# design 1

==> design_1/final_congestion.png <==
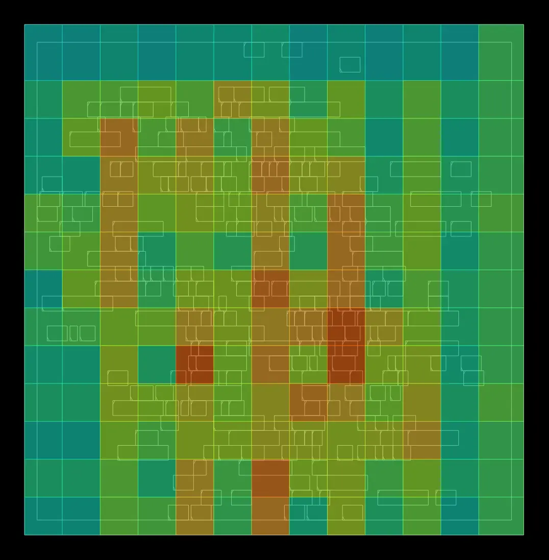

File: config.mk
export PLATFORM = sky130hd
export DESIGN_NAME = ring_stage_scheduler
export DESIGN_NICKNAME = d
export VERILOG_FILES = /design/src/rtl/ring_stage_scheduler.sv
export SDC_FILE = /design/constraint.sdc
export NUM_CORES = 1
export LEC_CHECK = 0
export CORE_AREA = 2 2 89 91
export CTS_CLUSTER_SIZE = 40
export DETAILED_ROUTE_END_ITERATION = 10
export DIE_AREA = 0 0 91 93
export PLACE_DENSITY = 0.46
export SLEW_MARGIN = 0
export SYNTH_ARGS = -nofsm -noshare
export SYNTH_HDL_FRONTEND = slang
export SYNTH_SLANG_ARGS = --single-unit
export TNS_END_PERCENT = 5
File: constraint.sdc
create_clock -name clk -period 1.9 [get_ports clk]
set_input_delay 0.285 -clock clk [delete_from_list [all_inputs] [get_ports clk]]
set_output_delay 0.285 -clock clk [all_outputs]
set_load 0.02 [all_outputs]
File: src/rtl/ring_stage_scheduler.sv
// rtl/ring_stage_scheduler.sv - one-hot start sequencer for a feedback ring of stages
module ring_stage_scheduler #(
    parameter int NUM_STAGES = 3,
    parameter int ITER_W     = 8,
    parameter int TIMEOUT    = 15
) (
    input  logic                          clk,
    input  logic                          rst,
    input  logic                          start,
    input  logic                          abort,
    input  logic [ITER_W-1:0]             iter_count,
    input  logic [NUM_STAGES-1:0]         stage_done,
    output logic [NUM_STAGES-1:0]         stage_go,
    output logic [$clog2(NUM_STAGES)-1:0] cur_stage,
    output logic [ITER_W-1:0]             iter_done,
    output logic                          busy,
    output logic                          done,
    output logic                          timeout_err
);

    localparam int SW = $clog2(NUM_STAGES);
    localparam int TW = $clog2(TIMEOUT + 1);
    localparam logic [SW-1:0] LAST_STAGE = SW'(NUM_STAGES - 1);
    localparam logic [TW-1:0] LAST_TICK  = TW'(TIMEOUT - 1);
    localparam logic [NUM_STAGES-1:0] GO_BASE = NUM_STAGES'(1);

    typedef enum logic [2:0] {
        IDLE    = 3'd0,
        ISSUE   = 3'd1,
        WAIT    = 3'd2,
        ADVANCE = 3'd3,
        FINISH  = 3'd4,
        ERROR   = 3'd5
    } state_t;

    state_t            state;
    state_t            state_n;
    logic [SW-1:0]     cur_n;
    logic [ITER_W-1:0] iter_n;
    logic [ITER_W-1:0] target;
    logic [ITER_W-1:0] target_n;
    logic [TW-1:0]     timer;
    logic [TW-1:0]     timer_n;
    logic [ITER_W-1:0] iter_inc;

    assign iter_inc = iter_done + ITER_W'(1);

    // Next-state and counter update; abort overrides everything outside IDLE
    always_comb begin
        state_n  = state;
        cur_n    = cur_stage;
        iter_n   = iter_done;
        timer_n  = timer;
        target_n = target;
        case (state)
            IDLE: begin
                if (start) begin
                    target_n = iter_count;
                    iter_n   = '0;
                    cur_n    = '0;
                    state_n  = (iter_count != '0) ? ISSUE : FINISH;
                end
            end
            ISSUE: begin
                timer_n = '0;
                state_n = WAIT;
            end
            WAIT: begin
                if (stage_done[cur_stage]) begin
                    state_n = ADVANCE;
                end else if (timer == LAST_TICK) begin
                    state_n = ERROR;
                end else begin
                    timer_n = timer + TW'(1);
                end
            end
            ADVANCE: begin
                if (cur_stage != LAST_STAGE) begin
                    cur_n   = cur_stage + SW'(1);
                    state_n = ISSUE;
                end else begin
                    cur_n   = '0;
                    iter_n  = iter_inc;
                    state_n = (iter_inc == target) ? FINISH : ISSUE;
                end
            end
            FINISH: begin
                state_n = IDLE;
            end
            ERROR: begin
                state_n = ERROR;
            end
            default: begin
                state_n = IDLE;
            end
        endcase
        if (abort && (state != IDLE)) begin
            state_n = IDLE;
            cur_n   = cur_stage;
            iter_n  = iter_done;
            timer_n = timer;
        end
    end

    // State, counters and outputs registered together so outputs track the state they belong to
    always_ff @(posedge clk or posedge rst) begin
        if (rst) begin
            state       <= IDLE;
            cur_stage   <= '0;
            iter_done   <= '0;
            target      <= '0;
            timer       <= '0;
            stage_go    <= '0;
            busy        <= 1'b0;
            done        <= 1'b0;
            timeout_err <= 1'b0;
        end else begin
            state       <= state_n;
            cur_stage   <= cur_n;
            iter_done   <= iter_n;
            target      <= target_n;
            timer       <= timer_n;
            stage_go    <= (state_n == ISSUE) ? (GO_BASE << cur_n) : '0;
            busy        <= (state_n == ISSUE) || (state_n == WAIT) ||
                           (state_n == ADVANCE) || (state_n == FINISH);
            done        <= (state_n == FINISH);
            timeout_err <= (state_n == ERROR);
        end
    end

endmodule

# design 2

### src/rtl/cdc_pkg.sv
// Shared types and helpers for the req/ack crossing controller.
// Holds the handshake FSM encoding and a width helper.
package cdc_pkg;

    typedef enum logic [1:0] {
        IDLE,
        REQ_HI,
        REQ_LO,
        RECOVER
    } hs_state_t;

    // Index width that never collapses to zero bits
    function automatic int clog2_min1(input int n);
        return (n <= 1) ? 1 : $clog2(n);
    endfunction

endpackage

### src/rtl/rr_arbiter.sv
// Round-robin arbiter: search starts one past the last winner.
// Pointer advances only when the grant is actually taken.
module rr_arbiter
    import cdc_pkg::*;
#(
    parameter int N = 4
) (
    input  logic                     clk_i,
    input  logic                     rst_i,
    input  logic [N-1:0]             req_i,
    input  logic                     adv_i,
    output logic [N-1:0]             gnt_o,
    output logic [clog2_min1(N)-1:0] idx_o
);

    localparam int W = clog2_min1(N);

    logic [W-1:0] ptr_q;
    logic [W-1:0] ptr_d;
    logic [W-1:0] jw;
    logic         found;
    int           j;

    always_comb begin
        gnt_o = '0;
        idx_o = '0;
        found = 1'b0;
        j     = 0;
        jw    = '0;
        for (int k = 0; k < N; k++) begin
            j = int'(ptr_q) + k;
            if (j >= N) j = j - N;
            jw = W'(j);
            if (!found && req_i[jw]) begin
                found     = 1'b1;
                gnt_o[jw] = 1'b1;
                idx_o     = jw;
            end
        end
        ptr_d = ptr_q;
        if (adv_i && found) begin
            ptr_d = (idx_o == W'(N - 1)) ? '0 : idx_o + 1'b1;
        end
    end

    always_ff @(posedge clk_i) begin
        if (rst_i) ptr_q <= '0;
        else       ptr_q <= ptr_d;
    end

endmodule

### src/rtl/cdc_hs_arbiter.sv
// Source-side four-phase req/ack controller sharing one crossing
// between several requesters, with per-phase ack timeout.
module cdc_hs_arbiter
    import cdc_pkg::*;
#(
    parameter int NUM_REQ     = 4,
    parameter int DATA_W      = 8,
    parameter int ACK_TIMEOUT = 255
) (
    input  logic                           CLK_I,
    input  logic                           RST_I,
    input  logic [NUM_REQ-1:0]             REQ_VALID_I,
    input  logic [NUM_REQ*DATA_W-1:0]      REQ_DATA_I,
    output logic [NUM_REQ-1:0]             REQ_READY_O,
    output logic                           XFER_REQ_O,
    output logic [DATA_W-1:0]              XFER_DATA_O,
    output logic [clog2_min1(NUM_REQ)-1:0] XFER_ID_O,
    input  logic                           XFER_ACK_I,
    output logic                           BUSY_O,
    output logic                           TIMEOUT_O,
    input  logic                           CLR_ERR_I
);

    localparam int IDW = clog2_min1(NUM_REQ);
    localparam int CW  = clog2_min1(ACK_TIMEOUT + 1);

    typedef logic [CW-1:0] cnt_t;
    localparam cnt_t CMAX = cnt_t'(ACK_TIMEOUT);

    hs_state_t         state_q, state_d;
    cnt_t              cnt_q, cnt_d, cnt_inc;
    logic              xreq_q, xreq_d;
    logic [DATA_W-1:0] data_q, data_d;
    logic [IDW-1:0]    id_q, id_d;
    logic              to_q, to_d;
    logic              to_set, to_hit;
    logic              grant;
    logic [NUM_REQ-1:0] gnt;
    logic [IDW-1:0]    gidx;
    logic [DATA_W-1:0] lane [NUM_REQ];

    for (genvar g = 0; g < NUM_REQ; g++) begin : g_lane
        assign lane[g] = REQ_DATA_I[g*DATA_W +: DATA_W];
    end

    // A stale ack from the previous handshake blocks any new grant
    assign grant = (state_q == IDLE) && !XFER_ACK_I
                 && (|REQ_VALID_I) && !RST_I;

    rr_arbiter #(
        .N(NUM_REQ)
    ) u_rr (
        .clk_i (CLK_I),
        .rst_i (RST_I),
        .req_i (REQ_VALID_I),
        .adv_i (grant),
        .gnt_o (gnt),
        .idx_o (gidx)
    );

    assign cnt_inc = (cnt_q == CMAX) ? CMAX : cnt_q + 1'b1;
    assign to_hit  = (ACK_TIMEOUT != 0) && (cnt_inc == CMAX);

    always_ff @(posedge CLK_I) begin
        if (RST_I) begin
            state_q <= IDLE;
            cnt_q   <= '0;
            xreq_q  <= 1'b0;
            data_q  <= '0;
            id_q    <= '0;
            to_q    <= 1'b0;
        end else begin
            state_q <= state_d;
            cnt_q   <= cnt_d;
            xreq_q  <= xreq_d;
            data_q  <= data_d;
            id_q    <= id_d;
            to_q    <= to_d;
        end
    end

    always_comb begin
        state_d = state_q;
        to_set  = 1'b0;
        unique case (state_q)
            IDLE: begin
                if (grant) state_d = REQ_HI;
            end
            REQ_HI: begin
                if (XFER_ACK_I) begin
                    state_d = REQ_LO;
                end else if (to_hit) begin
                    state_d = RECOVER;
                    to_set  = 1'b1;
                end
            end
            REQ_LO: begin
                if (!XFER_ACK_I) begin
                    state_d = IDLE;
                end else if (to_hit) begin
                    state_d = RECOVER;
                    to_set  = 1'b1;
                end
            end
            RECOVER: begin
                if (!XFER_ACK_I) state_d = IDLE;
            end
            default: state_d = IDLE;
        endcase
    end

    always_comb begin
        cnt_d = '0;
        if (state_d == state_q
            && (state_q == REQ_HI || state_q == REQ_LO)) begin
            cnt_d = cnt_inc;
        end
        xreq_d      = (state_d == REQ_HI);
        data_d      = grant ? lane[gidx] : data_q;
        id_d        = grant ? gidx : id_q;
        to_d        = to_set ? 1'b1 : (CLR_ERR_I ? 1'b0 : to_q);
        REQ_READY_O = grant ? gnt : '0;
        BUSY_O      = (state_q != IDLE);
    end

    assign XFER_REQ_O  = xreq_q;
    assign XFER_DATA_O = data_q;
    assign XFER_ID_O   = id_q;
    assign TIMEOUT_O   = to_q;

endmodule

### config.mk
export PLATFORM = sky130hd
export DESIGN_NAME = cdc_hs_arbiter
export DESIGN_NICKNAME = d
export VERILOG_FILES = /design/src/rtl/cdc_pkg.sv /design/src/rtl/rr_arbiter.sv /design/src/rtl/cdc_hs_arbiter.sv
export SDC_FILE = /design/constraint.sdc
export NUM_CORES = 1
export LEC_CHECK = 0
export ABC_AREA = 1
export CAP_MARGIN = 20
export CORE_UTILIZATION = 52
export CTS_CLUSTER_DIAMETER = 30
export CTS_CLUSTER_SIZE = 14
export DETAILED_ROUTE_END_ITERATION = 6
export PLACE_DENSITY_LB_ADDON = 0.3
export SYNTH_ARGS = -nofsm -noshare
export SYNTH_HDL_FRONTEND = slang
export SYNTH_HIERARCHICAL = 1
export SYNTH_SLANG_ARGS = --single-unit
### constraint.sdc
create_clock -name CLK_I -period 6.3 [get_ports CLK_I]
set_input_delay 0.63 -clock CLK_I [delete_from_list [all_inputs] [get_ports CLK_I]]
set_output_delay 0.63 -clock CLK_I [all_outputs]
set_load 0.03 [all_outputs]
# design 3

===== src/rtl/present_pkg.sv =====
// Shared definitions for the PRESENT-family bit-permutation layer:
// width legality, default sizing constants and the forward/inverse index maps.
package present_pkg;

  // Default state width and its derived constants (M = WIDTH-1, Q = WIDTH/4)
  localparam int DEFAULT_WIDTH = 64;
  localparam int M = DEFAULT_WIDTH - 1;
  localparam int Q = DEFAULT_WIDTH / 4;

  // A state width is usable only if it is a whole number of nibbles and at least two of them
  function automatic bit width_ok(input int width);
    return (width >= 8) && ((width % 4) == 0);
  endfunction

  // Forward map: bit i lands on (i*Q) mod M, the top bit stays where it is
  function automatic int p_fwd(input int i, input int width);
    if (i == width - 1) return width - 1;
    return (i * (width / 4)) % (width - 1);
  endfunction

  // Inverse map: bit j lands on (j*4) mod M, exact because Q*4 = WIDTH = 1 mod M
  function automatic int p_inv(input int j, input int width);
    if (j == width - 1) return width - 1;
    return (j * 4) % (width - 1);
  endfunction

endpackage


===== src/rtl/p_perm.sv =====
// Purely combinational PRESENT bit permutation, forward or inverse selected by inv.
module p_perm
  import present_pkg::*;
#(
  parameter int WIDTH = 64
) (
  input  logic [WIDTH-1:0] data_in,
  input  logic             inv,
  output logic [WIDTH-1:0] data_out
);

  logic [WIDTH-1:0] fwd_map;
  logic [WIDTH-1:0] inv_map;

  // Both maps are pure wiring; each is a bijection so every output bit has one driver
  for (genvar i = 0; i < WIDTH; i++) begin : g_wire
    assign fwd_map[p_fwd(i, WIDTH)] = data_in[i];
    assign inv_map[p_inv(i, WIDTH)] = data_in[i];
  end

  assign data_out = inv ? inv_map : fwd_map;

endmodule


===== src/rtl/p_layer_stream.sv =====
// Streaming PRESENT permutation layer: valid/ready input, permute on accept,
// and a 2-entry registered output buffer (head + skid) for full-rate back-pressure.
module p_layer_stream
  import present_pkg::*;
#(
  parameter int WIDTH = 64
) (
  input  logic             clock,
  input  logic             reset_n,
  input  logic             in_valid,
  output logic             in_ready,
  input  logic [WIDTH-1:0] in_data,
  input  logic             in_inv,
  output logic             out_valid,
  input  logic             out_ready,
  output logic [WIDTH-1:0] out_data,
  output logic             out_inv
);

  if (!width_ok(WIDTH)) begin : g_bad_width
    $error("p_layer_stream: WIDTH must be a multiple of 4 and at least 8");
  end

  logic [WIDTH-1:0] perm_data;

  logic [1:0]       count;
  logic [1:0]       count_next;
  logic             ready_q;
  logic             ready_next;
  logic [WIDTH-1:0] head_data;
  logic [WIDTH-1:0] head_data_next;
  logic             head_inv;
  logic             head_inv_next;
  logic [WIDTH-1:0] skid_data;
  logic [WIDTH-1:0] skid_data_next;
  logic             skid_inv;
  logic             skid_inv_next;
  logic             push;
  logic             pop;

  p_perm #(
    .WIDTH(WIDTH)
  ) u_perm (
    .data_in (in_data),
    .inv     (in_inv),
    .data_out(perm_data)
  );

  // Buffer bookkeeping: decide where an accepted beat goes and whether skid advances to head
  always_comb begin
    count_next     = count;
    head_data_next = head_data;
    head_inv_next  = head_inv;
    skid_data_next = skid_data;
    skid_inv_next  = skid_inv;
    push           = in_valid & ready_q;
    pop            = (count != 2'd0) & out_ready;

    if (push && !pop) begin
      if (count == 2'd0) begin
        head_data_next = perm_data;
        head_inv_next  = in_inv;
      end else begin
        skid_data_next = perm_data;
        skid_inv_next  = in_inv;
      end
      count_next = count + 2'd1;
    end else if (!push && pop) begin
      if (count == 2'd2) begin
        head_data_next = skid_data;
        head_inv_next  = skid_inv;
      end
      count_next = count - 2'd1;
    end else if (push && pop) begin
      // in_ready is low at count 2, so this only happens with a single entry held
      head_data_next = perm_data;
      head_inv_next  = in_inv;
    end

    ready_next = (count_next != 2'd2);
  end

  // State registers; reset empties the buffer and withholds in_ready until the first edge
  always_ff @(posedge clock or negedge reset_n) begin
    if (!reset_n) begin
      count     <= 2'd0;
      ready_q   <= 1'b0;
      head_data <= '0;
      head_inv  <= 1'b0;
      skid_data <= '0;
      skid_inv  <= 1'b0;
    end else begin
      count     <= count_next;
      ready_q   <= ready_next;
      head_data <= head_data_next;
      head_inv  <= head_inv_next;
      skid_data <= skid_data_next;
      skid_inv  <= skid_inv_next;
    end
  end

  assign in_ready  = ready_q;
  assign out_valid = (count != 2'd0);
  assign out_data  = head_data;
  assign out_inv   = head_inv;

endmodule

===== config.mk =====
export PLATFORM = sky130hd
export DESIGN_NAME = p_layer_stream
export DESIGN_NICKNAME = d
export VERILOG_FILES = /design/src/rtl/present_pkg.sv /design/src/rtl/p_perm.sv /design/src/rtl/p_layer_stream.sv
export SDC_FILE = /design/constraint.sdc
export NUM_CORES = 1
export LEC_CHECK = 0
export CORE_MARGIN = 2
export CORE_UTILIZATION = 40
export CTS_CLUSTER_SIZE = 20
export DETAILED_ROUTE_END_ITERATION = 8
export PLACE_DENSITY = 0.65
export RECOVER_POWER = 25
export SYNTH_ARGS = -nofsm -noshare
export SYNTH_HDL_FRONTEND = slang
export SYNTH_SLANG_ARGS = --single-unit

===== constraint.sdc =====
create_clock -name clock -period 3.9 [get_ports clock]
set_input_delay 0.78 -clock clock [delete_from_list [all_inputs] [get_ports clock]]
set_output_delay 0.78 -clock clock [all_outputs]
set_load 0.02 [all_outputs]

# design 4

**config.mk**
```make
export PLATFORM = sky130hd
export DESIGN_NAME = encoder128to7_pipe_flat
export DESIGN_NICKNAME = d
export VERILOG_FILES = /design/src/rtl/encoder128to7_pipe_if.sv /design/src/rtl/encoder128to7_pipe.sv /design/src/flat_wrapper.sv
export SDC_FILE = /design/constraint.sdc
export NUM_CORES = 1
export LEC_CHECK = 0
export ABC_AREA = 0
export CELL_PAD_IN_SITES_DETAIL_PLACEMENT = 1
export CELL_PAD_IN_SITES_GLOBAL_PLACEMENT = 1
export CORE_AREA = 5 5 125 127
export DETAILED_ROUTE_END_ITERATION = 12
export DIE_AREA = 0 0 130 132
export GPL_ROUTABILITY_DRIVEN = 0
export PLACE_DENSITY_LB_ADDON = 0.1
export SLEW_MARGIN = 20
export SYNTH_ARGS = -nofsm -noshare
export SYNTH_HDL_FRONTEND = slang
export SYNTH_SLANG_ARGS = --single-unit
```
**constraint.sdc**
```tcl
create_clock -name clk -period 2.5 [get_ports clk]
set_input_delay 0.25 -clock clk [delete_from_list [all_inputs] [get_ports clk]]
set_output_delay 0.25 -clock clk [all_outputs]
set_load 0.02 [all_outputs]
```
**src/rtl/encoder128to7_pipe_if.sv**
```systemverilog
// Stream bundle for the 128-to-7 encoder: one-hot words in, index/found/multi out.
interface encoder128to7_pipe_if;
  logic         in_valid;
  logic         in_ready;
  logic [127:0] onehot;
  logic         out_valid;
  logic         out_ready;
  logic [6:0]   index;
  logic         found;
  logic         multi;

  modport master (
    output in_valid, onehot, out_ready,
    input  in_ready, out_valid, index, found, multi
  );

  modport slave (
    input  in_valid, onehot, out_ready,
    output in_ready, out_valid, index, found, multi
  );
endinterface

```
**src/rtl/encoder128to7_pipe.sv**
```systemverilog
// Two-stage elastic 128-to-7 priority encoder: per-group encode, then group select.
module encoder128to7_pipe #(
  parameter int GROUP_W = 16
) (
  input logic                  clk,
  input logic                  rst_n,
  encoder128to7_pipe_if.slave  bus
);
  localparam int NGROUP = 128 / GROUP_W;
  localparam int LO_W   = $clog2(GROUP_W);
  localparam int SEL_W  = $clog2(NGROUP);

  function automatic logic [LO_W-1:0] enc_lo(input logic [GROUP_W-1:0] v);
    logic [LO_W-1:0] r;
    r = '0;
    for (int i = GROUP_W - 1; i >= 0; i--)
      if (v[i]) r = LO_W'(i);
    return r;
  endfunction

  function automatic logic is_multi(input logic [GROUP_W-1:0] v);
    return (v & (v - GROUP_W'(1))) != '0;
  endfunction

  logic [NGROUP-1:0] any_p0, mul_p0;
  logic [LO_W-1:0]   lo_p0 [NGROUP];

  always_comb begin
    any_p0 = '0;
    mul_p0 = '0;
    for (int g = 0; g < NGROUP; g++) begin
      any_p0[g] = |bus.onehot[g*GROUP_W +: GROUP_W];
      mul_p0[g] = is_multi(bus.onehot[g*GROUP_W +: GROUP_W]);
      lo_p0[g]  = enc_lo(bus.onehot[g*GROUP_W +: GROUP_W]);
    end
  end

  // ---- stage 1: group results ----
  logic              vld_p1;
  logic [NGROUP-1:0] any_p1, mul_p1;
  logic [LO_W-1:0]   lo_p1 [NGROUP];
  logic              vld_p2;
  logic              adv_out;

  assign adv_out      = ~vld_p2 | bus.out_ready;
  assign bus.in_ready = ~vld_p1 | adv_out;

  always_ff @(posedge clk or negedge rst_n) begin
    if (!rst_n) begin
      vld_p1 <= 1'b0;
      any_p1 <= '0;
      mul_p1 <= '0;
      for (int g = 0; g < NGROUP; g++) lo_p1[g] <= '0;
    end else if (bus.in_ready) begin
      vld_p1 <= bus.in_valid;
      any_p1 <= any_p0;
      mul_p1 <= mul_p0;
      for (int g = 0; g < NGROUP; g++) lo_p1[g] <= lo_p0[g];
    end
  end

  logic [SEL_W-1:0] gsel;
  logic [6:0]       index_nx;
  logic             found_nx, multi_nx;

  // Lowest populated group wins; an empty word falls through to group 0 with lo=0.
  always_comb begin
    gsel = '0;
    for (int g = NGROUP - 1; g >= 0; g--)
      if (any_p1[g]) gsel = SEL_W'(g);
    index_nx = {gsel, lo_p1[gsel]};
    found_nx = |any_p1;
    multi_nx = ((any_p1 & (any_p1 - NGROUP'(1))) != '0) | mul_p1[gsel];
  end

  // ---- stage 2: final result ----
  logic [6:0] index_p2;
  logic       found_p2, multi_p2;

  always_ff @(posedge clk or negedge rst_n) begin
    if (!rst_n) begin
      vld_p2   <= 1'b0;
      index_p2 <= '0;
      found_p2 <= 1'b0;
      multi_p2 <= 1'b0;
    end else if (adv_out) begin
      vld_p2   <= vld_p1;
      index_p2 <= index_nx;
      found_p2 <= found_nx;
      multi_p2 <= multi_nx;
    end
  end

  assign bus.out_valid = vld_p2;
  assign bus.index     = index_p2;
  assign bus.found     = found_p2;
  assign bus.multi     = multi_p2;
endmodule
```
**src/flat_wrapper.sv**
```systemverilog
// flat-port wrapper written by rule: the top's interface ports become plain ports
module encoder128to7_pipe_flat 
#(
  parameter int GROUP_W = 16
)
  (clk, rst_n, bus_in_valid, bus_onehot, bus_out_ready, bus_in_ready, bus_out_valid, bus_index, bus_found, bus_multi);
  encoder128to7_pipe_if bus_i ();
  input logic clk;
  input logic rst_n;
  input wire logic [$bits(bus_i.in_valid)-1:0] bus_in_valid;
  input wire logic [$bits(bus_i.onehot)-1:0] bus_onehot;
  input wire logic [$bits(bus_i.out_ready)-1:0] bus_out_ready;
  output wire logic [$bits(bus_i.in_ready)-1:0] bus_in_ready;
  output wire logic [$bits(bus_i.out_valid)-1:0] bus_out_valid;
  output wire logic [$bits(bus_i.index)-1:0] bus_index;
  output wire logic [$bits(bus_i.found)-1:0] bus_found;
  output wire logic [$bits(bus_i.multi)-1:0] bus_multi;
  assign bus_i.in_valid = bus_in_valid;
  assign bus_i.onehot = bus_onehot;
  assign bus_i.out_ready = bus_out_ready;
  assign bus_in_ready = bus_i.in_ready;
  assign bus_out_valid = bus_i.out_valid;
  assign bus_index = bus_i.index;
  assign bus_found = bus_i.found;
  assign bus_multi = bus_i.multi;
  encoder128to7_pipe #(.GROUP_W(GROUP_W)) u_core (.clk(clk), .rst_n(rst_n), .bus(bus_i));
endmodule
```
==> design_3/met2.png <==
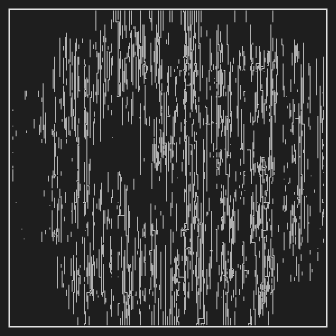
nets with wire on the layer = 663
longest straight run = 73.6 um
WL final: 15700 um
met2 GRT Util: 30.7%
via count: 4672

==> run notes, design 3 <==
flow finished, numbers: status=complete, but fails checks, failing checks=max-capacitance violations, max-slew violations, Hold Path End=in_ready, Final Hold Fails=0, CP cell instances=inv_1 -> ha_1 -> inv_1 -> clkdlybuf4s50_1, initial antenna violation count=0, FP Core Util=41.2%, Top Metal Used=met4, Setup Viol. Count Final=0, Reg2Reg Depth=6, routability cong.=0.817, post-layout period usage=69.4%, Final Max Tran Viols=99, hold path startpoint=count[0], Cell Area, Placed=7810 um^2, Int Pwr=0.00449 W, DR pass1 iterations=5, Clock-cell share=7.17%, Crit path top cell by count=inv_1, Taps Inserted=211, vias in the first global route=4757, final setup margin=1190 ps, Flop area=3330 um^2, Seq share, synth=52.7%, hold buffer count at CTS=0, most frequent cell after synthesis=dfrtp_1, wl on met1=7370 um, Ports=136, Worst Path Required=3120 ps, dpl hpwl=10700 um, inverter count=3, unrepaired setup endpoints after global routing=no, critical path buffer and inverter count=3, VDD IR max=0.344 mV, commonest cells in the synthesized netlist=dfrtp_1, mux2i_1, mux2_2, o21ai_1, nand3_1, GRT Max-Usage Layer=met2, Largest type area fraction=52.7%, Clk Latency, worst-skew pair=410 ps, ANT nets after route=0, number of max-cap violations=1, Final Core Density=54.9%, Worst EP arrival=1930 ps, logic share of the area=32.7%, die footprint=16800 um^2, Mapped Area=6310 um^2, area fraction in mux cells=26.3%, clock buf count=23, number of enable flip-flop cells=0, Repair and plain buffers=146
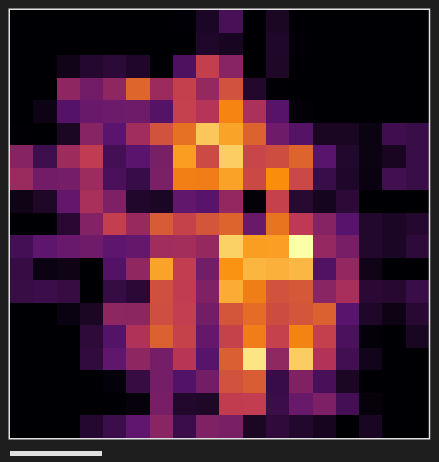
(design_1/wire_density.png)
Scale bar: 20 um. 18 x 19 tiles, from black (low) to pale yellow (high), scaled to the fullest tile. Values are wire area over tile area, all layers added.
tiles over half the peak = 20%
nearly empty tiles = 30%
mean over tiles = 0.089
emptiest ninth of the die = top right
WL final: 4880 um
GRT Util Overall: 12.4%
WL/cell: 13.9 um

Notes on design_1/final_congestion.png above:
GR Layer Usage met3: 2.98%
met2 GRT Util: 18.6%
met1 usage: 17.3%
Final Core Density: 35.4%

==> run notes, design 1 <==
flow finished, numbers: status=complete, but fails checks, failing checks=negative setup slack, area fraction in mux cells=7.77%, Pwr Density=1020 nW/um^2, postcts setup bufs=1, Startpoint Class=flip-flop, Fin Hold WS=382 ps, Int Pwr=0.00179 W, synthesis warning total=0, diode count=0, commonest cells in the synthesized netlist=dfrtp_1, nand2_1, nor2_1, a21oi_1, mux2_2, Yosys top cell by area=dfrtp_1, Crit Path Category=flip-flop to flip-flop, via-per-instance ratio=4.57, Seq. pwr=0.000919 W, placed insts=343, hold buffer count at CTS=0, Power Combinational=0.00121 W, WP depth=6, Residual DRC=0, vias in the first global route=1617, Reg2Reg Depth=6, Worst Setup EP=done, die height=93 um, Largest regs=iter_done x8, target x8, timer x4, die footprint=8460 um^2, Logic Gate Count=139, sw frac=34.4%, Power, Total=0.00272 W, Taps Inserted=102, CORE AREA=7530 um^2, TritonCTS clock tree=yes, Setup Viol. Count Final=3, most frequent cells in the layout=buf_4, clkdlybuf4s50_1, dfrtp_1, Critical Path Fanout Max=4, routed length on met3=146 um, worst flop-to-flop path startpoint=iter_done[0], Repair and plain buffers=68, DR pass1 iterations=4, Comb power frac=44.4%, CP cell instances=ha_4 -> nand2b_4 -> o211a_1 -> o32a_1 -> or4_4 -> a211oi_2, kind of cell adding the most delay to the critical path=simple AND/OR/NAND/NOR gates, inverter count=4, routability cong.=0.764, GRT Max-Usage Layer=met2, Flop area=783 um^2, syn nets=201, unrepaired setup endpoints after global routing=yes, comb area leader=simple AND/OR/NAND/NOR gates, fin crit period=1990 ps, Max-area cell class=combinational gates, layout cells sized above 1=31.6%, Avg Cell Area, Syn=9.94 um^2, Seq share, synth=42.6%, Ports=31, Mapped Area=1820 um^2, Commonest flop=dfrtp_1, Biggest consumer=combinational cells, OpenROAD warning count=30, flops & latches, synth=31, Worst EP arrival=2200 ps, Top Metal Used=met4, clock share of power=21.8%, Setup crit end kind=flip-flop, largest net degree at the start of global routing=32, Psw=0.000936 W, Area Growth Syn to Fin=46.4%, CTS buffer count=5, final setup margin=-93.7 ps, Adder Share, Synth=2.06%
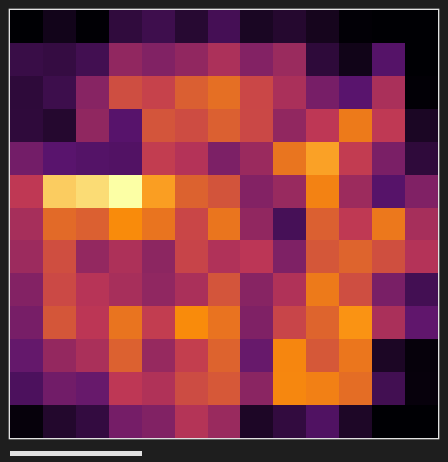
(design_2/wire_density.png)
Scale bar: 20 um. 13 x 13 tiles, from black (low) to pale yellow (high), scaled to the fullest tile. Values are wire area over tile area, all layers added.
mean over tiles = 0.19
fullest tile = 0.47
tiles over half the peak = 36%
densest ninth of the die = left middle
WL final: 4940 um
GRT Util Overall: 25.7%
via count: 2153
WL/cell: 12.0 um

==> run notes, design 2 <==
flow finished, numbers: Unique masters post-synth=33, Clk Latency, worst-skew pair=260 ps, Hold Path End=TIMEOUT_O, initial antenna violation count=0, flop count=24, Worst EP arrival=3390 ps, ys cells=309, Biggest consumer=combinational cells, Nets=415, CTS buffer count=3, clock buffer depth=2, commonest cells in the synthesized netlist=nor2_1, nand2_1, inv_1, o21ai_0, dfxtp_1, Clk power=0.000133 W, flops & latches, synth=24, Top Metal Used=met4, layout cells sized above 1=16.0%, GRT Max-Usage Layer=met2, slew at the pin closest to its max-slew limit=989 ps, Fin Hold WS=497 ps, inverter count=48, synthesis warning total=6, Worst-path clk slew=80 ps, simple-gate share of the synthesized area=41.2%, WP depth=6, largest net degree at the start of global routing=19, worst flop-to-flop path startpoint=u_rr/ptr_q[1], sequential power share=28.2%, Area Growth Syn to Fin=32.2%, OpenROAD warning count=35, clock share of power=20.7%, Setup Viol. Count Final=0, die height=65.0 um, initial DRC count=141, placed insts=406, met2 GRT Util=46.5%, status=finished clean, Seq. pwr=0.000180 W
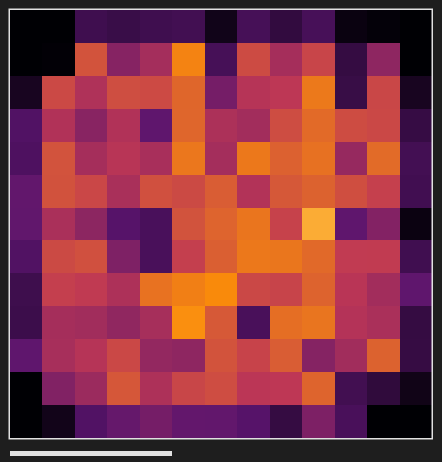
(design_4/density.png)
Scale bar: 50 um. 13 x 13 tiles, from black (low) to pale yellow (high), 0 to 100% covered.
fullest tile = 82%
tiles over 75% full = 1.2%
nearly empty tiles = 6.5%
mean over tiles = 40%

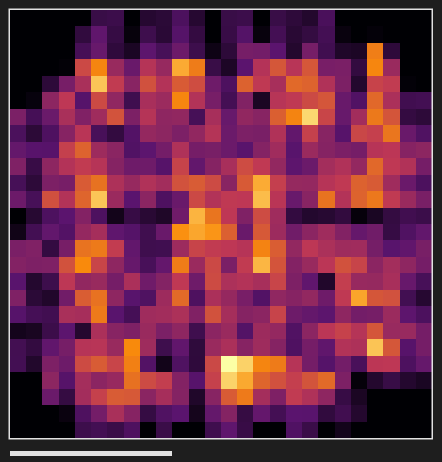
(design_4/wire_density.png)
Scale bar: 50 um. 26 x 26 tiles, from black (low) to pale yellow (high), scaled to the fullest tile. Values are wire area over tile area, all layers added.
nearly empty tiles = 11%
densest ninth of the die = middle
mean over tiles = 0.16

==> run notes, design 4 <==
flow finished, numbers: status=finished clean, Cell Area, Placed=6760 um^2, Rows=44, post-layout period usage=90.5%, Logic Gate Count=545, flops & latches, synth=59, Fin Hold WS=464 ps, Repair and plain buffers=177, CP cell instances=clkdlybuf4s50_1 -> nor4_1 -> nand2_1 -> a211oi_1 -> a21oi_1 -> a2111oi_0 -> a31oi_1, design area=7070 um^2, Crit Path Category=input pin to flip-flop, Hold Path End=u_core.bus.out_valid, met2 GRT Util=33.2%, GRT Max-Usage Layer=met2, Clk Latency, worst-skew pair=320 ps, Largest type area fraction=29.9%, die footprint=17200 um^2, ANT nets after route=0, Ports=143, wl on met1=8490 um, ys async rst share=100%, Commonest flop=dfrtp_1, syn nets=786, Clock-cell share=4.26%, Comb power frac=24.8%, number of max-cap violations=0, WP depth=7, sw frac=26.9%, routed length on met3=783 um, final setup margin=237 ps, Hold Path Depth=1, Seq share, synth=29.9%, Yosys top cell by area=dfrtp_1, Top cells by area=dfrtp_1, nor2_1, o21ai_0, fin crit period=2260 ps, reg2reg end=u_core.bus.index[2]

# design 5

==> design_5/density.png <==
Scale bar: 20 um. 8 x 8 tiles, from black (low) to pale yellow (high), 0 to 100% covered.
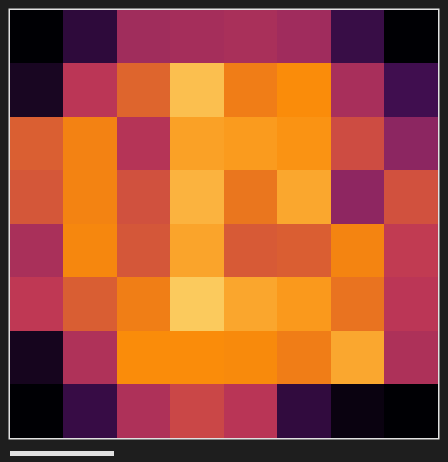

==> src/rtl/dithering_pkg.sv <==
// Shared definitions for the RGB dithering block: quantisation mode
// encoding and default channel geometry.
package dithering_pkg;

    typedef enum logic {
        TRUNC   = 1'b0,
        DIFFUSE = 1'b1
    } mode_e;

    localparam int DEF_IN_W  = 8;
    localparam int DEF_OUT_W = 4;
    localparam int DEF_N_CH  = 3;

endpackage

==> src/rtl/dither_channel.sv <==
// One colour channel of the ditherer: error-diffusion quantiser with its own
// signed carry-error register, updated only on accepted beats.
module dither_channel
    import dithering_pkg::*;
#(
    parameter int IN_W      = DEF_IN_W,
    parameter int OUT_W     = DEF_OUT_W,
    parameter int THRESHOLD = 2**(IN_W-OUT_W-1)
) (
    input  logic             clk,
    input  logic             rst,
    input  logic             en,
    input  mode_e            mode,
    input  logic             visible,
    input  logic             sol,
    input  logic [IN_W-1:0]  in_val,
    output logic [OUT_W-1:0] q,
    output logic             sat
);

    localparam int S  = IN_W - OUT_W;
    localparam int EW = S + 2;
    localparam int SW = IN_W + 2;
    localparam logic [S:0]           THR_V = (S+1)'(THRESHOLD);
    localparam logic signed [SW-1:0] MAX_V = {2'b00, {IN_W{1'b1}}};

    logic signed [EW-1:0] e_reg, e_next, e_used;
    logic signed [SW-1:0] sum, diff;
    logic [IN_W-1:0]      clamped;
    logic [S-1:0]         resid;
    logic [OUT_W-1:0]     q_next;

    always_comb begin
        e_used  = sol ? '0 : e_reg;
        sum     = $signed({2'b00, in_val}) + $signed({{OUT_W{e_used[EW-1]}}, e_used});
        sat     = 1'b0;
        clamped = sum[IN_W-1:0];
        if (sum[SW-1]) begin
            clamped = '0;
            sat     = 1'b1;
        end else if (sum > MAX_V) begin
            clamped = '1;
            sat     = 1'b1;
        end

        q_next = clamped[IN_W-1:S];
        resid  = clamped[S-1:0];
        diff   = '0;
        e_next = '0;
        if (mode == DIFFUSE) begin
            // Never round past full scale; the overshoot stays in the error.
            if (({1'b0, resid} >= THR_V) && (q_next != {OUT_W{1'b1}}))
                q_next = q_next + OUT_W'(1);
            diff   = $signed({2'b00, clamped}) - $signed({2'b00, q_next, {S{1'b0}}});
            e_next = EW'(diff);
        end else begin
            q_next = in_val[IN_W-1:S];
        end

        if (!visible) begin
            q_next = '0;
            e_next = '0;
            sat    = 1'b0;
        end
        q = q_next;
    end

    always_ff @(posedge clk) begin
        if (!rst)
            e_reg <= '0;
        else if (en)
            e_reg <= e_next;
    end

endmodule

==> src/rtl/dithering_rgb.sv <==
// Multi-channel RGB ditherer with a single-stage valid/ready output register.
// Defining DITHER_STATUS_EN adds the sat_count saturation-event counter port.
module dithering_rgb
    import dithering_pkg::*;
#(
    parameter int IN_W      = DEF_IN_W,
    parameter int OUT_W     = DEF_OUT_W,
    parameter int N_CH      = DEF_N_CH,
    parameter int THRESHOLD = 2**(IN_W-OUT_W-1)
) (
    input  logic                  clk,
    input  logic                  rst,
    input  logic                  mode,
    input  logic                  in_valid,
    output logic                  in_ready,
    input  logic [N_CH*IN_W-1:0]  in_pixel,
    input  logic                  in_visible,
    input  logic                  in_sol,
    output logic                  out_valid,
    input  logic                  out_ready,
    output logic [N_CH*OUT_W-1:0] out_pixel
`ifdef DITHER_STATUS_EN
    ,
    output logic [15:0]           sat_count
`endif
);

    logic                  accept;
    logic                  out_valid_reg;
    logic [N_CH*OUT_W-1:0] out_pixel_reg;
    logic [N_CH*OUT_W-1:0] q_all;
    logic [N_CH-1:0]       sat_vec;

    // Gated by rst so nothing is offered upstream while reset is held.
    assign in_ready  = rst && (!out_valid_reg || out_ready);
    assign accept    = in_valid && in_ready;
    assign out_valid = out_valid_reg;
    assign out_pixel = out_pixel_reg;

    generate
        for (genvar gi = 0; gi < N_CH; gi++) begin : gen_ch
            dither_channel #(
                .IN_W      (IN_W),
                .OUT_W     (OUT_W),
                .THRESHOLD (THRESHOLD)
            ) u_ch (
                .clk     (clk),
                .rst     (rst),
                .en      (accept),
                .mode    (mode_e'(mode)),
                .visible (in_visible),
                .sol     (in_sol),
                .in_val  (in_pixel[gi*IN_W +: IN_W]),
                .q       (q_all[gi*OUT_W +: OUT_W]),
                .sat     (sat_vec[gi])
            );
        end
    endgenerate

    always_ff @(posedge clk) begin
        if (!rst) begin
            out_valid_reg <= 1'b0;
            out_pixel_reg <= '0;
        end else if (accept) begin
            out_valid_reg <= 1'b1;
            out_pixel_reg <= q_all;
        end else if (out_ready) begin
            out_valid_reg <= 1'b0;
        end
    end

`ifdef DITHER_STATUS_EN
    logic [15:0] sat_count_reg;

    always_ff @(posedge clk) begin
        if (!rst)
            sat_count_reg <= '0;
        else if (accept && (|sat_vec) && (sat_count_reg != 16'hFFFF))
            sat_count_reg <= sat_count_reg + 16'd1;
    end

    assign sat_count = sat_count_reg;
`else
    logic unused_sat;
    assign unused_sat = ^sat_vec;
`endif

endmodule

==> config.mk <==
export PLATFORM = sky130hd
export DESIGN_NAME = dithering_rgb
export DESIGN_NICKNAME = d
export VERILOG_FILES = /design/src/rtl/dithering_pkg.sv /design/src/rtl/dither_channel.sv /design/src/rtl/dithering_rgb.sv
export SDC_FILE = /design/constraint.sdc
export NUM_CORES = 1
export LEC_CHECK = 0
export ABC_AREA = 1
export CAP_MARGIN = 20
export CORE_UTILIZATION = 47
export DETAILED_ROUTE_END_ITERATION = 7
export HOLD_SLACK_MARGIN = 0.08
export MAX_ROUTING_LAYER = met4
export PLACE_DENSITY = 0.79
export SETUP_SLACK_MARGIN = 0.4
export SYNTH_ARGS = -nofsm -noshare
export SYNTH_HDL_FRONTEND = slang
export SYNTH_SLANG_ARGS = --single-unit
==> constraint.sdc <==
create_clock -name clk -period 6.7 [get_ports clk]
set_input_delay 1.675 -clock clk [delete_from_list [all_inputs] [get_ports clk]]
set_output_delay 1.675 -clock clk [all_outputs]
set_load 0.1 [all_outputs]
# design 6

<file path="config.mk">
export PLATFORM = sky130hd
export DESIGN_NAME = f32_div
export DESIGN_NICKNAME = d
export VERILOG_FILES = /design/src/rtl/f32_pkg.sv /design/src/rtl/f32_mant_div.sv /design/src/rtl/f32_div.sv
export SDC_FILE = /design/constraint.sdc
export NUM_CORES = 1
export LEC_CHECK = 0
export ABC_AREA = 1
export CAP_MARGIN = 25
export CORE_MARGIN = 2
export CORE_UTILIZATION = 53
export DETAILED_ROUTE_END_ITERATION = 12
export DONT_BUFFER_PORTS = 1
export GPL_TIMING_DRIVEN = 1
export PLACE_DENSITY = 0.81
export SLEW_MARGIN = 20
export SYNTH_ARGS = -nofsm -noshare
export SYNTH_HDL_FRONTEND = slang
export SYNTH_SLANG_ARGS = --single-unit
</file>
<file path="constraint.sdc">
create_clock -name clk -period 2.81 [get_ports clk]
set_clock_uncertainty 0.1 [all_clocks]
set_input_delay 0.4215 -clock clk [delete_from_list [all_inputs] [get_ports clk]]
set_output_delay 0.4215 -clock clk [all_outputs]
set_load 0.005 [all_outputs]
</file>
<file path="src/rtl/f32_pkg.sv">
// Shared FP32 package for the divider and the multiplier.
// Provides the control state type, the format constants and the
// operand classification helpers. It has no ports.
package f32_pkg;

  typedef enum logic [2:0] {
    IDLE      = 3'd0,
    LOAD      = 3'd1,
    DIVIDE    = 3'd2,
    NORMALIZE = 3'd3,
    DONE      = 3'd4
  } state_t;

  localparam int          BIAS      = 127;
  localparam logic [7:0]  EXP_INF   = 8'hFF;
  localparam logic [31:0] RES_EXC   = 32'h7FFFFFFF;
  localparam int          DIV_ITERS = 25;

  function automatic logic is_nan(input logic [31:0] x);
    return (x[30:23] == EXP_INF) && (x[22:0] != 23'd0);
  endfunction

  function automatic logic is_inf(input logic [31:0] x);
    return (x[30:23] == EXP_INF) && (x[22:0] == 23'd0);
  endfunction

  // Denormals are flushed, so any zero exponent is treated as zero.
  function automatic logic is_zero_or_denorm(input logic [31:0] x);
    return (x[30:23] == 8'd0);
  endfunction

endpackage

</file>
<file path="src/rtl/f32_mant_div.sv">
// Restoring mantissa divider: one quotient bit per clock, DIV_ITERS bits.
// Ports:
//   clk, rst_n  clock, asynchronous active-low reset
//   load        start a new division with m_a / m_b
//   m_a, m_b    24-bit mantissas {1, frac}; m_b must stay stable while running
//   quotient    25-bit quotient accumulator, bit 24 is the integer bit
//   last        high during the cycle whose step produces the final bit
module f32_mant_div
  import f32_pkg::*;
(
  input  logic        clk,
  input  logic        rst_n,
  input  logic        load,
  input  logic [23:0] m_a,
  input  logic [23:0] m_b,
  output logic [24:0] quotient,
  output logic        last
);

  logic [24:0] rem_r;
  logic [24:0] qacc_r;
  logic [4:0]  iter_r;
  logic        run_r;
  logic        ge_s;
  logic [24:0] diff_s;

  // Trial subtraction of the divisor from the partial remainder.
  always_comb begin
    ge_s   = (rem_r >= {1'b0, m_b});
    diff_s = rem_r;
    if (ge_s) begin
      diff_s = rem_r - {1'b0, m_b};
    end else begin
      diff_s = rem_r;
    end
  end

  // Remainder, quotient accumulator and iteration counter.
  always_ff @(posedge clk or negedge rst_n) begin
    if (!rst_n) begin
      rem_r  <= 25'd0;
      qacc_r <= 25'd0;
      iter_r <= 5'd0;
      run_r  <= 1'b0;
    end else if (load) begin
      rem_r  <= {1'b0, m_a};
      qacc_r <= 25'd0;
      iter_r <= 5'(DIV_ITERS - 1);
      run_r  <= 1'b1;
    end else if (run_r) begin
      // After a successful subtract the remainder is below m_b, so the shift cannot overflow.
      rem_r  <= {diff_s[23:0], 1'b0};
      qacc_r <= {qacc_r[23:0], ge_s};
      if (iter_r == 5'd0) begin
        run_r <= 1'b0;
      end else begin
        iter_r <= iter_r - 5'd1;
      end
    end
  end

  assign quotient = qacc_r;
  assign last     = run_r && (iter_r == 5'd0);

endmodule

</file>
<file path="src/rtl/f32_div.sv">
// Sequential FP32 divider q = a / b with start/done handshake.
// Denormals are flushed to zero, rounding is truncation.
// Ports:
//   clk, rst_n     clock, asynchronous active-low reset
//   a, b           dividend and divisor, captured when start is seen in IDLE
//   start          request, ignored unless idle
//   busy           high in every state except IDLE
//   done           one-cycle pulse when q and flags become valid
//   q              registered quotient
//   overflow_o     result overflow or infinite operand
//   underflow_o    result flushed to zero
//   div_by_zero_o  divisor zero or denormal
module f32_div
  import f32_pkg::*;
(
  input  logic        clk,
  input  logic        rst_n,
  input  logic [31:0] a,
  input  logic [31:0] b,
  input  logic        start,
  output logic        busy,
  output logic        done,
  output logic [31:0] q,
  output logic        overflow_o,
  output logic        underflow_o,
  output logic        div_by_zero_o
);

  state_t             state_r;
  state_t             state_nxt;
  logic [31:0]        a_r;
  logic [31:0]        b_r;
  logic               capture_s;
  logic               load_s;
  logic               upd_s;
  logic [31:0]        q_nxt;
  logic               ov_nxt;
  logic               un_nxt;
  logic               dz_nxt;
  logic [24:0]        quot_s;
  logic               last_s;
  logic               sign_s;
  logic [22:0]        mant_s;
  logic signed [9:0]  exp_s;
  logic [31:0]        q_r;
  logic               busy_r;
  logic               done_r;
  logic               ov_r;
  logic               un_r;
  logic               dz_r;

  assign sign_s = a_r[31] ^ b_r[31];
  // Ranges from -127 to 380, so 10 signed bits hold it without wrap.
  assign exp_s  = {2'b00, a_r[30:23]} - {2'b00, b_r[30:23]} + 10'(BIAS - 1) + {9'd0, quot_s[24]};

  f32_mant_div u_mant_div (
    .clk      (clk),
    .rst_n    (rst_n),
    .load     (load_s),
    .m_a      ({1'b1, a_r[22:0]}),
    .m_b      ({1'b1, b_r[22:0]}),
    .quotient (quot_s),
    .last     (last_s)
  );

  // Select the 23 fraction bits below the leading one of the quotient.
  always_comb begin
    mant_s = 23'd0;
    if (quot_s[24]) begin
      mant_s = quot_s[23:1];
    end else begin
      mant_s = quot_s[22:0];
    end
  end

  // State register.
  always_ff @(posedge clk or negedge rst_n) begin
    if (!rst_n) begin
      state_r <= IDLE;
    end else begin
      state_r <= state_nxt;
    end
  end

  // Next-state logic, special-case handling and result formation.
  always_comb begin
    state_nxt = state_r;
    capture_s = 1'b0;
    load_s    = 1'b0;
    upd_s     = 1'b0;
    q_nxt     = 32'h0000_0000;
    ov_nxt    = 1'b0;
    un_nxt    = 1'b0;
    dz_nxt    = 1'b0;
    case (state_r)
      IDLE: begin
        if (start) begin
          capture_s = 1'b1;
          state_nxt = LOAD;
        end else begin
          state_nxt = IDLE;
        end
      end
      LOAD: begin
        if (is_nan(a_r) || is_nan(b_r)) begin
          upd_s     = 1'b1;
          state_nxt = DONE;
        end else if (is_inf(a_r) || is_inf(b_r)) begin
          upd_s     = 1'b1;
          q_nxt     = RES_EXC;
          ov_nxt    = 1'b1;
          state_nxt = DONE;
        end else if (is_zero_or_denorm(b_r)) begin
          upd_s     = 1'b1;
          q_nxt     = RES_EXC;
          ov_nxt    = 1'b1;
          dz_nxt    = 1'b1;
          state_nxt = DONE;
        end else if (is_zero_or_denorm(a_r)) begin
          upd_s     = 1'b1;
          q_nxt     = {sign_s, 31'd0};
          state_nxt = DONE;
        end else begin
          load_s    = 1'b1;
          state_nxt = DIVIDE;
        end
      end
      DIVIDE: begin
        if (last_s) begin
          state_nxt = NORMALIZE;
        end else begin
          state_nxt = DIVIDE;
        end
      end
      NORMALIZE: begin
        upd_s     = 1'b1;
        state_nxt = DONE;
        if (exp_s >= 10'sd255) begin
          q_nxt  = RES_EXC;
          ov_nxt = 1'b1;
        end else if (exp_s <= 10'sd0) begin
          q_nxt  = {sign_s, 31'd0};
          un_nxt = 1'b1;
        end else begin
          q_nxt  = {sign_s, exp_s[7:0], mant_s};
        end
      end
      DONE: begin
        state_nxt = IDLE;
      end
      default: begin
        state_nxt = IDLE;
      end
    endcase
  end

  // Operand capture on an accepted request.
  always_ff @(posedge clk or negedge rst_n) begin
    if (!rst_n) begin
      a_r <= 32'd0;
      b_r <= 32'd0;
    end else if (capture_s) begin
      a_r <= a;
      b_r <= b;
    end
  end

  // Registered handshake, result and flags; flags are always written as a set.
  always_ff @(posedge clk or negedge rst_n) begin
    if (!rst_n) begin
      busy_r <= 1'b0;
      done_r <= 1'b0;
      q_r    <= 32'd0;
      ov_r   <= 1'b0;
      un_r   <= 1'b0;
      dz_r   <= 1'b0;
    end else begin
      busy_r <= (state_nxt != IDLE);
      done_r <= (state_nxt == DONE);
      if (upd_s) begin
        q_r  <= q_nxt;
        ov_r <= ov_nxt;
        un_r <= un_nxt;
        dz_r <= dz_nxt;
      end
    end
  end

  assign busy          = busy_r;
  assign done          = done_r;
  assign q             = q_r;
  assign overflow_o    = ov_r;
  assign underflow_o   = un_r;
  assign div_by_zero_o = dz_r;

endmodule

</file>
==> design_6/final_congestion.png <==
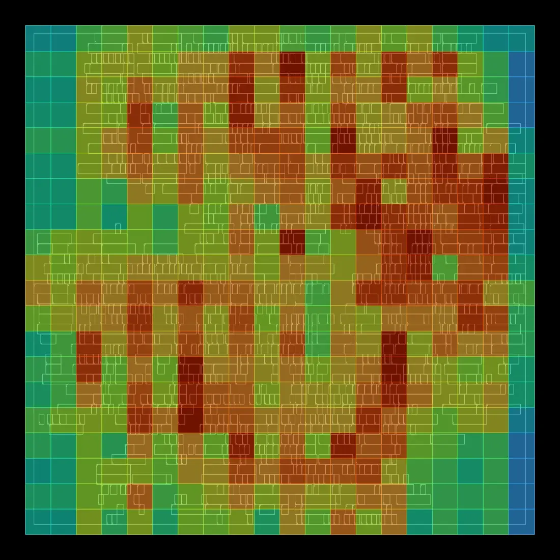
WL/cell: 16.0 um
Final Core Density: 61.6%
met2 GRT Util: 42.0%

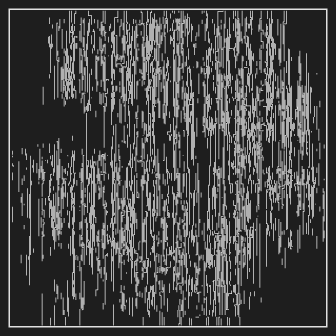
(design_6/met2.png)
wire length on this layer = 11400 um
longest straight run = 43.2 um
share of all routed wire = 46%
nets with wire on the layer = 1177
main direction = vertical
WL final: 24700 um
via count: 8582

==> run notes, design 6 <==
flow finished, numbers: Fin Hold WS=-418 ps, Worst Path Required=3040 ps, failing checks=negative hold slack, negative setup slack, Setup Viol. Count Final=33, post_cts resized=17, Synth Area in XOR/XNOR=1.75%, Setup crit end kind=flip-flop, Ports=104, PortBufs=0, worst flop-to-flop path startpoint=a_r[23], status=complete, but fails checks, CTS buffer count=17, Adder Share, Synth=5.01%, met1 usage=35.4%, final setup margin=-210 ps, OpenROAD warning count=33, flops & latches, synth=160, Top Metal Used=met4, Power Combinational=0.0101 W, logic share of the area=43.1%, WP depth=20, Seq. pwr=0.00407 W, Final Hold Fails=160, number of enable flip-flop cells=0, metal2 WL=11400 um, Combinational Area=4720 um^2, routability cong.=0.930, Commonest flop=dfrtp_1, clk root buf=clkbuf_16, Area Growth Syn to Fin=14.9%, Rows=49, CP cell instances=inv_2 -> ha_4 -> inv_2 -> fa_1 -> inv_2 -> buf_6 -> nand2_2 -> a21oi_4 -> nand3_2 -> nor2_2 -> nand4_1 -> nand2_2 -> inv_1 -> nand2_1 -> nand2_2 -> nand3_4 -> nand2_4 -> inv_8 -> clkbuf_16 -> nand2_1
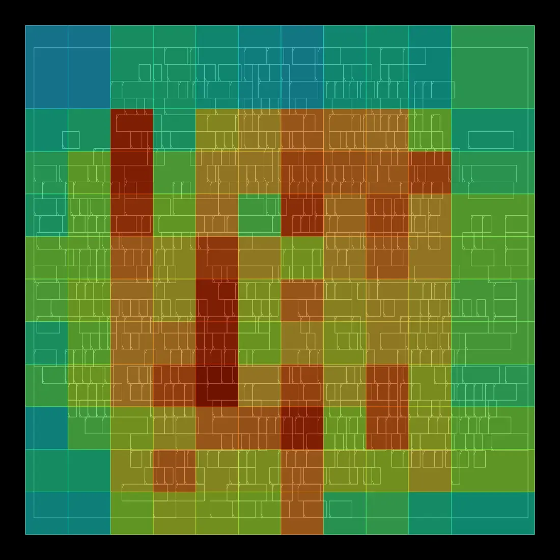
(design_5/final_congestion.png)
GRT Util Overall: 24.2%
WL/cell: 11.8 um

Notes on design_5/density.png above:
tiles over 75% full = 17%
fullest tile = 88%
nearly empty tiles = 6.2%
CORE AREA: 6100 um^2
FP Core Util: 49.9%

==> run notes, design 5 <==
flow finished, numbers: status=finished clean, Top cells by area=nand2_1, dfxtp_1, inv_1, worst flop-to-flop path startpoint=gen_ch[0].u_ch.e_reg[0], vias in the first global route=2971, Comb power frac=31.0%, Ports=45, ys async rst share=0%, Top Metal Used=met4, Commonest flop=dfxtp_1, sw frac=34.5%, hold path startpoint=gen_ch[0].u_ch.e_reg[0], Taps Inserted=75, WP depth=19, Max-Slew Margin vs Limit=34.3%, critical path buffer and inverter count=3, slew at the pin closest to its max-slew limit=984 ps, metal2 WL=3510 um, Hold Path Depth=2, unrepaired setup endpoints after global routing=no, met2 GRT Util=42.7%, clock buffer depth=2, die height=82.5 um, Clk power=0.000166 W, clock buf count=7, VDD IR max=0.110 mV, PortBufs=44, ys cells=513, Avg Cell Area, Syn=5.93 um^2, TNS Setup=0 ps, Combinational Area=2060 um^2, Adder Share, Synth=10.6%, OpenROAD warning count=26, Worst EP arrival=5660 ps, Seq. pwr=0.000192 W, design area=3650 um^2, Setup Viol. Count Final=0, Slowest-stage cell, CP=clkdlybuf4s50_1, Critical Path Fanout Max=15, comb area leader=simple AND/OR/NAND/NOR gates

# design 7

==> design_7/density.png <==
Scale bar: 50 um. 17 x 11 tiles, from black (low) to pale yellow (high), 0 to 100% covered.
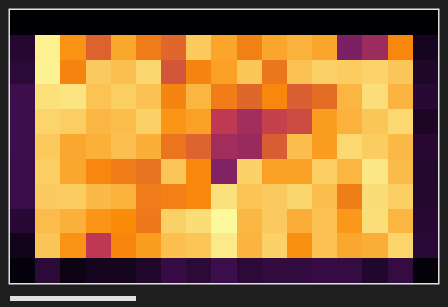

--- src/rtl/pipe_stage_register_if.sv ---
// Valid/ready payload channel between pipeline stages.
// The master drives valid/data and the slave drives ready.
interface pipe_stage_register_if #(
  parameter int unsigned DATA_W = 64
);
  logic              valid;
  logic              ready;
  logic [DATA_W-1:0] data;

  modport master (output valid, output data, input ready);
  modport slave  (input valid, input data, output ready);
endinterface

--- src/rtl/pipe_stage_register.sv ---
// Pipeline stage register with a 2-entry skid buffer; 1-cycle latency, full throughput.
// in_if.ready is registered (!skid_valid) and never depends on out_if.ready; flush drops all entries.
module pipe_stage_register #(
  parameter int unsigned       DATA_W     = 64,
  parameter logic [DATA_W-1:0] CLR_VALUE  = '0,
  parameter bit                CLEAR_DATA = 1'b1,
  parameter int unsigned       CNT_W      = 16
) (
  input  logic                 clk,
  input  logic                 reset,
  input  logic                 flush,
  pipe_stage_register_if.slave  in_if,
  pipe_stage_register_if.master out_if,
  output logic [1:0]           occupancy,
  output logic [CNT_W-1:0]     stall_cycles,
  output logic [CNT_W-1:0]     flush_count
);

  logic              main_valid_q, main_valid_d;
  logic              skid_valid_q, skid_valid_d;
  logic [DATA_W-1:0] main_data_q, main_data_d;
  logic [DATA_W-1:0] skid_data_q, skid_data_d;
  logic [CNT_W-1:0]  stall_q, stall_d;
  logic [CNT_W-1:0]  flush_cnt_q, flush_cnt_d;

  logic accept;
  logic consume;

  assign accept  = in_if.valid & ~skid_valid_q;
  assign consume = main_valid_q & out_if.ready;

  always_comb begin
    main_valid_d = main_valid_q;
    skid_valid_d = skid_valid_q;
    main_data_d  = main_data_q;
    skid_data_d  = skid_data_q;
    stall_d      = stall_q;
    flush_cnt_d  = flush_cnt_q;

    if (flush) begin
      main_valid_d = 1'b0;
      skid_valid_d = 1'b0;
      if (CLEAR_DATA) begin
        main_data_d = CLR_VALUE;
        skid_data_d = CLR_VALUE;
      end
      if (flush_cnt_q != {CNT_W{1'b1}}) begin
        flush_cnt_d = flush_cnt_q + CNT_W'(1);
      end
    end else begin
      // Skid always drains first so ordering stays strictly FIFO.
      if (!main_valid_q || consume) begin
        if (skid_valid_q) begin
          main_data_d  = skid_data_q;
          main_valid_d = 1'b1;
          skid_valid_d = 1'b0;
        end else if (accept) begin
          main_data_d  = in_if.data;
          main_valid_d = 1'b1;
        end else begin
          main_valid_d = 1'b0;
        end
      end else if (accept) begin
        skid_data_d  = in_if.data;
        skid_valid_d = 1'b1;
      end

      if (main_valid_q && !out_if.ready && (stall_q != {CNT_W{1'b1}})) begin
        stall_d = stall_q + CNT_W'(1);
      end
    end
  end

  always_ff @(posedge clk or posedge reset) begin
    if (reset) begin
      main_valid_q <= 1'b0;
      skid_valid_q <= 1'b0;
      main_data_q  <= CLR_VALUE;
      skid_data_q  <= CLR_VALUE;
      stall_q      <= '0;
      flush_cnt_q  <= '0;
    end else begin
      main_valid_q <= main_valid_d;
      skid_valid_q <= skid_valid_d;
      main_data_q  <= main_data_d;
      skid_data_q  <= skid_data_d;
      stall_q      <= stall_d;
      flush_cnt_q  <= flush_cnt_d;
    end
  end

  assign in_if.ready  = ~skid_valid_q;
  assign out_if.valid = main_valid_q;
  assign out_if.data  = main_data_q;
  assign occupancy    = {1'b0, main_valid_q} + {1'b0, skid_valid_q};
  assign stall_cycles = stall_q;
  assign flush_count  = flush_cnt_q;

endmodule
--- src/flat_wrapper.sv ---
// flat-port wrapper written by rule: the top's interface ports become plain ports
module pipe_stage_register_flat 
#(
  parameter int unsigned       DATA_W     = 64,
  parameter logic [DATA_W-1:0] CLR_VALUE  = '0,
  parameter bit                CLEAR_DATA = 1'b1,
  parameter int unsigned       CNT_W      = 16
)
  (clk, reset, flush, occupancy, stall_cycles, flush_count, in_if_valid, in_if_data, in_if_ready, out_if_valid, out_if_data, out_if_ready);
  pipe_stage_register_if #(.DATA_W(DATA_W)) in_if_i ();
  pipe_stage_register_if #(.DATA_W(DATA_W)) out_if_i ();
  input  logic clk;
  input  logic reset;
  input  logic flush;
  output logic [1:0] occupancy;
  output logic [CNT_W-1:0] stall_cycles;
  output logic [CNT_W-1:0] flush_count;
  input wire logic [$bits(in_if_i.valid)-1:0] in_if_valid;
  input wire logic [$bits(in_if_i.data)-1:0] in_if_data;
  output wire logic [$bits(in_if_i.ready)-1:0] in_if_ready;
  output wire logic [$bits(out_if_i.valid)-1:0] out_if_valid;
  output wire logic [$bits(out_if_i.data)-1:0] out_if_data;
  input wire logic [$bits(out_if_i.ready)-1:0] out_if_ready;
  assign in_if_i.valid = in_if_valid;
  assign in_if_i.data = in_if_data;
  assign in_if_ready = in_if_i.ready;
  assign out_if_valid = out_if_i.valid;
  assign out_if_data = out_if_i.data;
  assign out_if_i.ready = out_if_ready;
  pipe_stage_register #(.DATA_W(DATA_W), .CLR_VALUE(CLR_VALUE), .CLEAR_DATA(CLEAR_DATA), .CNT_W(CNT_W)) u_core (.clk(clk), .reset(reset), .flush(flush), .in_if(in_if_i), .out_if(out_if_i), .occupancy(occupancy), .stall_cycles(stall_cycles), .flush_count(flush_count));
endmodule
--- config.mk ---
export PLATFORM = sky130hd
export DESIGN_NAME = pipe_stage_register_flat
export DESIGN_NICKNAME = d
export VERILOG_FILES = /design/src/rtl/pipe_stage_register_if.sv /design/src/rtl/pipe_stage_register.sv /design/src/flat_wrapper.sv
export SDC_FILE = /design/constraint.sdc
export NUM_CORES = 1
export LEC_CHECK = 0
export CAP_MARGIN = 40
export CORE_ASPECT_RATIO = 0.6
export CORE_MARGIN = 8
export CORE_UTILIZATION = 50
export CTS_CLUSTER_DIAMETER = 120
export CTS_CLUSTER_SIZE = 40
export DETAILED_ROUTE_END_ITERATION = 10
export MAX_ROUTING_LAYER = met4
export PLACE_DENSITY = 0.8
export SYNTH_ARGS = -nofsm -noshare
export SYNTH_HDL_FRONTEND = slang
export SYNTH_SLANG_ARGS = --single-unit
--- constraint.sdc ---
create_clock -name clk -period 7.8 [get_ports clk]
set_input_delay 1.95 -clock clk [delete_from_list [all_inputs] [get_ports clk]]
set_output_delay 1.95 -clock clk [all_outputs]
set_load 0.1 [all_outputs]
# design 8

<file path="config.mk">
export PLATFORM = sky130hd
export DESIGN_NAME = uart_tx_fifo
export DESIGN_NICKNAME = d
export VERILOG_FILES = /design/src/rtl/uart_tx_fifo_pkg.sv /design/src/rtl/uart_tx_fifo.sv
export SDC_FILE = /design/constraint.sdc
export NUM_CORES = 1
export LEC_CHECK = 0
export ABC_AREA = 1
export CAP_MARGIN = 30
export CORE_MARGIN = 3
export CORE_UTILIZATION = 23
export CTS_CLUSTER_SIZE = 20
export DETAILED_ROUTE_END_ITERATION = 10
export PLACE_DENSITY_LB_ADDON = 0.12
export SYNTH_ARGS = -nofsm -noshare
export SYNTH_HDL_FRONTEND = slang
export SYNTH_SLANG_ARGS = --single-unit
</file>
<file path="constraint.sdc">
create_clock -name clk -period 3.8 [get_ports clk]
set_clock_uncertainty 0.05 [all_clocks]
set_input_delay 0.95 -clock clk [delete_from_list [all_inputs] [get_ports clk]]
set_output_delay 0.95 -clock clk [all_outputs]
set_load 0.1 [all_outputs]
</file>
<file path="src/rtl/uart_tx_fifo_pkg.sv">
// Shared UART definitions: FSM state encodings, default baud divisor, counter sizing.
// Also intended for the companion receiver so both ends agree on encodings and divisor.
package uart_tx_fifo_pkg;

  localparam logic [2:0] ST_IDLE  = 3'd0;
  localparam logic [2:0] ST_FETCH = 3'd1;
  localparam logic [2:0] ST_START = 3'd2;
  localparam logic [2:0] ST_DATA  = 3'd3;
  localparam logic [2:0] ST_STOP  = 3'd4;

  // 100 MHz core clock, 115200 baud.
  localparam int UART_DEFAULT_CLK_DIV = 868;

  // Counter width for a 0..n-1 counter; never narrower than one bit.
  function automatic int cnt_width(input int n);
    return (n > 1) ? $clog2(n) : 1;
  endfunction

endpackage

</file>
<file path="src/rtl/uart_tx_fifo.sv">
// 8N1-style UART transmitter draining a registered-read FIFO; first start bit 2 cycles after fifo_rd_en.
// Pops only when tx_en && !fifo_empty at IDLE or the last STOP cycle; back-to-back frames add one FETCH cycle.
module uart_tx_fifo
  import uart_tx_fifo_pkg::*;
#(
  parameter int CLK_DIV   = UART_DEFAULT_CLK_DIV,
  parameter int DATA_BITS = 8,
  parameter int STOP_BITS = 1
) (
  input  logic                 clk,
  input  logic                 rst_n,
  input  logic                 tx_en,
  input  logic                 fifo_empty,
  input  logic [DATA_BITS-1:0] fifo_rd_data,
  output logic                 fifo_rd_en,
  output logic                 tx,
  output logic                 busy,
  output logic                 tx_done
);

  localparam int BAUD_W = cnt_width(CLK_DIV * STOP_BITS);
  localparam int BIT_W  = cnt_width(DATA_BITS);

  localparam logic [BAUD_W-1:0] BIT_LAST  = BAUD_W'(CLK_DIV - 1);
  localparam logic [BAUD_W-1:0] STOP_LAST = BAUD_W'(CLK_DIV * STOP_BITS - 1);
  localparam logic [BIT_W-1:0]  DATA_LAST = BIT_W'(DATA_BITS - 1);

  logic [2:0]           state;
  logic [BAUD_W-1:0]    baud_cnt;
  logic [BIT_W-1:0]     bit_cnt;
  logic [DATA_BITS-1:0] shift_q;
  logic                 baud_tc;
  logic                 stop_last;

  // STOP spans all stop bits in one count, so its terminal value differs from START/DATA.
  assign baud_tc    = (state == ST_STOP) ? (baud_cnt == STOP_LAST) : (baud_cnt == BIT_LAST);
  assign stop_last  = (state == ST_STOP) && (baud_cnt == STOP_LAST);
  assign fifo_rd_en = tx_en && !fifo_empty && ((state == ST_IDLE) || stop_last);
  assign busy       = (state != ST_IDLE);

  always_ff @(posedge clk or negedge rst_n) begin
    if (!rst_n) begin
      state    <= ST_IDLE;
      baud_cnt <= '0;
      bit_cnt  <= '0;
      shift_q  <= '0;
      tx       <= 1'b1;
      tx_done  <= 1'b0;
    end else begin
      tx_done <= 1'b0;
      case (state)
        ST_IDLE: begin
          tx <= 1'b1;
          if (fifo_rd_en) state <= ST_FETCH;
        end
        // Read data lands this cycle because the FIFO read port is registered.
        ST_FETCH: begin
          shift_q  <= fifo_rd_data;
          baud_cnt <= '0;
          tx       <= 1'b0;
          state    <= ST_START;
        end
        ST_START: begin
          if (baud_tc) begin
            baud_cnt <= '0;
            bit_cnt  <= '0;
            tx       <= shift_q[0];
            state    <= ST_DATA;
          end else begin
            baud_cnt <= baud_cnt + 1'b1;
          end
        end
        ST_DATA: begin
          if (baud_tc) begin
            baud_cnt <= '0;
            if (bit_cnt == DATA_LAST) begin
              tx    <= 1'b1;
              state <= ST_STOP;
            end else begin
              shift_q <= shift_q >> 1;
              tx      <= shift_q[1];
              bit_cnt <= bit_cnt + 1'b1;
            end
          end else begin
            baud_cnt <= baud_cnt + 1'b1;
          end
        end
        ST_STOP: begin
          if (baud_tc) begin
            baud_cnt <= '0;
            tx_done  <= 1'b1;
            state    <= fifo_rd_en ? ST_FETCH : ST_IDLE;
          end else begin
            baud_cnt <= baud_cnt + 1'b1;
          end
        end
        default: begin
          tx    <= 1'b1;
          state <= ST_IDLE;
        end
      endcase
    end
  end

endmodule

</file>
==> design_7/met2.png <==
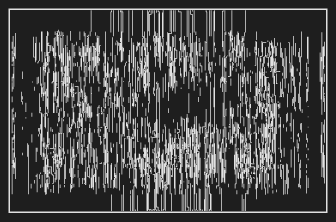
wire length on this layer = 10300 um
share of all routed wire = 49%
met2 GRT Util: 38.3%
via count: 6139
WL final: 21100 um

Notes on design_7/density.png above:
tiles over 75% full = 51%
nearly empty tiles = 10%
fullest tile = 99%
mean over tiles = 60%

==> run notes, design 7 <==
flow finished, numbers: status=finished clean, GRT Util Overall=23.6%, Ports=169, Max-area cell class=registers, synthesis warning total=0, simple-gate share of the synthesized area=9.53%, clock share of power=27.9%, clock buffer depth=2, placed insts=1019, Crit Path Category=flip-flop to primary output, Slowest-stage cell, CP=clkdlybuf4s50_1, die height=108 um, DR pass1 iterations=5, number of max-cap violations=0, metal2 WL=10300 um, kind of cell adding the most delay to the critical path=buffers and inverters, flops & latches, synth=162, GRT Max-Usage Layer=met2, Logic Gate Count=385, Pwr Density=245 nW/um^2, Flop area=4060 um^2, Worst Setup EP=in_if_ready, Seq/total area=36.5%, routability cong.=0.845, Num Clock Sinks=162, VDD IR max=0.212 mV, unrepaired setup endpoints after global routing=no, initial antenna violation count=1, Final Core Density=81.2%, via-per-instance ratio=5.84, diode count=1, Hold Path Depth=1, Worst EP arrival=2120 ps, Nets=918, final setup margin=3730 ps, FP Core Util=51.5%, Comb power frac=36.2%, clk root buf=clkbuf_16, r2r setup slk=4980 ps, Clock Skew=12.2 ps, Layout non-clock buf frac=31.0%, chip width=169 um, Clock-cell share=4.82%, Adder Share, Synth=0.532%, commonest cells in the synthesized netlist=dfrtp_1, nor2_1, a211oi_1, a22o_1, mux2i_1, hold buffer count at CTS=0, critical path buffer and inverter count=4, postcts setup bufs=0, Int Pwr=0.00168 W, Reg2Reg Depth=6, number of enable flip-flop cells=0, Unique masters post-synth=44, WL/cell=20.1 um, Top Metal Used=met4, Static Leak=4.74 nW, hold path startpoint=u_core.skid_data_q[35], Psw=0.00104 W, GR Layer Usage met3=4.84%, Worst-path clk slew=70 ps, CTS buffer count=17, vias in the first global route=6334, H-tree levels=4, reg2reg end=u_core.out_if.data[49]
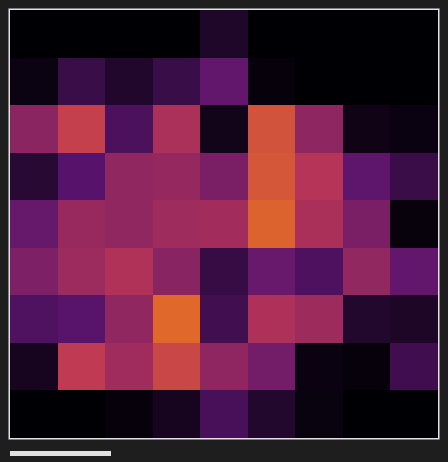
(design_8/density.png)
Scale bar: 20 um. 9 x 9 tiles, from black (low) to pale yellow (high), 0 to 100% covered.
fullest tile = 64%
densest ninth of the die = middle
mean over tiles = 23%
emptiest ninth of the die = top right
CORE AREA: 5990 um^2
FP Core Util: 24.0%
Final Core Density: 28.8%

==> run notes, design 8 <==
flow finished, numbers: routability cong.=0.794, Avg Cell Area, Syn=7.94 um^2, Power, Total=0.00120 W, most frequent cells in the layout=nand2_1, nor2_1, dfrtp_1, flop count=26, vias in the first global route=1140, Worst Path Required=2800 ps, flops & latches, synth=26, Taps Inserted=75, Clock-cell share=3.19%, Critical Path Fanout Max=2, Startpoint Class=input pin, PortBufs=15, Setup crit end kind=primary output, largest net degree at the start of global routing=27, Slowest-stage cell, CP=clkdlybuf4s50_1, Yosys top cell by area=dfrtp_1, kind of cell adding the most delay to the critical path=buffers and inverters, hold path startpoint=bit_cnt[1], Num Clock Sinks=26, Most flops, register=baud_cnt, status=finished clean, Largest type area fraction=43.6%, placed insts=269, maximum clock frequency=351 MHz, inverter count=21, diode count=0, Final Hold Fails=0, Unique masters post-synth=23, Largest regs=baud_cnt x10, shift_q x8, number of max-cap violations=0, postcts setup bufs=0, die footprint=7230 um^2, design area=1720 um^2, Static Leak=0.862 nW, Hold Path Depth=2, H-tree levels=1, clock buffer depth=2, met2 GRT Util=15.9%, synthesis warning total=0, GR Layer Usage met3=2.72%, Cell Area, Placed=1670 um^2, hold buffer count at CTS=0, critical path buffer and inverter count=2, Crit Path Category=input pin to primary output, Hold Path Class=flip-flop to flip-flop, most numerous logic cell after layout=nand2_1, Gate Count Post-Synth=181, comb area leader=simple AND/OR/NAND/NOR gates, Combinational Area=682 um^2, WL/cell=11.0 um, Adder Share, Synth=2.61%, Setup Viol. Count Final=0, Mapped Area=1440 um^2, Max-Slew Margin vs Limit=35.5%, post-layout period usage=75.1%, die height=85.0 um, Layout non-clock buf frac=9.43%, logic share of the area=39.6%, Int Pwr=0.000639 W, met1 usage=11.8%, first-pass GRT wire length=5440 um, AO/OA Area Share=11.8%

# design 9

==> design_9/wire_density.png <==
Scale bar: 50 um. 34 x 34 tiles, from black (low) to pale yellow (high), scaled to the fullest tile. Values are wire area over tile area, all layers added.
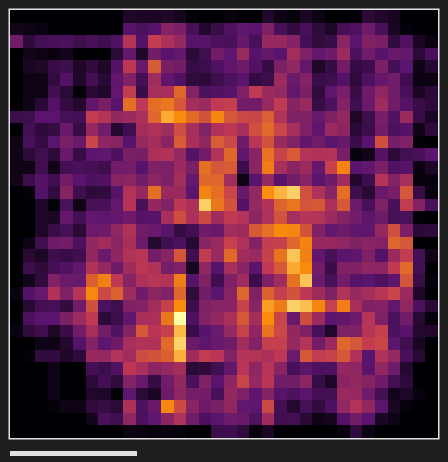

$ cat src/rtl/pool2x2_window_gen_if.sv
// Bus bundle between the conv/activation stage, the 2x2 window generator
// and the max-pool unit: an unthrottled pixel stream in, 2x2 windows out.
interface pool2x2_window_gen_if #(
    parameter int DATA_W = 8
);
    logic                     in_valid;
    logic signed [DATA_W-1:0] in_data;
    logic signed [DATA_W-1:0] p00;
    logic signed [DATA_W-1:0] p01;
    logic signed [DATA_W-1:0] p10;
    logic signed [DATA_W-1:0] p11;
    logic                     out_valid;
    logic                     frame_done;

    // Upstream side: drives pixels and observes windows
    modport master (
        output in_valid, in_data,
        input  p00, p01, p10, p11, out_valid, frame_done
    );

    // Window generator side: consumes pixels and produces windows
    modport slave (
        input  in_valid, in_data,
        output p00, p01, p10, p11, out_valid, frame_done
    );
endinterface

$ cat src/rtl/pool2x2_window_gen.sv
// 2x2 stride-2 window generator for the max-pool stage. Even rows are stored
// in a one-line buffer; on odd rows the even-column pixel is held and the
// odd-column pixel completes a window that is registered out one cycle later.
module pool2x2_window_gen #(
    parameter int DATA_W = 8,
    parameter int IMG_W  = 28,
    parameter int IMG_H  = 28
) (
    input  logic                 clk,
    input  logic                 rst,
    pool2x2_window_gen_if.slave  bus
);
    localparam int CW = (IMG_W > 1) ? $clog2(IMG_W) : 1;
    localparam int RW = (IMG_H > 1) ? $clog2(IMG_H) : 1;

    localparam logic [CW-1:0] COL_LAST = CW'(IMG_W - 1);
    localparam logic [RW-1:0] ROW_LAST = RW'(IMG_H - 1);
    // Position of the p11 pixel of the frame's final window; a trailing odd
    // row/column lies beyond it and never contributes to a window.
    localparam logic [CW-1:0] COL_FINAL_WIN = CW'(2 * (IMG_W / 2) - 1);
    localparam logic [RW-1:0] ROW_FINAL_WIN = RW'(2 * (IMG_H / 2) - 1);

    logic signed [DATA_W-1:0] lineBuf [IMG_W];

    logic [CW-1:0]            col_q, col_d;
    logic [RW-1:0]            row_q, row_d;
    logic signed [DATA_W-1:0] hold_q, hold_d;
    logic signed [DATA_W-1:0] p00_q, p00_d;
    logic signed [DATA_W-1:0] p01_q, p01_d;
    logic signed [DATA_W-1:0] p10_q, p10_d;
    logic signed [DATA_W-1:0] p11_q, p11_d;
    logic                     outValid_q, outValid_d;
    logic                     frameDone_q, frameDone_d;

    logic                     bufWrite;
    logic                     windowBeat;

    // Next-state: raster counters, line-buffer/hold capture and window assembly
    always_comb begin
        col_d       = col_q;
        row_d       = row_q;
        hold_d      = hold_q;
        p00_d       = p00_q;
        p01_d       = p01_q;
        p10_d       = p10_q;
        p11_d       = p11_q;
        bufWrite    = 1'b0;
        windowBeat  = bus.in_valid & row_q[0] & col_q[0];
        outValid_d  = windowBeat;
        frameDone_d = windowBeat && (row_q == ROW_FINAL_WIN) && (col_q == COL_FINAL_WIN);

        if (bus.in_valid) begin
            if (col_q == COL_LAST) begin
                col_d = '0;
                row_d = (row_q == ROW_LAST) ? '0 : row_q + RW'(1);
            end else begin
                col_d = col_q + CW'(1);
            end

            if (!row_q[0]) begin
                bufWrite = 1'b1;
            end else if (!col_q[0]) begin
                hold_d = bus.in_data;
            end
        end

        if (windowBeat) begin
            p00_d = lineBuf[col_q - CW'(1)];
            p01_d = lineBuf[col_q];
            p10_d = hold_q;
            p11_d = bus.in_data;
        end
    end

    // Line buffer holds the most recent even row; contents need no reset
    always_ff @(posedge clk) begin
        if (bufWrite) begin
            lineBuf[col_q] <= bus.in_data;
        end
    end

    // State and registered window outputs
    always_ff @(posedge clk or negedge rst) begin
        if (!rst) begin
            col_q       <= '0;
            row_q       <= '0;
            hold_q      <= '0;
            p00_q       <= '0;
            p01_q       <= '0;
            p10_q       <= '0;
            p11_q       <= '0;
            outValid_q  <= 1'b0;
            frameDone_q <= 1'b0;
        end else begin
            col_q       <= col_d;
            row_q       <= row_d;
            hold_q      <= hold_d;
            p00_q       <= p00_d;
            p01_q       <= p01_d;
            p10_q       <= p10_d;
            p11_q       <= p11_d;
            outValid_q  <= outValid_d;
            frameDone_q <= frameDone_d;
        end
    end

    assign bus.p00        = p00_q;
    assign bus.p01        = p01_q;
    assign bus.p10        = p10_q;
    assign bus.p11        = p11_q;
    assign bus.out_valid  = outValid_q;
    assign bus.frame_done = frameDone_q;
endmodule

$ cat src/flat_wrapper.sv
// flat-port wrapper written by rule: the top's interface ports become plain ports
module pool2x2_window_gen_flat 
#(
    parameter int DATA_W = 8,
    parameter int IMG_W  = 28,
    parameter int IMG_H  = 28
)
  (clk, rst, bus_in_valid, bus_in_data, bus_p00, bus_p01, bus_p10, bus_p11, bus_out_valid, bus_frame_done);
  pool2x2_window_gen_if #(.DATA_W(DATA_W)) bus_i ();
  input  logic clk;
  input  logic rst;
  input wire logic [$bits(bus_i.in_valid)-1:0] bus_in_valid;
  input wire logic [$bits(bus_i.in_data)-1:0] bus_in_data;
  output wire logic [$bits(bus_i.p00)-1:0] bus_p00;
  output wire logic [$bits(bus_i.p01)-1:0] bus_p01;
  output wire logic [$bits(bus_i.p10)-1:0] bus_p10;
  output wire logic [$bits(bus_i.p11)-1:0] bus_p11;
  output wire logic [$bits(bus_i.out_valid)-1:0] bus_out_valid;
  output wire logic [$bits(bus_i.frame_done)-1:0] bus_frame_done;
  assign bus_i.in_valid = bus_in_valid;
  assign bus_i.in_data = bus_in_data;
  assign bus_p00 = bus_i.p00;
  assign bus_p01 = bus_i.p01;
  assign bus_p10 = bus_i.p10;
  assign bus_p11 = bus_i.p11;
  assign bus_out_valid = bus_i.out_valid;
  assign bus_frame_done = bus_i.frame_done;
  pool2x2_window_gen #(.DATA_W(DATA_W), .IMG_W(IMG_W), .IMG_H(IMG_H)) u_core (.clk(clk), .rst(rst), .bus(bus_i));
endmodule
$ cat config.mk
export PLATFORM = sky130hd
export DESIGN_NAME = pool2x2_window_gen_flat
export DESIGN_NICKNAME = d
export VERILOG_FILES = /design/src/rtl/pool2x2_window_gen_if.sv /design/src/rtl/pool2x2_window_gen.sv /design/src/flat_wrapper.sv
export SDC_FILE = /design/constraint.sdc
export NUM_CORES = 1
export LEC_CHECK = 0
export CAP_MARGIN = 25
export CORE_MARGIN = 1.5
export CORE_UTILIZATION = 45
export CTS_CLUSTER_DIAMETER = 30
export DETAILED_ROUTE_END_ITERATION = 6
export PLACE_DENSITY_LB_ADDON = 0.08
export SYNTH_ARGS = -nofsm -noshare
export SYNTH_HDL_FRONTEND = slang
export SYNTH_SLANG_ARGS = --single-unit
$ cat constraint.sdc
create_clock -name clk -period 3.9 [get_ports clk]
set_input_delay 0.78 -clock clk [delete_from_list [all_inputs] [get_ports clk]]
set_output_delay 0.78 -clock clk [all_outputs]
set_load 0.01 [all_outputs]
# design 10

`config.mk`:
```
export PLATFORM = sky130hd
export DESIGN_NAME = golden_nonce_uart_tx
export DESIGN_NICKNAME = d
export VERILOG_FILES = /design/src/rtl/golden_nonce_tx_pkg.sv /design/src/rtl/nonce_fifo.sv /design/src/rtl/golden_nonce_uart_tx.sv
export SDC_FILE = /design/constraint.sdc
export NUM_CORES = 1
export LEC_CHECK = 0
export ABC_CLOCK_PERIOD_IN_PS = 4500
export CAP_MARGIN = 20
export CORE_MARGIN = 3
export CORE_UTILIZATION = 40
export CTS_BUF_LIST = sky130_fd_sc_hd__clkbuf_4
export CTS_CLUSTER_SIZE = 25
export DETAILED_ROUTE_END_ITERATION = 16
export PLACE_DENSITY = 0.66
export SLEW_MARGIN = 20
export SYNTH_ARGS = -nofsm -noshare
export SYNTH_HDL_FRONTEND = slang
export SYNTH_HIERARCHICAL = 1
export SYNTH_SLANG_ARGS = --single-unit
```
`constraint.sdc`:
```
create_clock -name hash_clk -period 4.5 [get_ports hash_clk]
set_clock_uncertainty 0.05 [all_clocks]
set_input_delay 1.125 -clock hash_clk [delete_from_list [all_inputs] [get_ports hash_clk]]
set_output_delay 1.125 -clock hash_clk [all_outputs]
set_load 0.01 [all_outputs]
```
`src/rtl/golden_nonce_tx_pkg.sv`:
```
// golden_nonce_tx_pkg: shared FSM state type and UART framing constants for the nonce transmitter
package golden_nonce_tx_pkg;
    typedef enum logic [1:0] {IDLE, START, DATA, STOP} tx_state_e;
    localparam int BITS_PER_BYTE   = 8;
    localparam int BYTES_PER_NONCE = 4;
    localparam int FRAME_BITS      = 10;
endpackage

```
`src/rtl/nonce_fifo.sv`:
```
// nonce_fifo: synchronous FIFO with head data visible combinationally
// Ports: clk/rst (sync active-high), push/din write, pop advances head,
//        dout = head word, full/empty flags, count = words queued.
module nonce_fifo #(
    parameter int WIDTH      = 32,
    parameter int DEPTH_LOG2 = 2
) (
    input  logic                  clk,
    input  logic                  rst,
    input  logic                  push,
    input  logic [WIDTH-1:0]      din,
    input  logic                  pop,
    output logic [WIDTH-1:0]      dout,
    output logic                  full,
    output logic                  empty,
    output logic [DEPTH_LOG2:0]   count
);
    localparam int DEPTH = 1 << DEPTH_LOG2;
    logic [WIDTH-1:0]  mem_q [DEPTH];
    logic [DEPTH_LOG2:0] wr_ptr_q, wr_ptr_d, rd_ptr_q, rd_ptr_d;
    logic do_push, do_pop;
    // Pointers carry one extra wrap bit: equal = empty, only MSB differs = full.
    always_comb begin
        empty    = wr_ptr_q == rd_ptr_q;
        full     = (wr_ptr_q[DEPTH_LOG2] != rd_ptr_q[DEPTH_LOG2]) &&
                   (wr_ptr_q[DEPTH_LOG2-1:0] == rd_ptr_q[DEPTH_LOG2-1:0]);
        count    = wr_ptr_q - rd_ptr_q;
        do_pop   = pop && !empty;
        // A pop on the same edge frees the slot being written, so full+pop still accepts.
        do_push  = push && (!full || do_pop);
        wr_ptr_d = wr_ptr_q + {{DEPTH_LOG2{1'b0}}, do_push};
        rd_ptr_d = rd_ptr_q + {{DEPTH_LOG2{1'b0}}, do_pop};
        dout     = mem_q[rd_ptr_q[DEPTH_LOG2-1:0]];
    end
    always_ff @(posedge clk) begin
        if (rst) begin
            wr_ptr_q <= '0;
            rd_ptr_q <= '0;
        end else begin
            wr_ptr_q <= wr_ptr_d;
            rd_ptr_q <= rd_ptr_d;
        end
    end
    always_ff @(posedge clk) begin
        if (do_push) mem_q[wr_ptr_q[DEPTH_LOG2-1:0]] <= din;
    end
endmodule

```
`src/rtl/golden_nonce_uart_tx.sv`:
```
// golden_nonce_uart_tx: queues golden nonces and sends each as four 8N1 UART bytes, LSB byte first
// Ports: hash_clk, reset (sync active-high), golden_nonce_valid/golden_nonce strobe input,
//        tx_serial UART line (idle high), busy, sticky overflow, fifo_count words queued.
module golden_nonce_uart_tx
    import golden_nonce_tx_pkg::*;
#(
    parameter int BAUD_DIVISOR    = 434,
    parameter int FIFO_DEPTH_LOG2 = 2
) (
    input  logic                     hash_clk,
    input  logic                     reset,
    input  logic                     golden_nonce_valid,
    input  logic [31:0]              golden_nonce,
    output logic                     tx_serial,
    output logic                     busy,
    output logic                     overflow,
    output logic [FIFO_DEPTH_LOG2:0] fifo_count
);
    localparam int BW = $clog2(BAUD_DIVISOR);
    tx_state_e   state_q, state_d;
    logic [BW-1:0] baud_q, baud_d;
    logic [2:0]  bit_idx_q, bit_idx_d;
    logic [1:0]  byte_idx_q, byte_idx_d;
    logic [31:0] shift_q, shift_d;
    logic        tx_q, tx_d;
    logic        overflow_q, overflow_d;
    logic        fifo_pop, fifo_full, fifo_empty, baud_last;
    logic [31:0] fifo_dout;

    nonce_fifo #(
        .WIDTH      (32),
        .DEPTH_LOG2 (FIFO_DEPTH_LOG2)
    ) u_fifo (
        .clk   (hash_clk),
        .rst   (reset),
        .push  (golden_nonce_valid),
        .din   (golden_nonce),
        .pop   (fifo_pop),
        .dout  (fifo_dout),
        .full  (fifo_full),
        .empty (fifo_empty),
        .count (fifo_count)
    );

    assign fifo_pop  = (state_q == IDLE) && !fifo_empty;
    assign baud_last = baud_q == BW'(BAUD_DIVISOR - 1);

    // tx_d is the line level for the cycle after this edge, so tx_serial is a plain flop.
    // The shift word moves right once per data bit, so consecutive bytes fall out LSB first.
    always_comb begin
        state_d    = state_q;
        baud_d     = baud_q + BW'(1);
        bit_idx_d  = bit_idx_q;
        byte_idx_d = byte_idx_q;
        shift_d    = shift_q;
        tx_d       = tx_q;
        overflow_d = overflow_q | (golden_nonce_valid & fifo_full & ~fifo_pop);
        case (state_q)
            IDLE: begin
                baud_d = '0;
                tx_d   = 1'b1;
                if (!fifo_empty) begin
                    state_d    = START;
                    shift_d    = fifo_dout;
                    byte_idx_d = '0;
                    tx_d       = 1'b0;
                end
            end
            START: begin
                if (baud_last) begin
                    state_d   = DATA;
                    baud_d    = '0;
                    bit_idx_d = '0;
                    tx_d      = shift_q[0];
                end
            end
            DATA: begin
                if (baud_last) begin
                    baud_d  = '0;
                    shift_d = {1'b0, shift_q[31:1]};
                    if (bit_idx_q == 3'(BITS_PER_BYTE - 1)) begin
                        state_d = STOP;
                        tx_d    = 1'b1;
                    end else begin
                        bit_idx_d = bit_idx_q + 3'd1;
                        tx_d      = shift_q[1];
                    end
                end
            end
            STOP: begin
                if (baud_last) begin
                    baud_d = '0;
                    if (byte_idx_q != 2'(BYTES_PER_NONCE - 1)) begin
                        state_d    = START;
                        byte_idx_d = byte_idx_q + 2'd1;
                        tx_d       = 1'b0;
                    end else begin
                        state_d = IDLE;
                        tx_d    = 1'b1;
                    end
                end
            end
            default: begin
                state_d = IDLE;
                tx_d    = 1'b1;
            end
        endcase
    end

    always_ff @(posedge hash_clk) begin
        if (reset) begin
            state_q    <= IDLE;
            baud_q     <= '0;
            bit_idx_q  <= '0;
            byte_idx_q <= '0;
            shift_q    <= '0;
            tx_q       <= 1'b1;
            overflow_q <= 1'b0;
        end else begin
            state_q    <= state_d;
            baud_q     <= baud_d;
            bit_idx_q  <= bit_idx_d;
            byte_idx_q <= byte_idx_d;
            shift_q    <= shift_d;
            tx_q       <= tx_d;
            overflow_q <= overflow_d;
        end
    end

    assign tx_serial = tx_q;
    assign overflow  = overflow_q;
    assign busy      = (state_q != IDLE) || !fifo_empty;
endmodule

```
# design 11

**src/rtl/mcm_pkg.sv**
```systemverilog
// Shared types and reference tables for the odd-part DCT-II constant multiplier.
package mcm_pkg;

  typedef enum logic [1:0] {
    SZ4  = 2'd0,
    SZ8  = 2'd1,
    SZ16 = 2'd2,
    SZ32 = 2'd3
  } dct_sz_e;

  localparam int unsigned NUM_LANES = 16;

  // Odd-row coefficients per transform size, lane 0 first; unused lanes are 0.
  localparam int COEF_TAB [4][16] = '{
    '{83, 36,  0,  0,  0,  0,  0,  0,  0,  0,  0,  0,  0,  0,  0,  0},
    '{89, 75, 50, 18,  0,  0,  0,  0,  0,  0,  0,  0,  0,  0,  0,  0},
    '{90, 87, 80, 70, 57, 43, 25,  9,  0,  0,  0,  0,  0,  0,  0,  0},
    '{90, 90, 88, 85, 82, 78, 73, 67, 61, 54, 46, 38, 31, 22, 13,  4}
  };

  // One bit per populated lane for the given size.
  function automatic logic [15:0] lane_mask(dct_sz_e sz);
    logic [15:0] m;
    m = '0;
    case (sz)
      SZ4:     m = 16'h0003;
      SZ8:     m = 16'h000F;
      SZ16:    m = 16'h00FF;
      SZ32:    m = 16'hFFFF;
      default: m = '0;
    endcase
    return m;
  endfunction

endpackage

```
**src/rtl/mcm_odd_core.sv**
```systemverilog
// Combinational back end of the odd-part MCM: turns the registered odd
// partials (x*1, x*3, ..., x*31) into the 16 lane products for one size.
module mcm_odd_core
  import mcm_pkg::*;
#(
  parameter int unsigned OUT_W = 27
) (
  input  logic signed [OUT_W-1:0]    p1,
  input  logic signed [OUT_W-1:0]    p3,
  input  logic signed [OUT_W-1:0]    p5,
  input  logic signed [OUT_W-1:0]    p7,
  input  logic signed [OUT_W-1:0]    p9,
  input  logic signed [OUT_W-1:0]    p11,
  input  logic signed [OUT_W-1:0]    p13,
  input  logic signed [OUT_W-1:0]    p23,
  input  logic signed [OUT_W-1:0]    p27,
  input  logic signed [OUT_W-1:0]    p31,
  input  dct_sz_e                    sz,
  output logic [NUM_LANES*OUT_W-1:0] lanes
);

  logic signed [OUT_W-1:0] c4,  c9,  c13, c18, c22, c25, c31, c36, c38;
  logic signed [OUT_W-1:0] c43, c46, c50, c54, c57, c61, c67, c70, c73;
  logic signed [OUT_W-1:0] c75, c78, c80, c82, c83, c85, c87, c88, c89, c90;
  logic signed [OUT_W-1:0] lane [NUM_LANES];

  assign c4  = p1 <<< 2;
  assign c9  = p9;
  assign c13 = p13;
  assign c18 = p9 <<< 1;
  assign c22 = p11 <<< 1;
  assign c25 = (p3 <<< 3) + p1;
  assign c31 = p31;
  assign c36 = p9 <<< 2;
  assign c38 = (p5 <<< 3) - (p1 <<< 1);
  assign c43 = (p11 <<< 2) - p1;
  assign c46 = p23 <<< 1;
  assign c50 = (p3 <<< 4) + (p1 <<< 1);
  assign c54 = p27 <<< 1;
  assign c57 = (p1 <<< 6) - p7;
  assign c61 = (p1 <<< 6) - p3;
  assign c67 = (p1 <<< 6) + p3;
  assign c70 = (p7 <<< 3) + (p7 <<< 1);
  assign c73 = (p9 <<< 3) + p1;
  assign c75 = (p5 <<< 4) - p5;
  assign c78 = (p13 <<< 2) + (p13 <<< 1);
  assign c80 = p5 <<< 4;
  assign c82 = (p5 <<< 4) + (p1 <<< 1);
  assign c83 = (p5 <<< 4) + p3;
  assign c85 = (p5 <<< 4) + p5;
  assign c87 = (p11 <<< 3) - p1;
  assign c88 = p11 <<< 3;
  assign c89 = (p11 <<< 3) + p1;
  assign c90 = (p11 <<< 3) + (p1 <<< 1);

  // Route the products of the selected size onto lanes; idle lanes read 0.
  always_comb begin
    for (int unsigned k = 0; k < NUM_LANES; k++) lane[k] = '0;
    case (sz)
      SZ4: begin
        lane[0] = c83; lane[1] = c36;
      end
      SZ8: begin
        lane[0] = c89; lane[1] = c75; lane[2] = c50; lane[3] = c18;
      end
      SZ16: begin
        lane[0] = c90; lane[1] = c87; lane[2] = c80; lane[3] = c70;
        lane[4] = c57; lane[5] = c43; lane[6] = c25; lane[7] = c9;
      end
      SZ32: begin
        lane[0]  = c90; lane[1]  = c90; lane[2]  = c88; lane[3]  = c85;
        lane[4]  = c82; lane[5]  = c78; lane[6]  = c73; lane[7]  = c67;
        lane[8]  = c61; lane[9]  = c54; lane[10] = c46; lane[11] = c38;
        lane[12] = c31; lane[13] = c22; lane[14] = c13; lane[15] = c4;
      end
      default: ;
    endcase
    lanes = '0;
    for (int unsigned k = 0; k < NUM_LANES; k++) lanes[k*OUT_W +: OUT_W] = lane[k];
  end

endmodule

```
**src/rtl/mcm_odd_pipe.sv**
```systemverilog
// Two-stage pipelined multiple-constant multiplier for the odd half of the
// DCT-II butterfly (4/8/16/32 point), valid/ready with a global stall.
// Optional build macro: MCM_ROUND_EN enables round-half-up >>> SHIFT on
// every lane in stage B.
module mcm_odd_pipe
  import mcm_pkg::*;
#(
  parameter int unsigned IN_W  = 17,
  parameter int unsigned OUT_W = 27,
  parameter int unsigned SHIFT = 7
) (
  input  logic                       clk,
  input  logic                       rst,
  input  logic                       in_valid,
  output logic                       in_ready,
  input  logic signed [IN_W-1:0]     in_x,
  input  logic [1:0]                 in_sz,
  output logic                       out_valid,
  input  logic                       out_ready,
  output logic [NUM_LANES*OUT_W-1:0] out_prod,
  output logic [15:0]                out_mask,
  output logic [1:0]                 out_sz
);

  localparam bit CFG_OK = (OUT_W >= IN_W + 7) && (SHIFT >= 1) && (SHIFT <= OUT_W - 2);

  // An out-of-range parameter set shows up as this named scope in the hierarchy.
  if (!CFG_OK) begin : g_cfg_out_of_range
  end

  logic                    adv;
  logic signed [OUT_W-1:0] xe, x22, x26;
  logic signed [OUT_W-1:0] n1, n3, n5, n7, n9, n11, n13, n23, n27, n31;

  logic                    va;
  dct_sz_e                 a_sz;
  logic signed [OUT_W-1:0] a_p1, a_p3, a_p5, a_p7, a_p9;
  logic signed [OUT_W-1:0] a_p11, a_p13, a_p23, a_p27, a_p31;

  logic [NUM_LANES*OUT_W-1:0] raw_lanes;
  logic [NUM_LANES*OUT_W-1:0] prod_next;

  assign adv      = !out_valid || out_ready;
  assign in_ready = adv;

  // Shared odd partials; x*11 and x*13 come from exact halving of x*22 / x*26.
  always_comb begin
    xe  = {{(OUT_W-IN_W){in_x[IN_W-1]}}, in_x};
    x22 = (xe <<< 4) + (xe <<< 2) + (xe <<< 1);
    x26 = (xe <<< 4) + (xe <<< 3) + (xe <<< 1);
    n1  = xe;
    n3  = xe + (xe <<< 1);
    n5  = xe + (xe <<< 2);
    n7  = (xe <<< 3) - xe;
    n9  = (xe <<< 3) + xe;
    n11 = x22 >>> 1;
    n13 = x26 >>> 1;
    n23 = (xe <<< 4) + n7;
    n27 = (xe <<< 5) - n5;
    n31 = (xe <<< 5) - xe;
  end

  // Stage A: capture the accepted sample's size tag and partials.
  always_ff @(posedge clk or posedge rst) begin
    if (rst) begin
      va    <= 1'b0;
      a_sz  <= SZ4;
      a_p1  <= '0; a_p3  <= '0; a_p5  <= '0; a_p7  <= '0; a_p9  <= '0;
      a_p11 <= '0; a_p13 <= '0; a_p23 <= '0; a_p27 <= '0; a_p31 <= '0;
    end else if (adv) begin
      va <= in_valid;
      if (in_valid) begin
        a_sz  <= dct_sz_e'(in_sz);
        a_p1  <= n1;  a_p3  <= n3;  a_p5  <= n5;  a_p7  <= n7;  a_p9  <= n9;
        a_p11 <= n11; a_p13 <= n13; a_p23 <= n23; a_p27 <= n27; a_p31 <= n31;
      end
    end
  end

  mcm_odd_core #(
    .OUT_W(OUT_W)
  ) u_core (
    .p1   (a_p1),
    .p3   (a_p3),
    .p5   (a_p5),
    .p7   (a_p7),
    .p9   (a_p9),
    .p11  (a_p11),
    .p13  (a_p13),
    .p23  (a_p23),
    .p27  (a_p27),
    .p31  (a_p31),
    .sz   (a_sz),
    .lanes(raw_lanes)
  );

`ifdef MCM_ROUND_EN
  localparam logic signed [OUT_W:0] RND_BIAS = {{OUT_W{1'b0}}, 1'b1} << (SHIFT - 1);

  logic signed [OUT_W:0] rnd_sum [NUM_LANES];
  logic signed [OUT_W:0] rnd_sh  [NUM_LANES];

  // Round half up in one extra bit of headroom, then narrow back to OUT_W.
  always_comb begin
    prod_next = '0;
    for (int unsigned k = 0; k < NUM_LANES; k++) begin
      rnd_sum[k] = {raw_lanes[k*OUT_W + OUT_W - 1], raw_lanes[k*OUT_W +: OUT_W]} + RND_BIAS;
      rnd_sh[k]  = rnd_sum[k] >>> SHIFT;
      prod_next[k*OUT_W +: OUT_W] = rnd_sh[k][OUT_W-1:0];
    end
  end
`else
  assign prod_next = raw_lanes;
`endif

  // Stage B: present products, mask and size; holds while downstream stalls.
  always_ff @(posedge clk or posedge rst) begin
    if (rst) begin
      out_valid <= 1'b0;
      out_prod  <= '0;
      out_mask  <= '0;
      out_sz    <= '0;
    end else if (adv) begin
      out_valid <= va;
      if (va) begin
        out_prod <= prod_next;
        out_mask <= lane_mask(a_sz);
        out_sz   <= a_sz;
      end
    end
  end

endmodule

```
**config.mk**
```make
export PLATFORM = sky130hd
export DESIGN_NAME = mcm_odd_pipe
export DESIGN_NICKNAME = d
export VERILOG_FILES = /design/src/rtl/mcm_pkg.sv /design/src/rtl/mcm_odd_core.sv /design/src/rtl/mcm_odd_pipe.sv
export SDC_FILE = /design/constraint.sdc
export NUM_CORES = 2
export LEC_CHECK = 0
export CAP_MARGIN = 20
export CORE_MARGIN = 4
export CORE_UTILIZATION = 55
export CTS_CLUSTER_SIZE = 16
export DETAILED_ROUTE_END_ITERATION = 7
export HOLD_SLACK_MARGIN = 0.12
export PLACE_DENSITY = 0.78
export REMOVE_ABC_BUFFERS = 1
export SYNTH_ARGS = -nofsm -noshare
export SYNTH_HDL_FRONTEND = slang
export SYNTH_SLANG_ARGS = --single-unit
```
**constraint.sdc**
```tcl
create_clock -name clk -period 27.3 [get_ports clk]
set_input_delay 6.825 -clock clk [delete_from_list [all_inputs] [get_ports clk]]
set_output_delay 6.825 -clock clk [all_outputs]
set_load 0.005 [all_outputs]
```
# design 12

--- config.mk ---
export PLATFORM = sky130hd
export DESIGN_NAME = uart_rx_ctrl_flat
export DESIGN_NICKNAME = d
export VERILOG_FILES = /design/src/rtl/uart_rx_ctrl_pkg.sv /design/src/rtl/uart_rx_ctrl_if.sv /design/src/rtl/uart_rx_ctrl_sipo.sv /design/src/rtl/uart_rx_ctrl.sv /design/src/flat_wrapper.sv
export SDC_FILE = /design/constraint.sdc
export NUM_CORES = 1
export LEC_CHECK = 0
export ABC_CLOCK_PERIOD_IN_PS = 3200
export CORE_ASPECT_RATIO = 1.25
export CORE_MARGIN = 8
export CORE_UTILIZATION = 58
export CTS_CLUSTER_DIAMETER = 50
export DETAILED_ROUTE_END_ITERATION = 8
export PLACE_DENSITY = 0.91
export SETUP_SLACK_MARGIN = 0.5
export SLEW_MARGIN = 30
export SYNTH_ARGS = -nofsm -noshare
export SYNTH_HDL_FRONTEND = slang
export SYNTH_SLANG_ARGS = --single-unit
--- constraint.sdc ---
create_clock -name clk -period 3.2 [get_ports clk]
set_input_delay 0.48 -clock clk [delete_from_list [all_inputs] [get_ports clk]]
set_output_delay 0.48 -clock clk [all_outputs]
set_load 0.01 [all_outputs]
--- src/rtl/uart_rx_ctrl_pkg.sv ---
// Shared frame, state and result types for the UART receiver.
// The decode helper turns a captured 11-bit frame into data and error flags.
package pkg_uart;

  localparam int FW            = 11;
  localparam int BAUD_DIV_DFLT = 434;

  typedef logic [FW-1:0] frame_t;

  typedef enum logic [1:0] {
    IDLE,
    START,
    DATA,
    CHECK
  } state_t;

  typedef struct packed {
    logic [7:0] data;
    logic       perr;
    logic       ferr;
  } rx_result_t;

  // Frame layout, LSB first: [0] start, [8:1] data, [9] parity, [10] stop.
  function automatic rx_result_t decode(frame_t f, logic odd);
    rx_result_t r;
    r.data = f[8:1];
    r.perr = (^f[9:1]) ^ odd;
    r.ferr = ~f[10];
    return r;
  endfunction

endpackage

--- src/rtl/uart_rx_ctrl_if.sv ---
// Serial line input and received-byte outputs of the UART receiver.
// The master side drives the line; the slave side is the receiver.
interface uart_rx_ctrl_if;

  logic       i_rx;
  logic [7:0] o_data;
  logic       o_valid;
  logic       o_parity_err;
  logic       o_frame_err;
  logic       o_busy;

  modport master (
    output i_rx,
    input  o_data, o_valid, o_parity_err, o_frame_err, o_busy
  );

  modport slave (
    input  i_rx,
    output o_data, o_valid, o_parity_err, o_frame_err, o_busy
  );

endinterface

--- src/rtl/uart_rx_ctrl_sipo.sv ---
// 11-bit serial-in parallel-out register, shifting toward bit0 so the
// first bit received (start) ends up in bit0 after a full frame.
module sipo_dw_11
  import pkg_uart::*;
(
  input  logic   clk,
  input  logic   rst,
  input  logic   i_ena,
  input  logic   i_val,
  output frame_t o_frame
);

  frame_t sr;

  always_ff @(posedge clk) begin
    if (!rst) begin
      sr <= '0;
    end else if (i_ena) begin
      sr <= {i_val, sr[FW-1:1]};
    end
  end

  assign o_frame = sr;

endmodule

--- src/rtl/uart_rx_ctrl.sv ---
// UART receiver: synchronizer, start-edge detect, mid-bit sampling FSM and
// registered byte/error outputs. 8 data bits, one parity bit, one stop bit.
//
//   state | meaning
//   ------+-----------------------------------------------------------
//   IDLE  | waiting for a 1->0 edge on the synchronized line
//   START | counting to mid start bit; confirm low or drop as glitch
//   DATA  | sampling d0..d7, parity and stop once per bit period
//   CHECK | one cycle: publish byte, error flags and the valid pulse
module uart_rx_ctrl
  import pkg_uart::*;
#(
  parameter int BAUD_DIV   = BAUD_DIV_DFLT,
  parameter bit ODD_PARITY = 1'b0
) (
  input logic           clk,
  input logic           rst,
  uart_rx_ctrl_if.slave bus
);

  localparam logic [15:0] HALF_M1 = 16'(BAUD_DIV / 2 - 1);
  localparam logic [15:0] FULL_M1 = 16'(BAUD_DIV - 1);
  localparam logic [3:0]  BIT_MAX = 4'(FW);
  localparam logic [3:0]  BIT_STP = 4'(FW - 1);

  logic        rx_m, rx_s, rx_q;
  state_t      state;
  logic [15:0] baud_cnt;
  logic [3:0]  bit_cnt;
  logic        sh_ena;
  frame_t      frame;
  rx_result_t  res;
  logic        frame_unused;

  logic [7:0]  data_q;
  logic        valid_q, perr_q, ferr_q, busy_q;

  // Reset to the idle level so release never looks like a start edge.
  always_ff @(posedge clk) begin
    if (!rst) begin
      rx_m <= 1'b1;
      rx_s <= 1'b1;
      rx_q <= 1'b1;
    end else begin
      rx_m <= bus.i_rx;
      rx_s <= rx_m;
      rx_q <= rx_s;
    end
  end

  always_comb begin
    sh_ena = 1'b0;
    case (state)
      START:   sh_ena = (baud_cnt == HALF_M1) && !rx_s;
      DATA:    sh_ena = (baud_cnt == FULL_M1);
      default: sh_ena = 1'b0;
    endcase
  end

  sipo_dw_11 u_sipo (
    .clk     (clk),
    .rst     (rst),
    .i_ena   (sh_ena),
    .i_val   (rx_s),
    .o_frame (frame)
  );

  assign res          = decode(frame, ODD_PARITY);
  assign frame_unused = frame[0];

  always_ff @(posedge clk) begin
    if (!rst) begin
      state    <= IDLE;
      baud_cnt <= '0;
      bit_cnt  <= '0;
      data_q   <= 8'h00;
      valid_q  <= 1'b0;
      perr_q   <= 1'b0;
      ferr_q   <= 1'b0;
      busy_q   <= 1'b0;
    end else begin
      valid_q <= 1'b0;
      case (state)
        IDLE: begin
          if (rx_q && !rx_s) begin
            baud_cnt <= '0;
            state    <= START;
            busy_q   <= 1'b1;
          end
        end
        START: begin
          if (baud_cnt == HALF_M1) begin
            if (!rx_s) begin
              bit_cnt  <= 4'd1;
              baud_cnt <= '0;
              state    <= DATA;
            end else begin
              state    <= IDLE;
              busy_q   <= 1'b0;
            end
          end else begin
            baud_cnt <= baud_cnt + 16'd1;
          end
        end
        DATA: begin
          if (baud_cnt == FULL_M1) begin
            baud_cnt <= '0;
            if (bit_cnt != BIT_MAX) bit_cnt <= bit_cnt + 4'd1;
            // Leaving at mid-stop lets the next start edge be caught with no gap.
            if (bit_cnt == BIT_STP) state <= CHECK;
          end else begin
            baud_cnt <= baud_cnt + 16'd1;
          end
        end
        CHECK: begin
          data_q  <= res.data;
          perr_q  <= res.perr;
          ferr_q  <= res.ferr;
          valid_q <= 1'b1;
          busy_q  <= 1'b0;
          state   <= IDLE;
        end
        default: begin
          state  <= IDLE;
          busy_q <= 1'b0;
        end
      endcase
    end
  end

  assign bus.o_data       = data_q;
  assign bus.o_valid      = valid_q;
  assign bus.o_parity_err = perr_q;
  assign bus.o_frame_err  = ferr_q;
  assign bus.o_busy       = busy_q;

endmodule

--- src/flat_wrapper.sv ---
// flat-port wrapper written by rule: the top's interface ports become plain ports
module uart_rx_ctrl_flat import pkg_uart::*;
#(
  parameter int BAUD_DIV   = BAUD_DIV_DFLT,
  parameter bit ODD_PARITY = 1'b0
)
  (clk, rst, bus_i_rx, bus_o_data, bus_o_valid, bus_o_parity_err, bus_o_frame_err, bus_o_busy);
  uart_rx_ctrl_if bus_i ();
  input logic clk;
  input logic rst;
  input wire logic [$bits(bus_i.i_rx)-1:0] bus_i_rx;
  output wire logic [$bits(bus_i.o_data)-1:0] bus_o_data;
  output wire logic [$bits(bus_i.o_valid)-1:0] bus_o_valid;
  output wire logic [$bits(bus_i.o_parity_err)-1:0] bus_o_parity_err;
  output wire logic [$bits(bus_i.o_frame_err)-1:0] bus_o_frame_err;
  output wire logic [$bits(bus_i.o_busy)-1:0] bus_o_busy;
  assign bus_i.i_rx = bus_i_rx;
  assign bus_o_data = bus_i.o_data;
  assign bus_o_valid = bus_i.o_valid;
  assign bus_o_parity_err = bus_i.o_parity_err;
  assign bus_o_frame_err = bus_i.o_frame_err;
  assign bus_o_busy = bus_i.o_busy;
  uart_rx_ctrl #(.BAUD_DIV(BAUD_DIV), .ODD_PARITY(ODD_PARITY)) u_core (.clk(clk), .rst(rst), .bus(bus_i));
endmodule
==> design_11/final_congestion.png <==
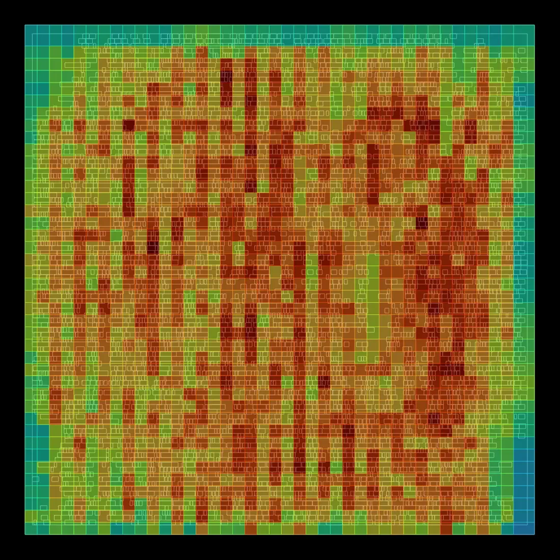
GRT Max-Usage Layer: met2
WL/cell: 23.5 um
Final Core Density: 64.8%
met2 GRT Util: 59.7%

==> run notes, design 11 <==
flow finished, numbers: WP depth=3, WL final=155000 um, flops & latches, synth=557, postcts setup bufs=0, Clk Latency, worst-skew pair=670 ps, logic share of the area=53.1%, pre-CTS setup slack=12300 ps, clock share of power=17.9%, metal2 WL=72300 um, wl on met1=61300 um, CTS buffer count=61, fillers=6664, reg2reg end=out_prod[185], most frequent cells in the layout=nand2_1, dfrtp_1, o21ai_0, Critical Path Fanout Max=7, synthesis warning total=0, Seq share, synth=32.4%, inverter count=249, yosys synthesis chip area=43100 um^2, unrepaired setup endpoints after global routing=no, FP Core Util=55.5%, comb area leader=AND-OR/OR-AND gates, hold buffer count at CTS=0, Logic Gate Count=4075, routed length on met3=14200 um, DR pass1 iterations=6, met1 usage=47.9%, status=finished clean, Startpoint Class=input pin, Hold Path End=out_prod[396], flop count=557, Residual DRC=0, Crit Path Category=input pin to primary output, Max-area cell class=combinational gates, commonest cells in the synthesized netlist=nand2_1, dfrtp_1, o21ai_0, ha_1, nor2_1, number of flip-flops in the largest register=365, Clock-cell share=4.18%, Nets=5971, sw frac=44.7%, chip width=288 um, Worst-path clk slew=60 ps, clock buf count=81, ys async rst share=100%, fin cells=6581, Max-Slew Margin vs Limit=22.2%, Worst Setup EP=in_ready, Ports=475, Crit path top cell by count=clkdlybuf4s50_1, Worst Path Required=20480 ps, Fin Hold WS=465 ps, Static Leak=23.0 nW, Num Clock Sinks=557, die footprint=82900 um^2, area fraction in mux cells=1.19%, Worst EP arrival=8190 ps, Rows=102, Power Combinational=0.00269 W, Cell Area, Placed=48200 um^2, ys cells=5209, AO/OA Area Share=21.8%, ANT nets after route=0
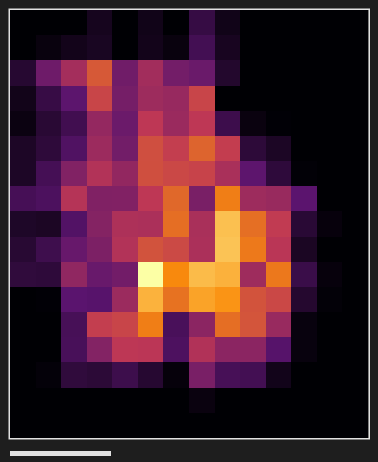
(design_12/wire_density.png)
Scale bar: 20 um. 14 x 17 tiles, from black (low) to pale yellow (high), scaled to the fullest tile. Values are wire area over tile area, all layers added.
mean over tiles = 0.12
fullest tile = 0.53
emptiest ninth of the die = top right
tiles over half the peak = 16%
nearly empty tiles = 38%
via count: 1750
WL/cell: 15.0 um
WL final: 4450 um
GRT Util Overall: 15.8%

==> run notes, design 12 <==
flow finished, numbers: CP cell instances=inv_1 -> ha_1 -> or3b_2 -> or4_4 -> o21a_4 -> or4_1 -> a31oi_1, Mapped Area=2220 um^2, Biggest consumer=registers, clock buf count=5, Most flops, register=u_core.baud_cnt, Area Growth Syn to Fin=13.3%, vias in the first global route=1744, Largest type area fraction=42.5%, Logic Gate Count=173, PortBufs=14, metal2 WL=2250 um, Power Combinational=0.000135 W, Avg Cell Area, Syn=9.23 um^2, Clk power=0.000451 W, GR Layer Usage met3=3.66%, WP depth=7, Worst Setup EP=u_core.bit_cnt[3], Flop area=941 um^2, GRT Max-Usage Layer=met2, Residual DRC=0, Rows=25, wl on met1=1960 um, area fraction in mux cells=9.94%, Final Core Density=67.4%, simple-gate share of the synthesized area=22.4%, Hold Path Class=flip-flop to flip-flop, die height=85.1 um, status=finished clean, Clock-cell share=4.64%, first-pass GRT wire length=7670 um, comb area leader=simple AND/OR/NAND/NOR gates, die footprint=6070 um^2, VDD IR max=0.395 mV, number of enable flip-flop cells=0, critical path buffer and inverter count=1
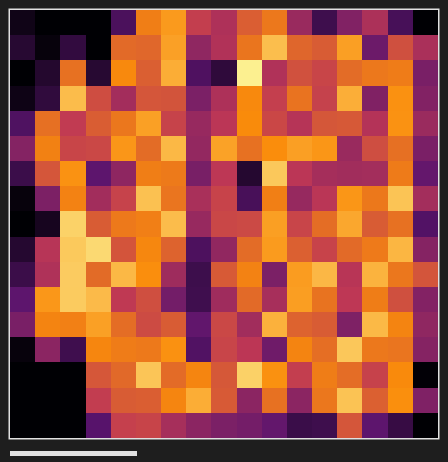
(design_9/density.png)
Scale bar: 50 um. 17 x 17 tiles, from black (low) to pale yellow (high), 0 to 100% covered.
tiles over 75% full = 18%
mean over tiles = 51%
fullest tile = 97%
nearly empty tiles = 7.3%
Final Core Density: 55.7%
CORE AREA: 26800 um^2

## Picture notes: design_9/wire_density.png
mean over tiles = 0.19
fullest tile = 0.68
tiles over half the peak = 14%
nearly empty tiles = 11%
WL/cell: 27.6 um
WL final: 33900 um
via count: 7500
GRT Util Overall: 24.6%

==> run notes, design 9 <==
flow finished, numbers: Cell Area, Placed=12900 um^2, clk root buf=clkbuf_16, postcts setup bufs=0, Crit Path Category=flip-flop to flip-flop, Logic Gate Count=438, diode count=0, Seq share, synth=65.6%, first-pass GRT wire length=50600 um, WP depth=7, slew at the pin closest to its max-slew limit=902 ps, Nets=851, fin cells=1226, reg2reg end=u_core.bus.p00[7], flops & latches, synth=276, maximum clock frequency=303 MHz, Critical Path Fanout Max=41, crit path launch=u_core.col_q[1], hold buffer count at CTS=0, fillers=2115, ys async rst share=18.8%, Setup crit end kind=flip-flop, PortBufs=44, Residual DRC=0, Largest type area fraction=54.9%, largest net degree at the start of global routing=86, layout cells sized above 1=25.1%, post-layout period usage=84.5%, die footprint=28200 um^2, pre-CTS setup slack=668 ps, met2 GRT Util=38.8%, most frequent cells in the layout=edfxtp_1, nand2_1, mux4_2, fin crit period=3300 ps, worst flop-to-flop path startpoint=u_core.col_q[1], Power Combinational=0.00330 W, die height=168 um, flop count=276, FP Core Util=45.7%, routed length on met3=2430 um, Combinational Area=3950 um^2, Yosys top cell by area=edfxtp_1, r2r setup slk=600 ps, Layout non-clock buf frac=3.42%, Adder Share, Synth=0.511%, most frequent cell after synthesis=edfxtp_1, GR Layer Usage met3=4.54%, met1 usage=35.3%, logic share of the area=26.5%, unrepaired setup endpoints after global routing=no, kind of cell adding the most delay to the critical path=adder cells, status=finished clean, vias in the first global route=7762, Clock-cell share=13.3%, Commonest flop=edfxtp_1, Ports=45, AO/OA Area Share=4.82%, sequential power share=32.2%, Seq/total area=53.8%, Worst Setup EP=u_core.bus.p00[7], Top cells by area=edfxtp_1, mux4_2, dfrtp_1, clock buf count=73, dpl hpwl=21300 um, initial antenna violation count=0, Max-Slew Margin vs Limit=38.3%, via-per-instance ratio=6.12
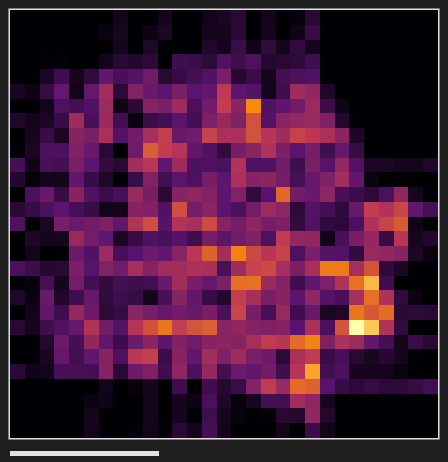
(design_10/wire_density.png)
Scale bar: 50 um. 29 x 29 tiles, from black (low) to pale yellow (high), scaled to the fullest tile. Values are wire area over tile area, all layers added.
mean over tiles = 0.097
nearly empty tiles = 26%
tiles over half the peak = 6.5%
fullest tile = 0.49
WL final: 13100 um
WL/cell: 17.4 um

==> run notes, design 10 <==
flow finished, numbers: final setup margin=688 ps, Seq/total area=58.2%, largest net degree at the start of global routing=41, Seq. pwr=0.00207 W, diode count=1, yosys synthesis chip area=7610 um^2, status=finished clean, GRT Max-Usage Layer=met2, Pwr Density=526 nW/um^2, fin cells=753, postcts setup bufs=0, reg2reg end=u_fifo/mem_q[2][12], die footprint=20700 um^2, chip width=144 um, flops & latches, synth=184, clock buf count=17, Crit Path Category=flip-flop to primary output, clk root buf=clkbuf_4

## Gallery

The metal 1 layer.
Plate I
Scale bar: 100 um.
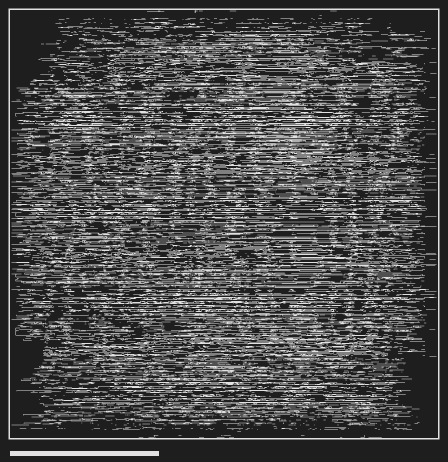
Plate II
Scale bar: 50 um.
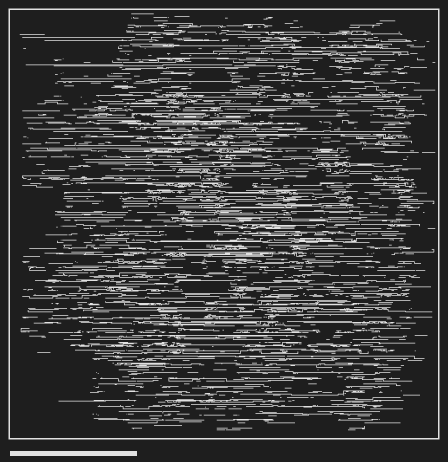
Plate III
Scale bar: 20 um.
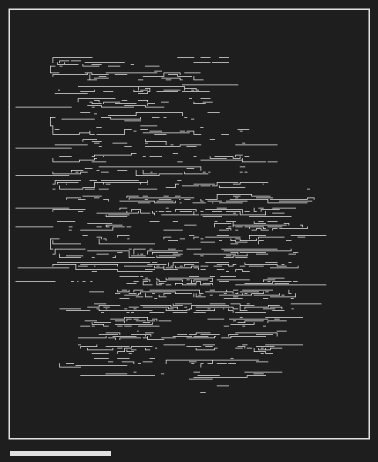
Plate IV
Scale bar: 50 um.
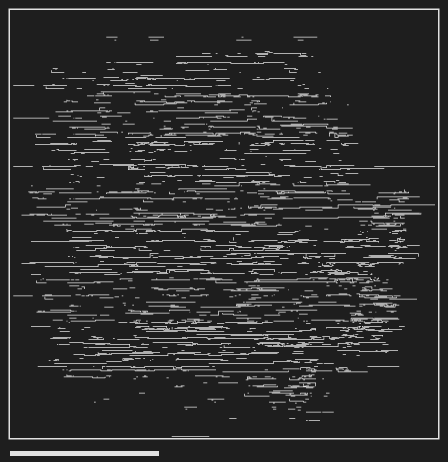
- largest die: Plate I
- Plate IV = design 10
- Plate III = design 12
- Plate I = design 11
- Plate II = design 9



==> layout pictures side by side <==
Placement density heat map.
(a)
Scale bar: 50 um. 14 x 14 tiles, from black (low) to pale yellow (high), 0 to 100% covered.
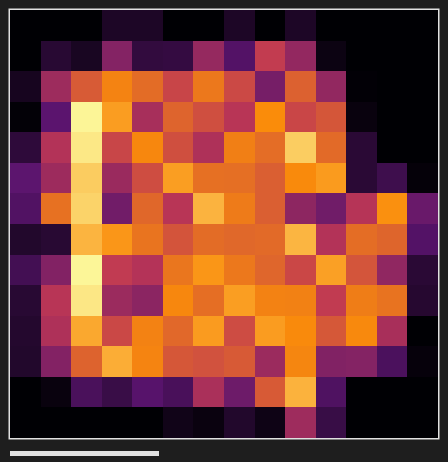
(b)
Scale bar: 20 um. 9 x 9 tiles, from black (low) to pale yellow (high), 0 to 100% covered.
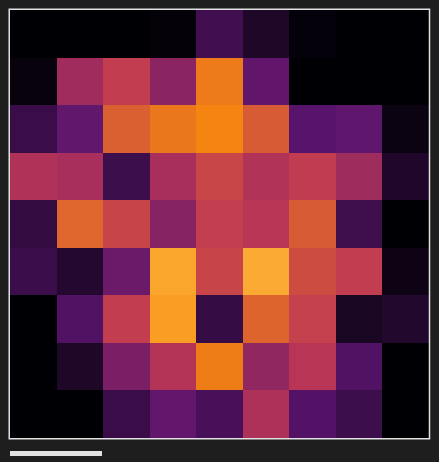
(c)
Scale bar: 20 um. 6 x 6 tiles, from black (low) to pale yellow (high), 0 to 100% covered.
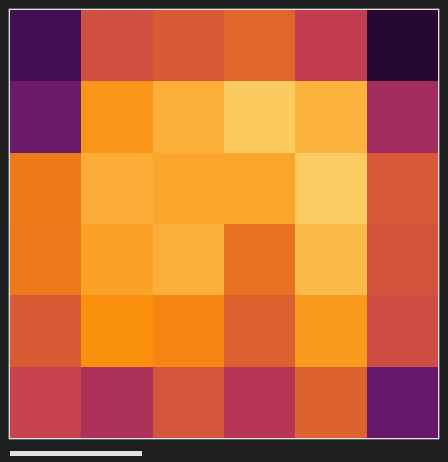
(d)
Scale bar: 50 um. 14 x 14 tiles, from black (low) to pale yellow (high), 0 to 100% covered.
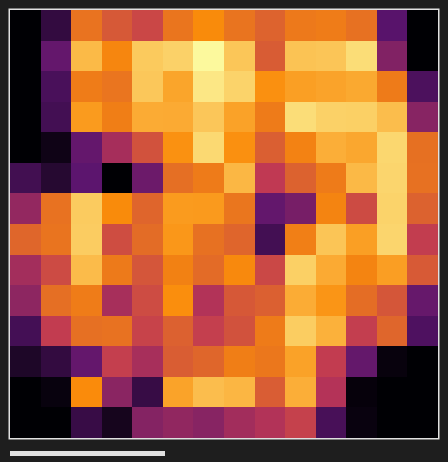
(e)
Scale bar: 20 um. 7 x 9 tiles, from black (low) to pale yellow (high), 0 to 100% covered.
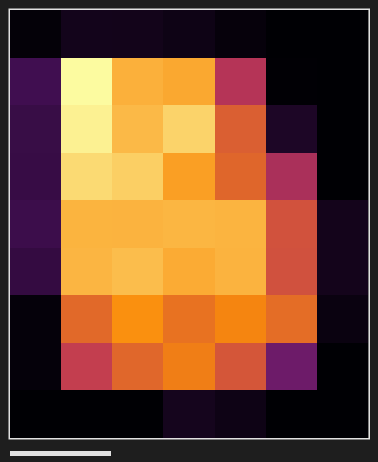
(f)
Scale bar: 50 um. 13 x 13 tiles, from black (low) to pale yellow (high), 0 to 100% covered.
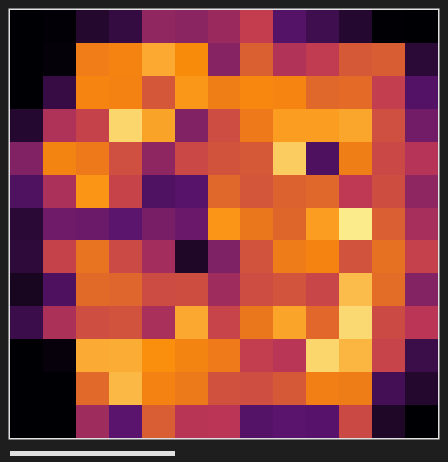
Of these, smallest die: (c)
(f): design 3
(e): design 12
(a): design 10
(d): design 6
(c): design 2
(b): design 1


==> layout pictures side by side <==
Routed metal per tile.
image #1
Scale bar: 50 um. 28 x 28 tiles, from black (low) to pale yellow (high), scaled to the fullest tile. Values are wire area over tile area, all layers added.
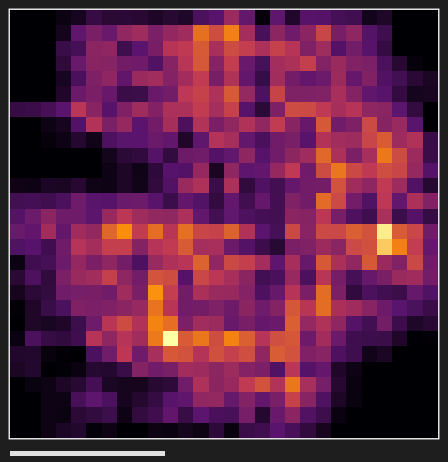
image #2
Scale bar: 20 um. 16 x 16 tiles, from black (low) to pale yellow (high), scaled to the fullest tile. Values are wire area over tile area, all layers added.
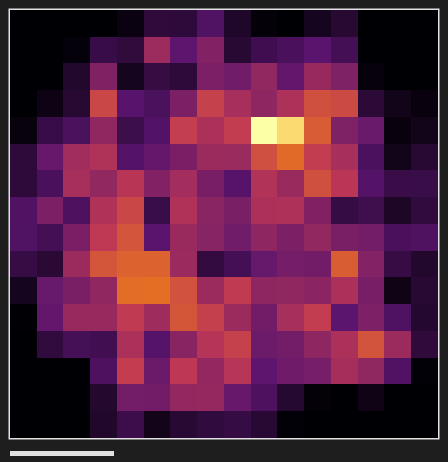
image #3
Scale bar: 50 um. 26 x 26 tiles, from black (low) to pale yellow (high), scaled to the fullest tile. Values are wire area over tile area, all layers added.
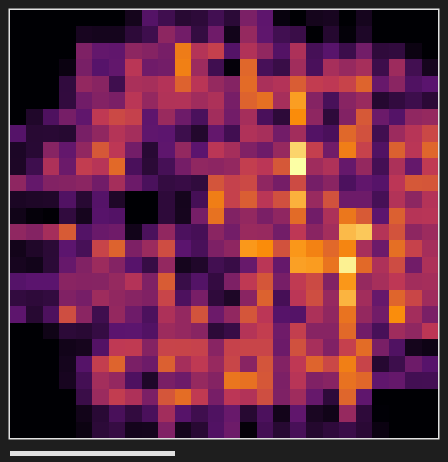
image #4
Scale bar: 20 um. 17 x 17 tiles, from black (low) to pale yellow (high), scaled to the fullest tile. Values are wire area over tile area, all layers added.
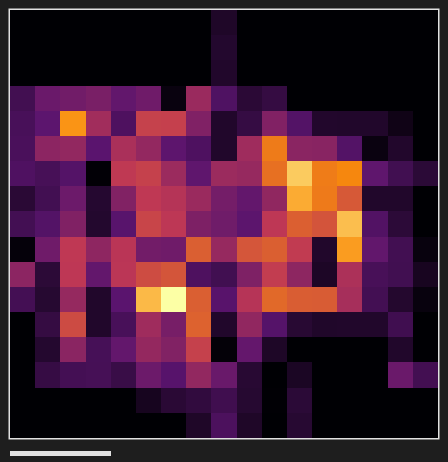
image #5
Scale bar: 50 um. 34 x 22 tiles, from black (low) to pale yellow (high), scaled to the fullest tile. Values are wire area over tile area, all layers added.
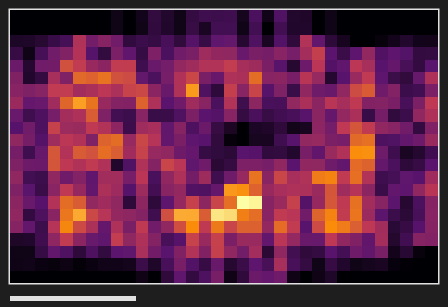
image #6
Scale bar: 100 um. 29 x 29 tiles, from black (low) to pale yellow (high), scaled to the fullest tile. Values are wire area over tile area, all layers added.
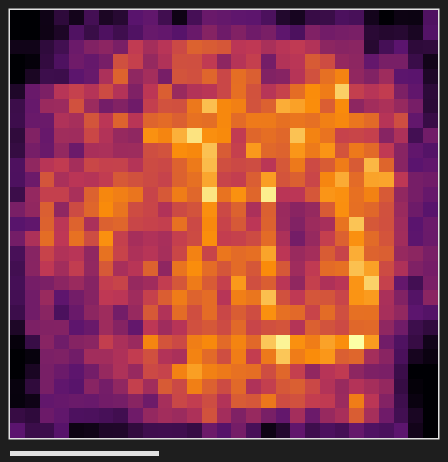
design 6 -> image #1
design 8 -> image #4
design 7 -> image #5
design 3 -> image #3
design 11 -> image #6
design 5 -> image #2
- largest die: image #6

Key to image #6:
nearly empty tiles = 2.1%
fullest tile = 0.70
densest ninth of the die = middle
mean over tiles = 0.31

No activity file was given, so power comes from the tool's default toggle rates.
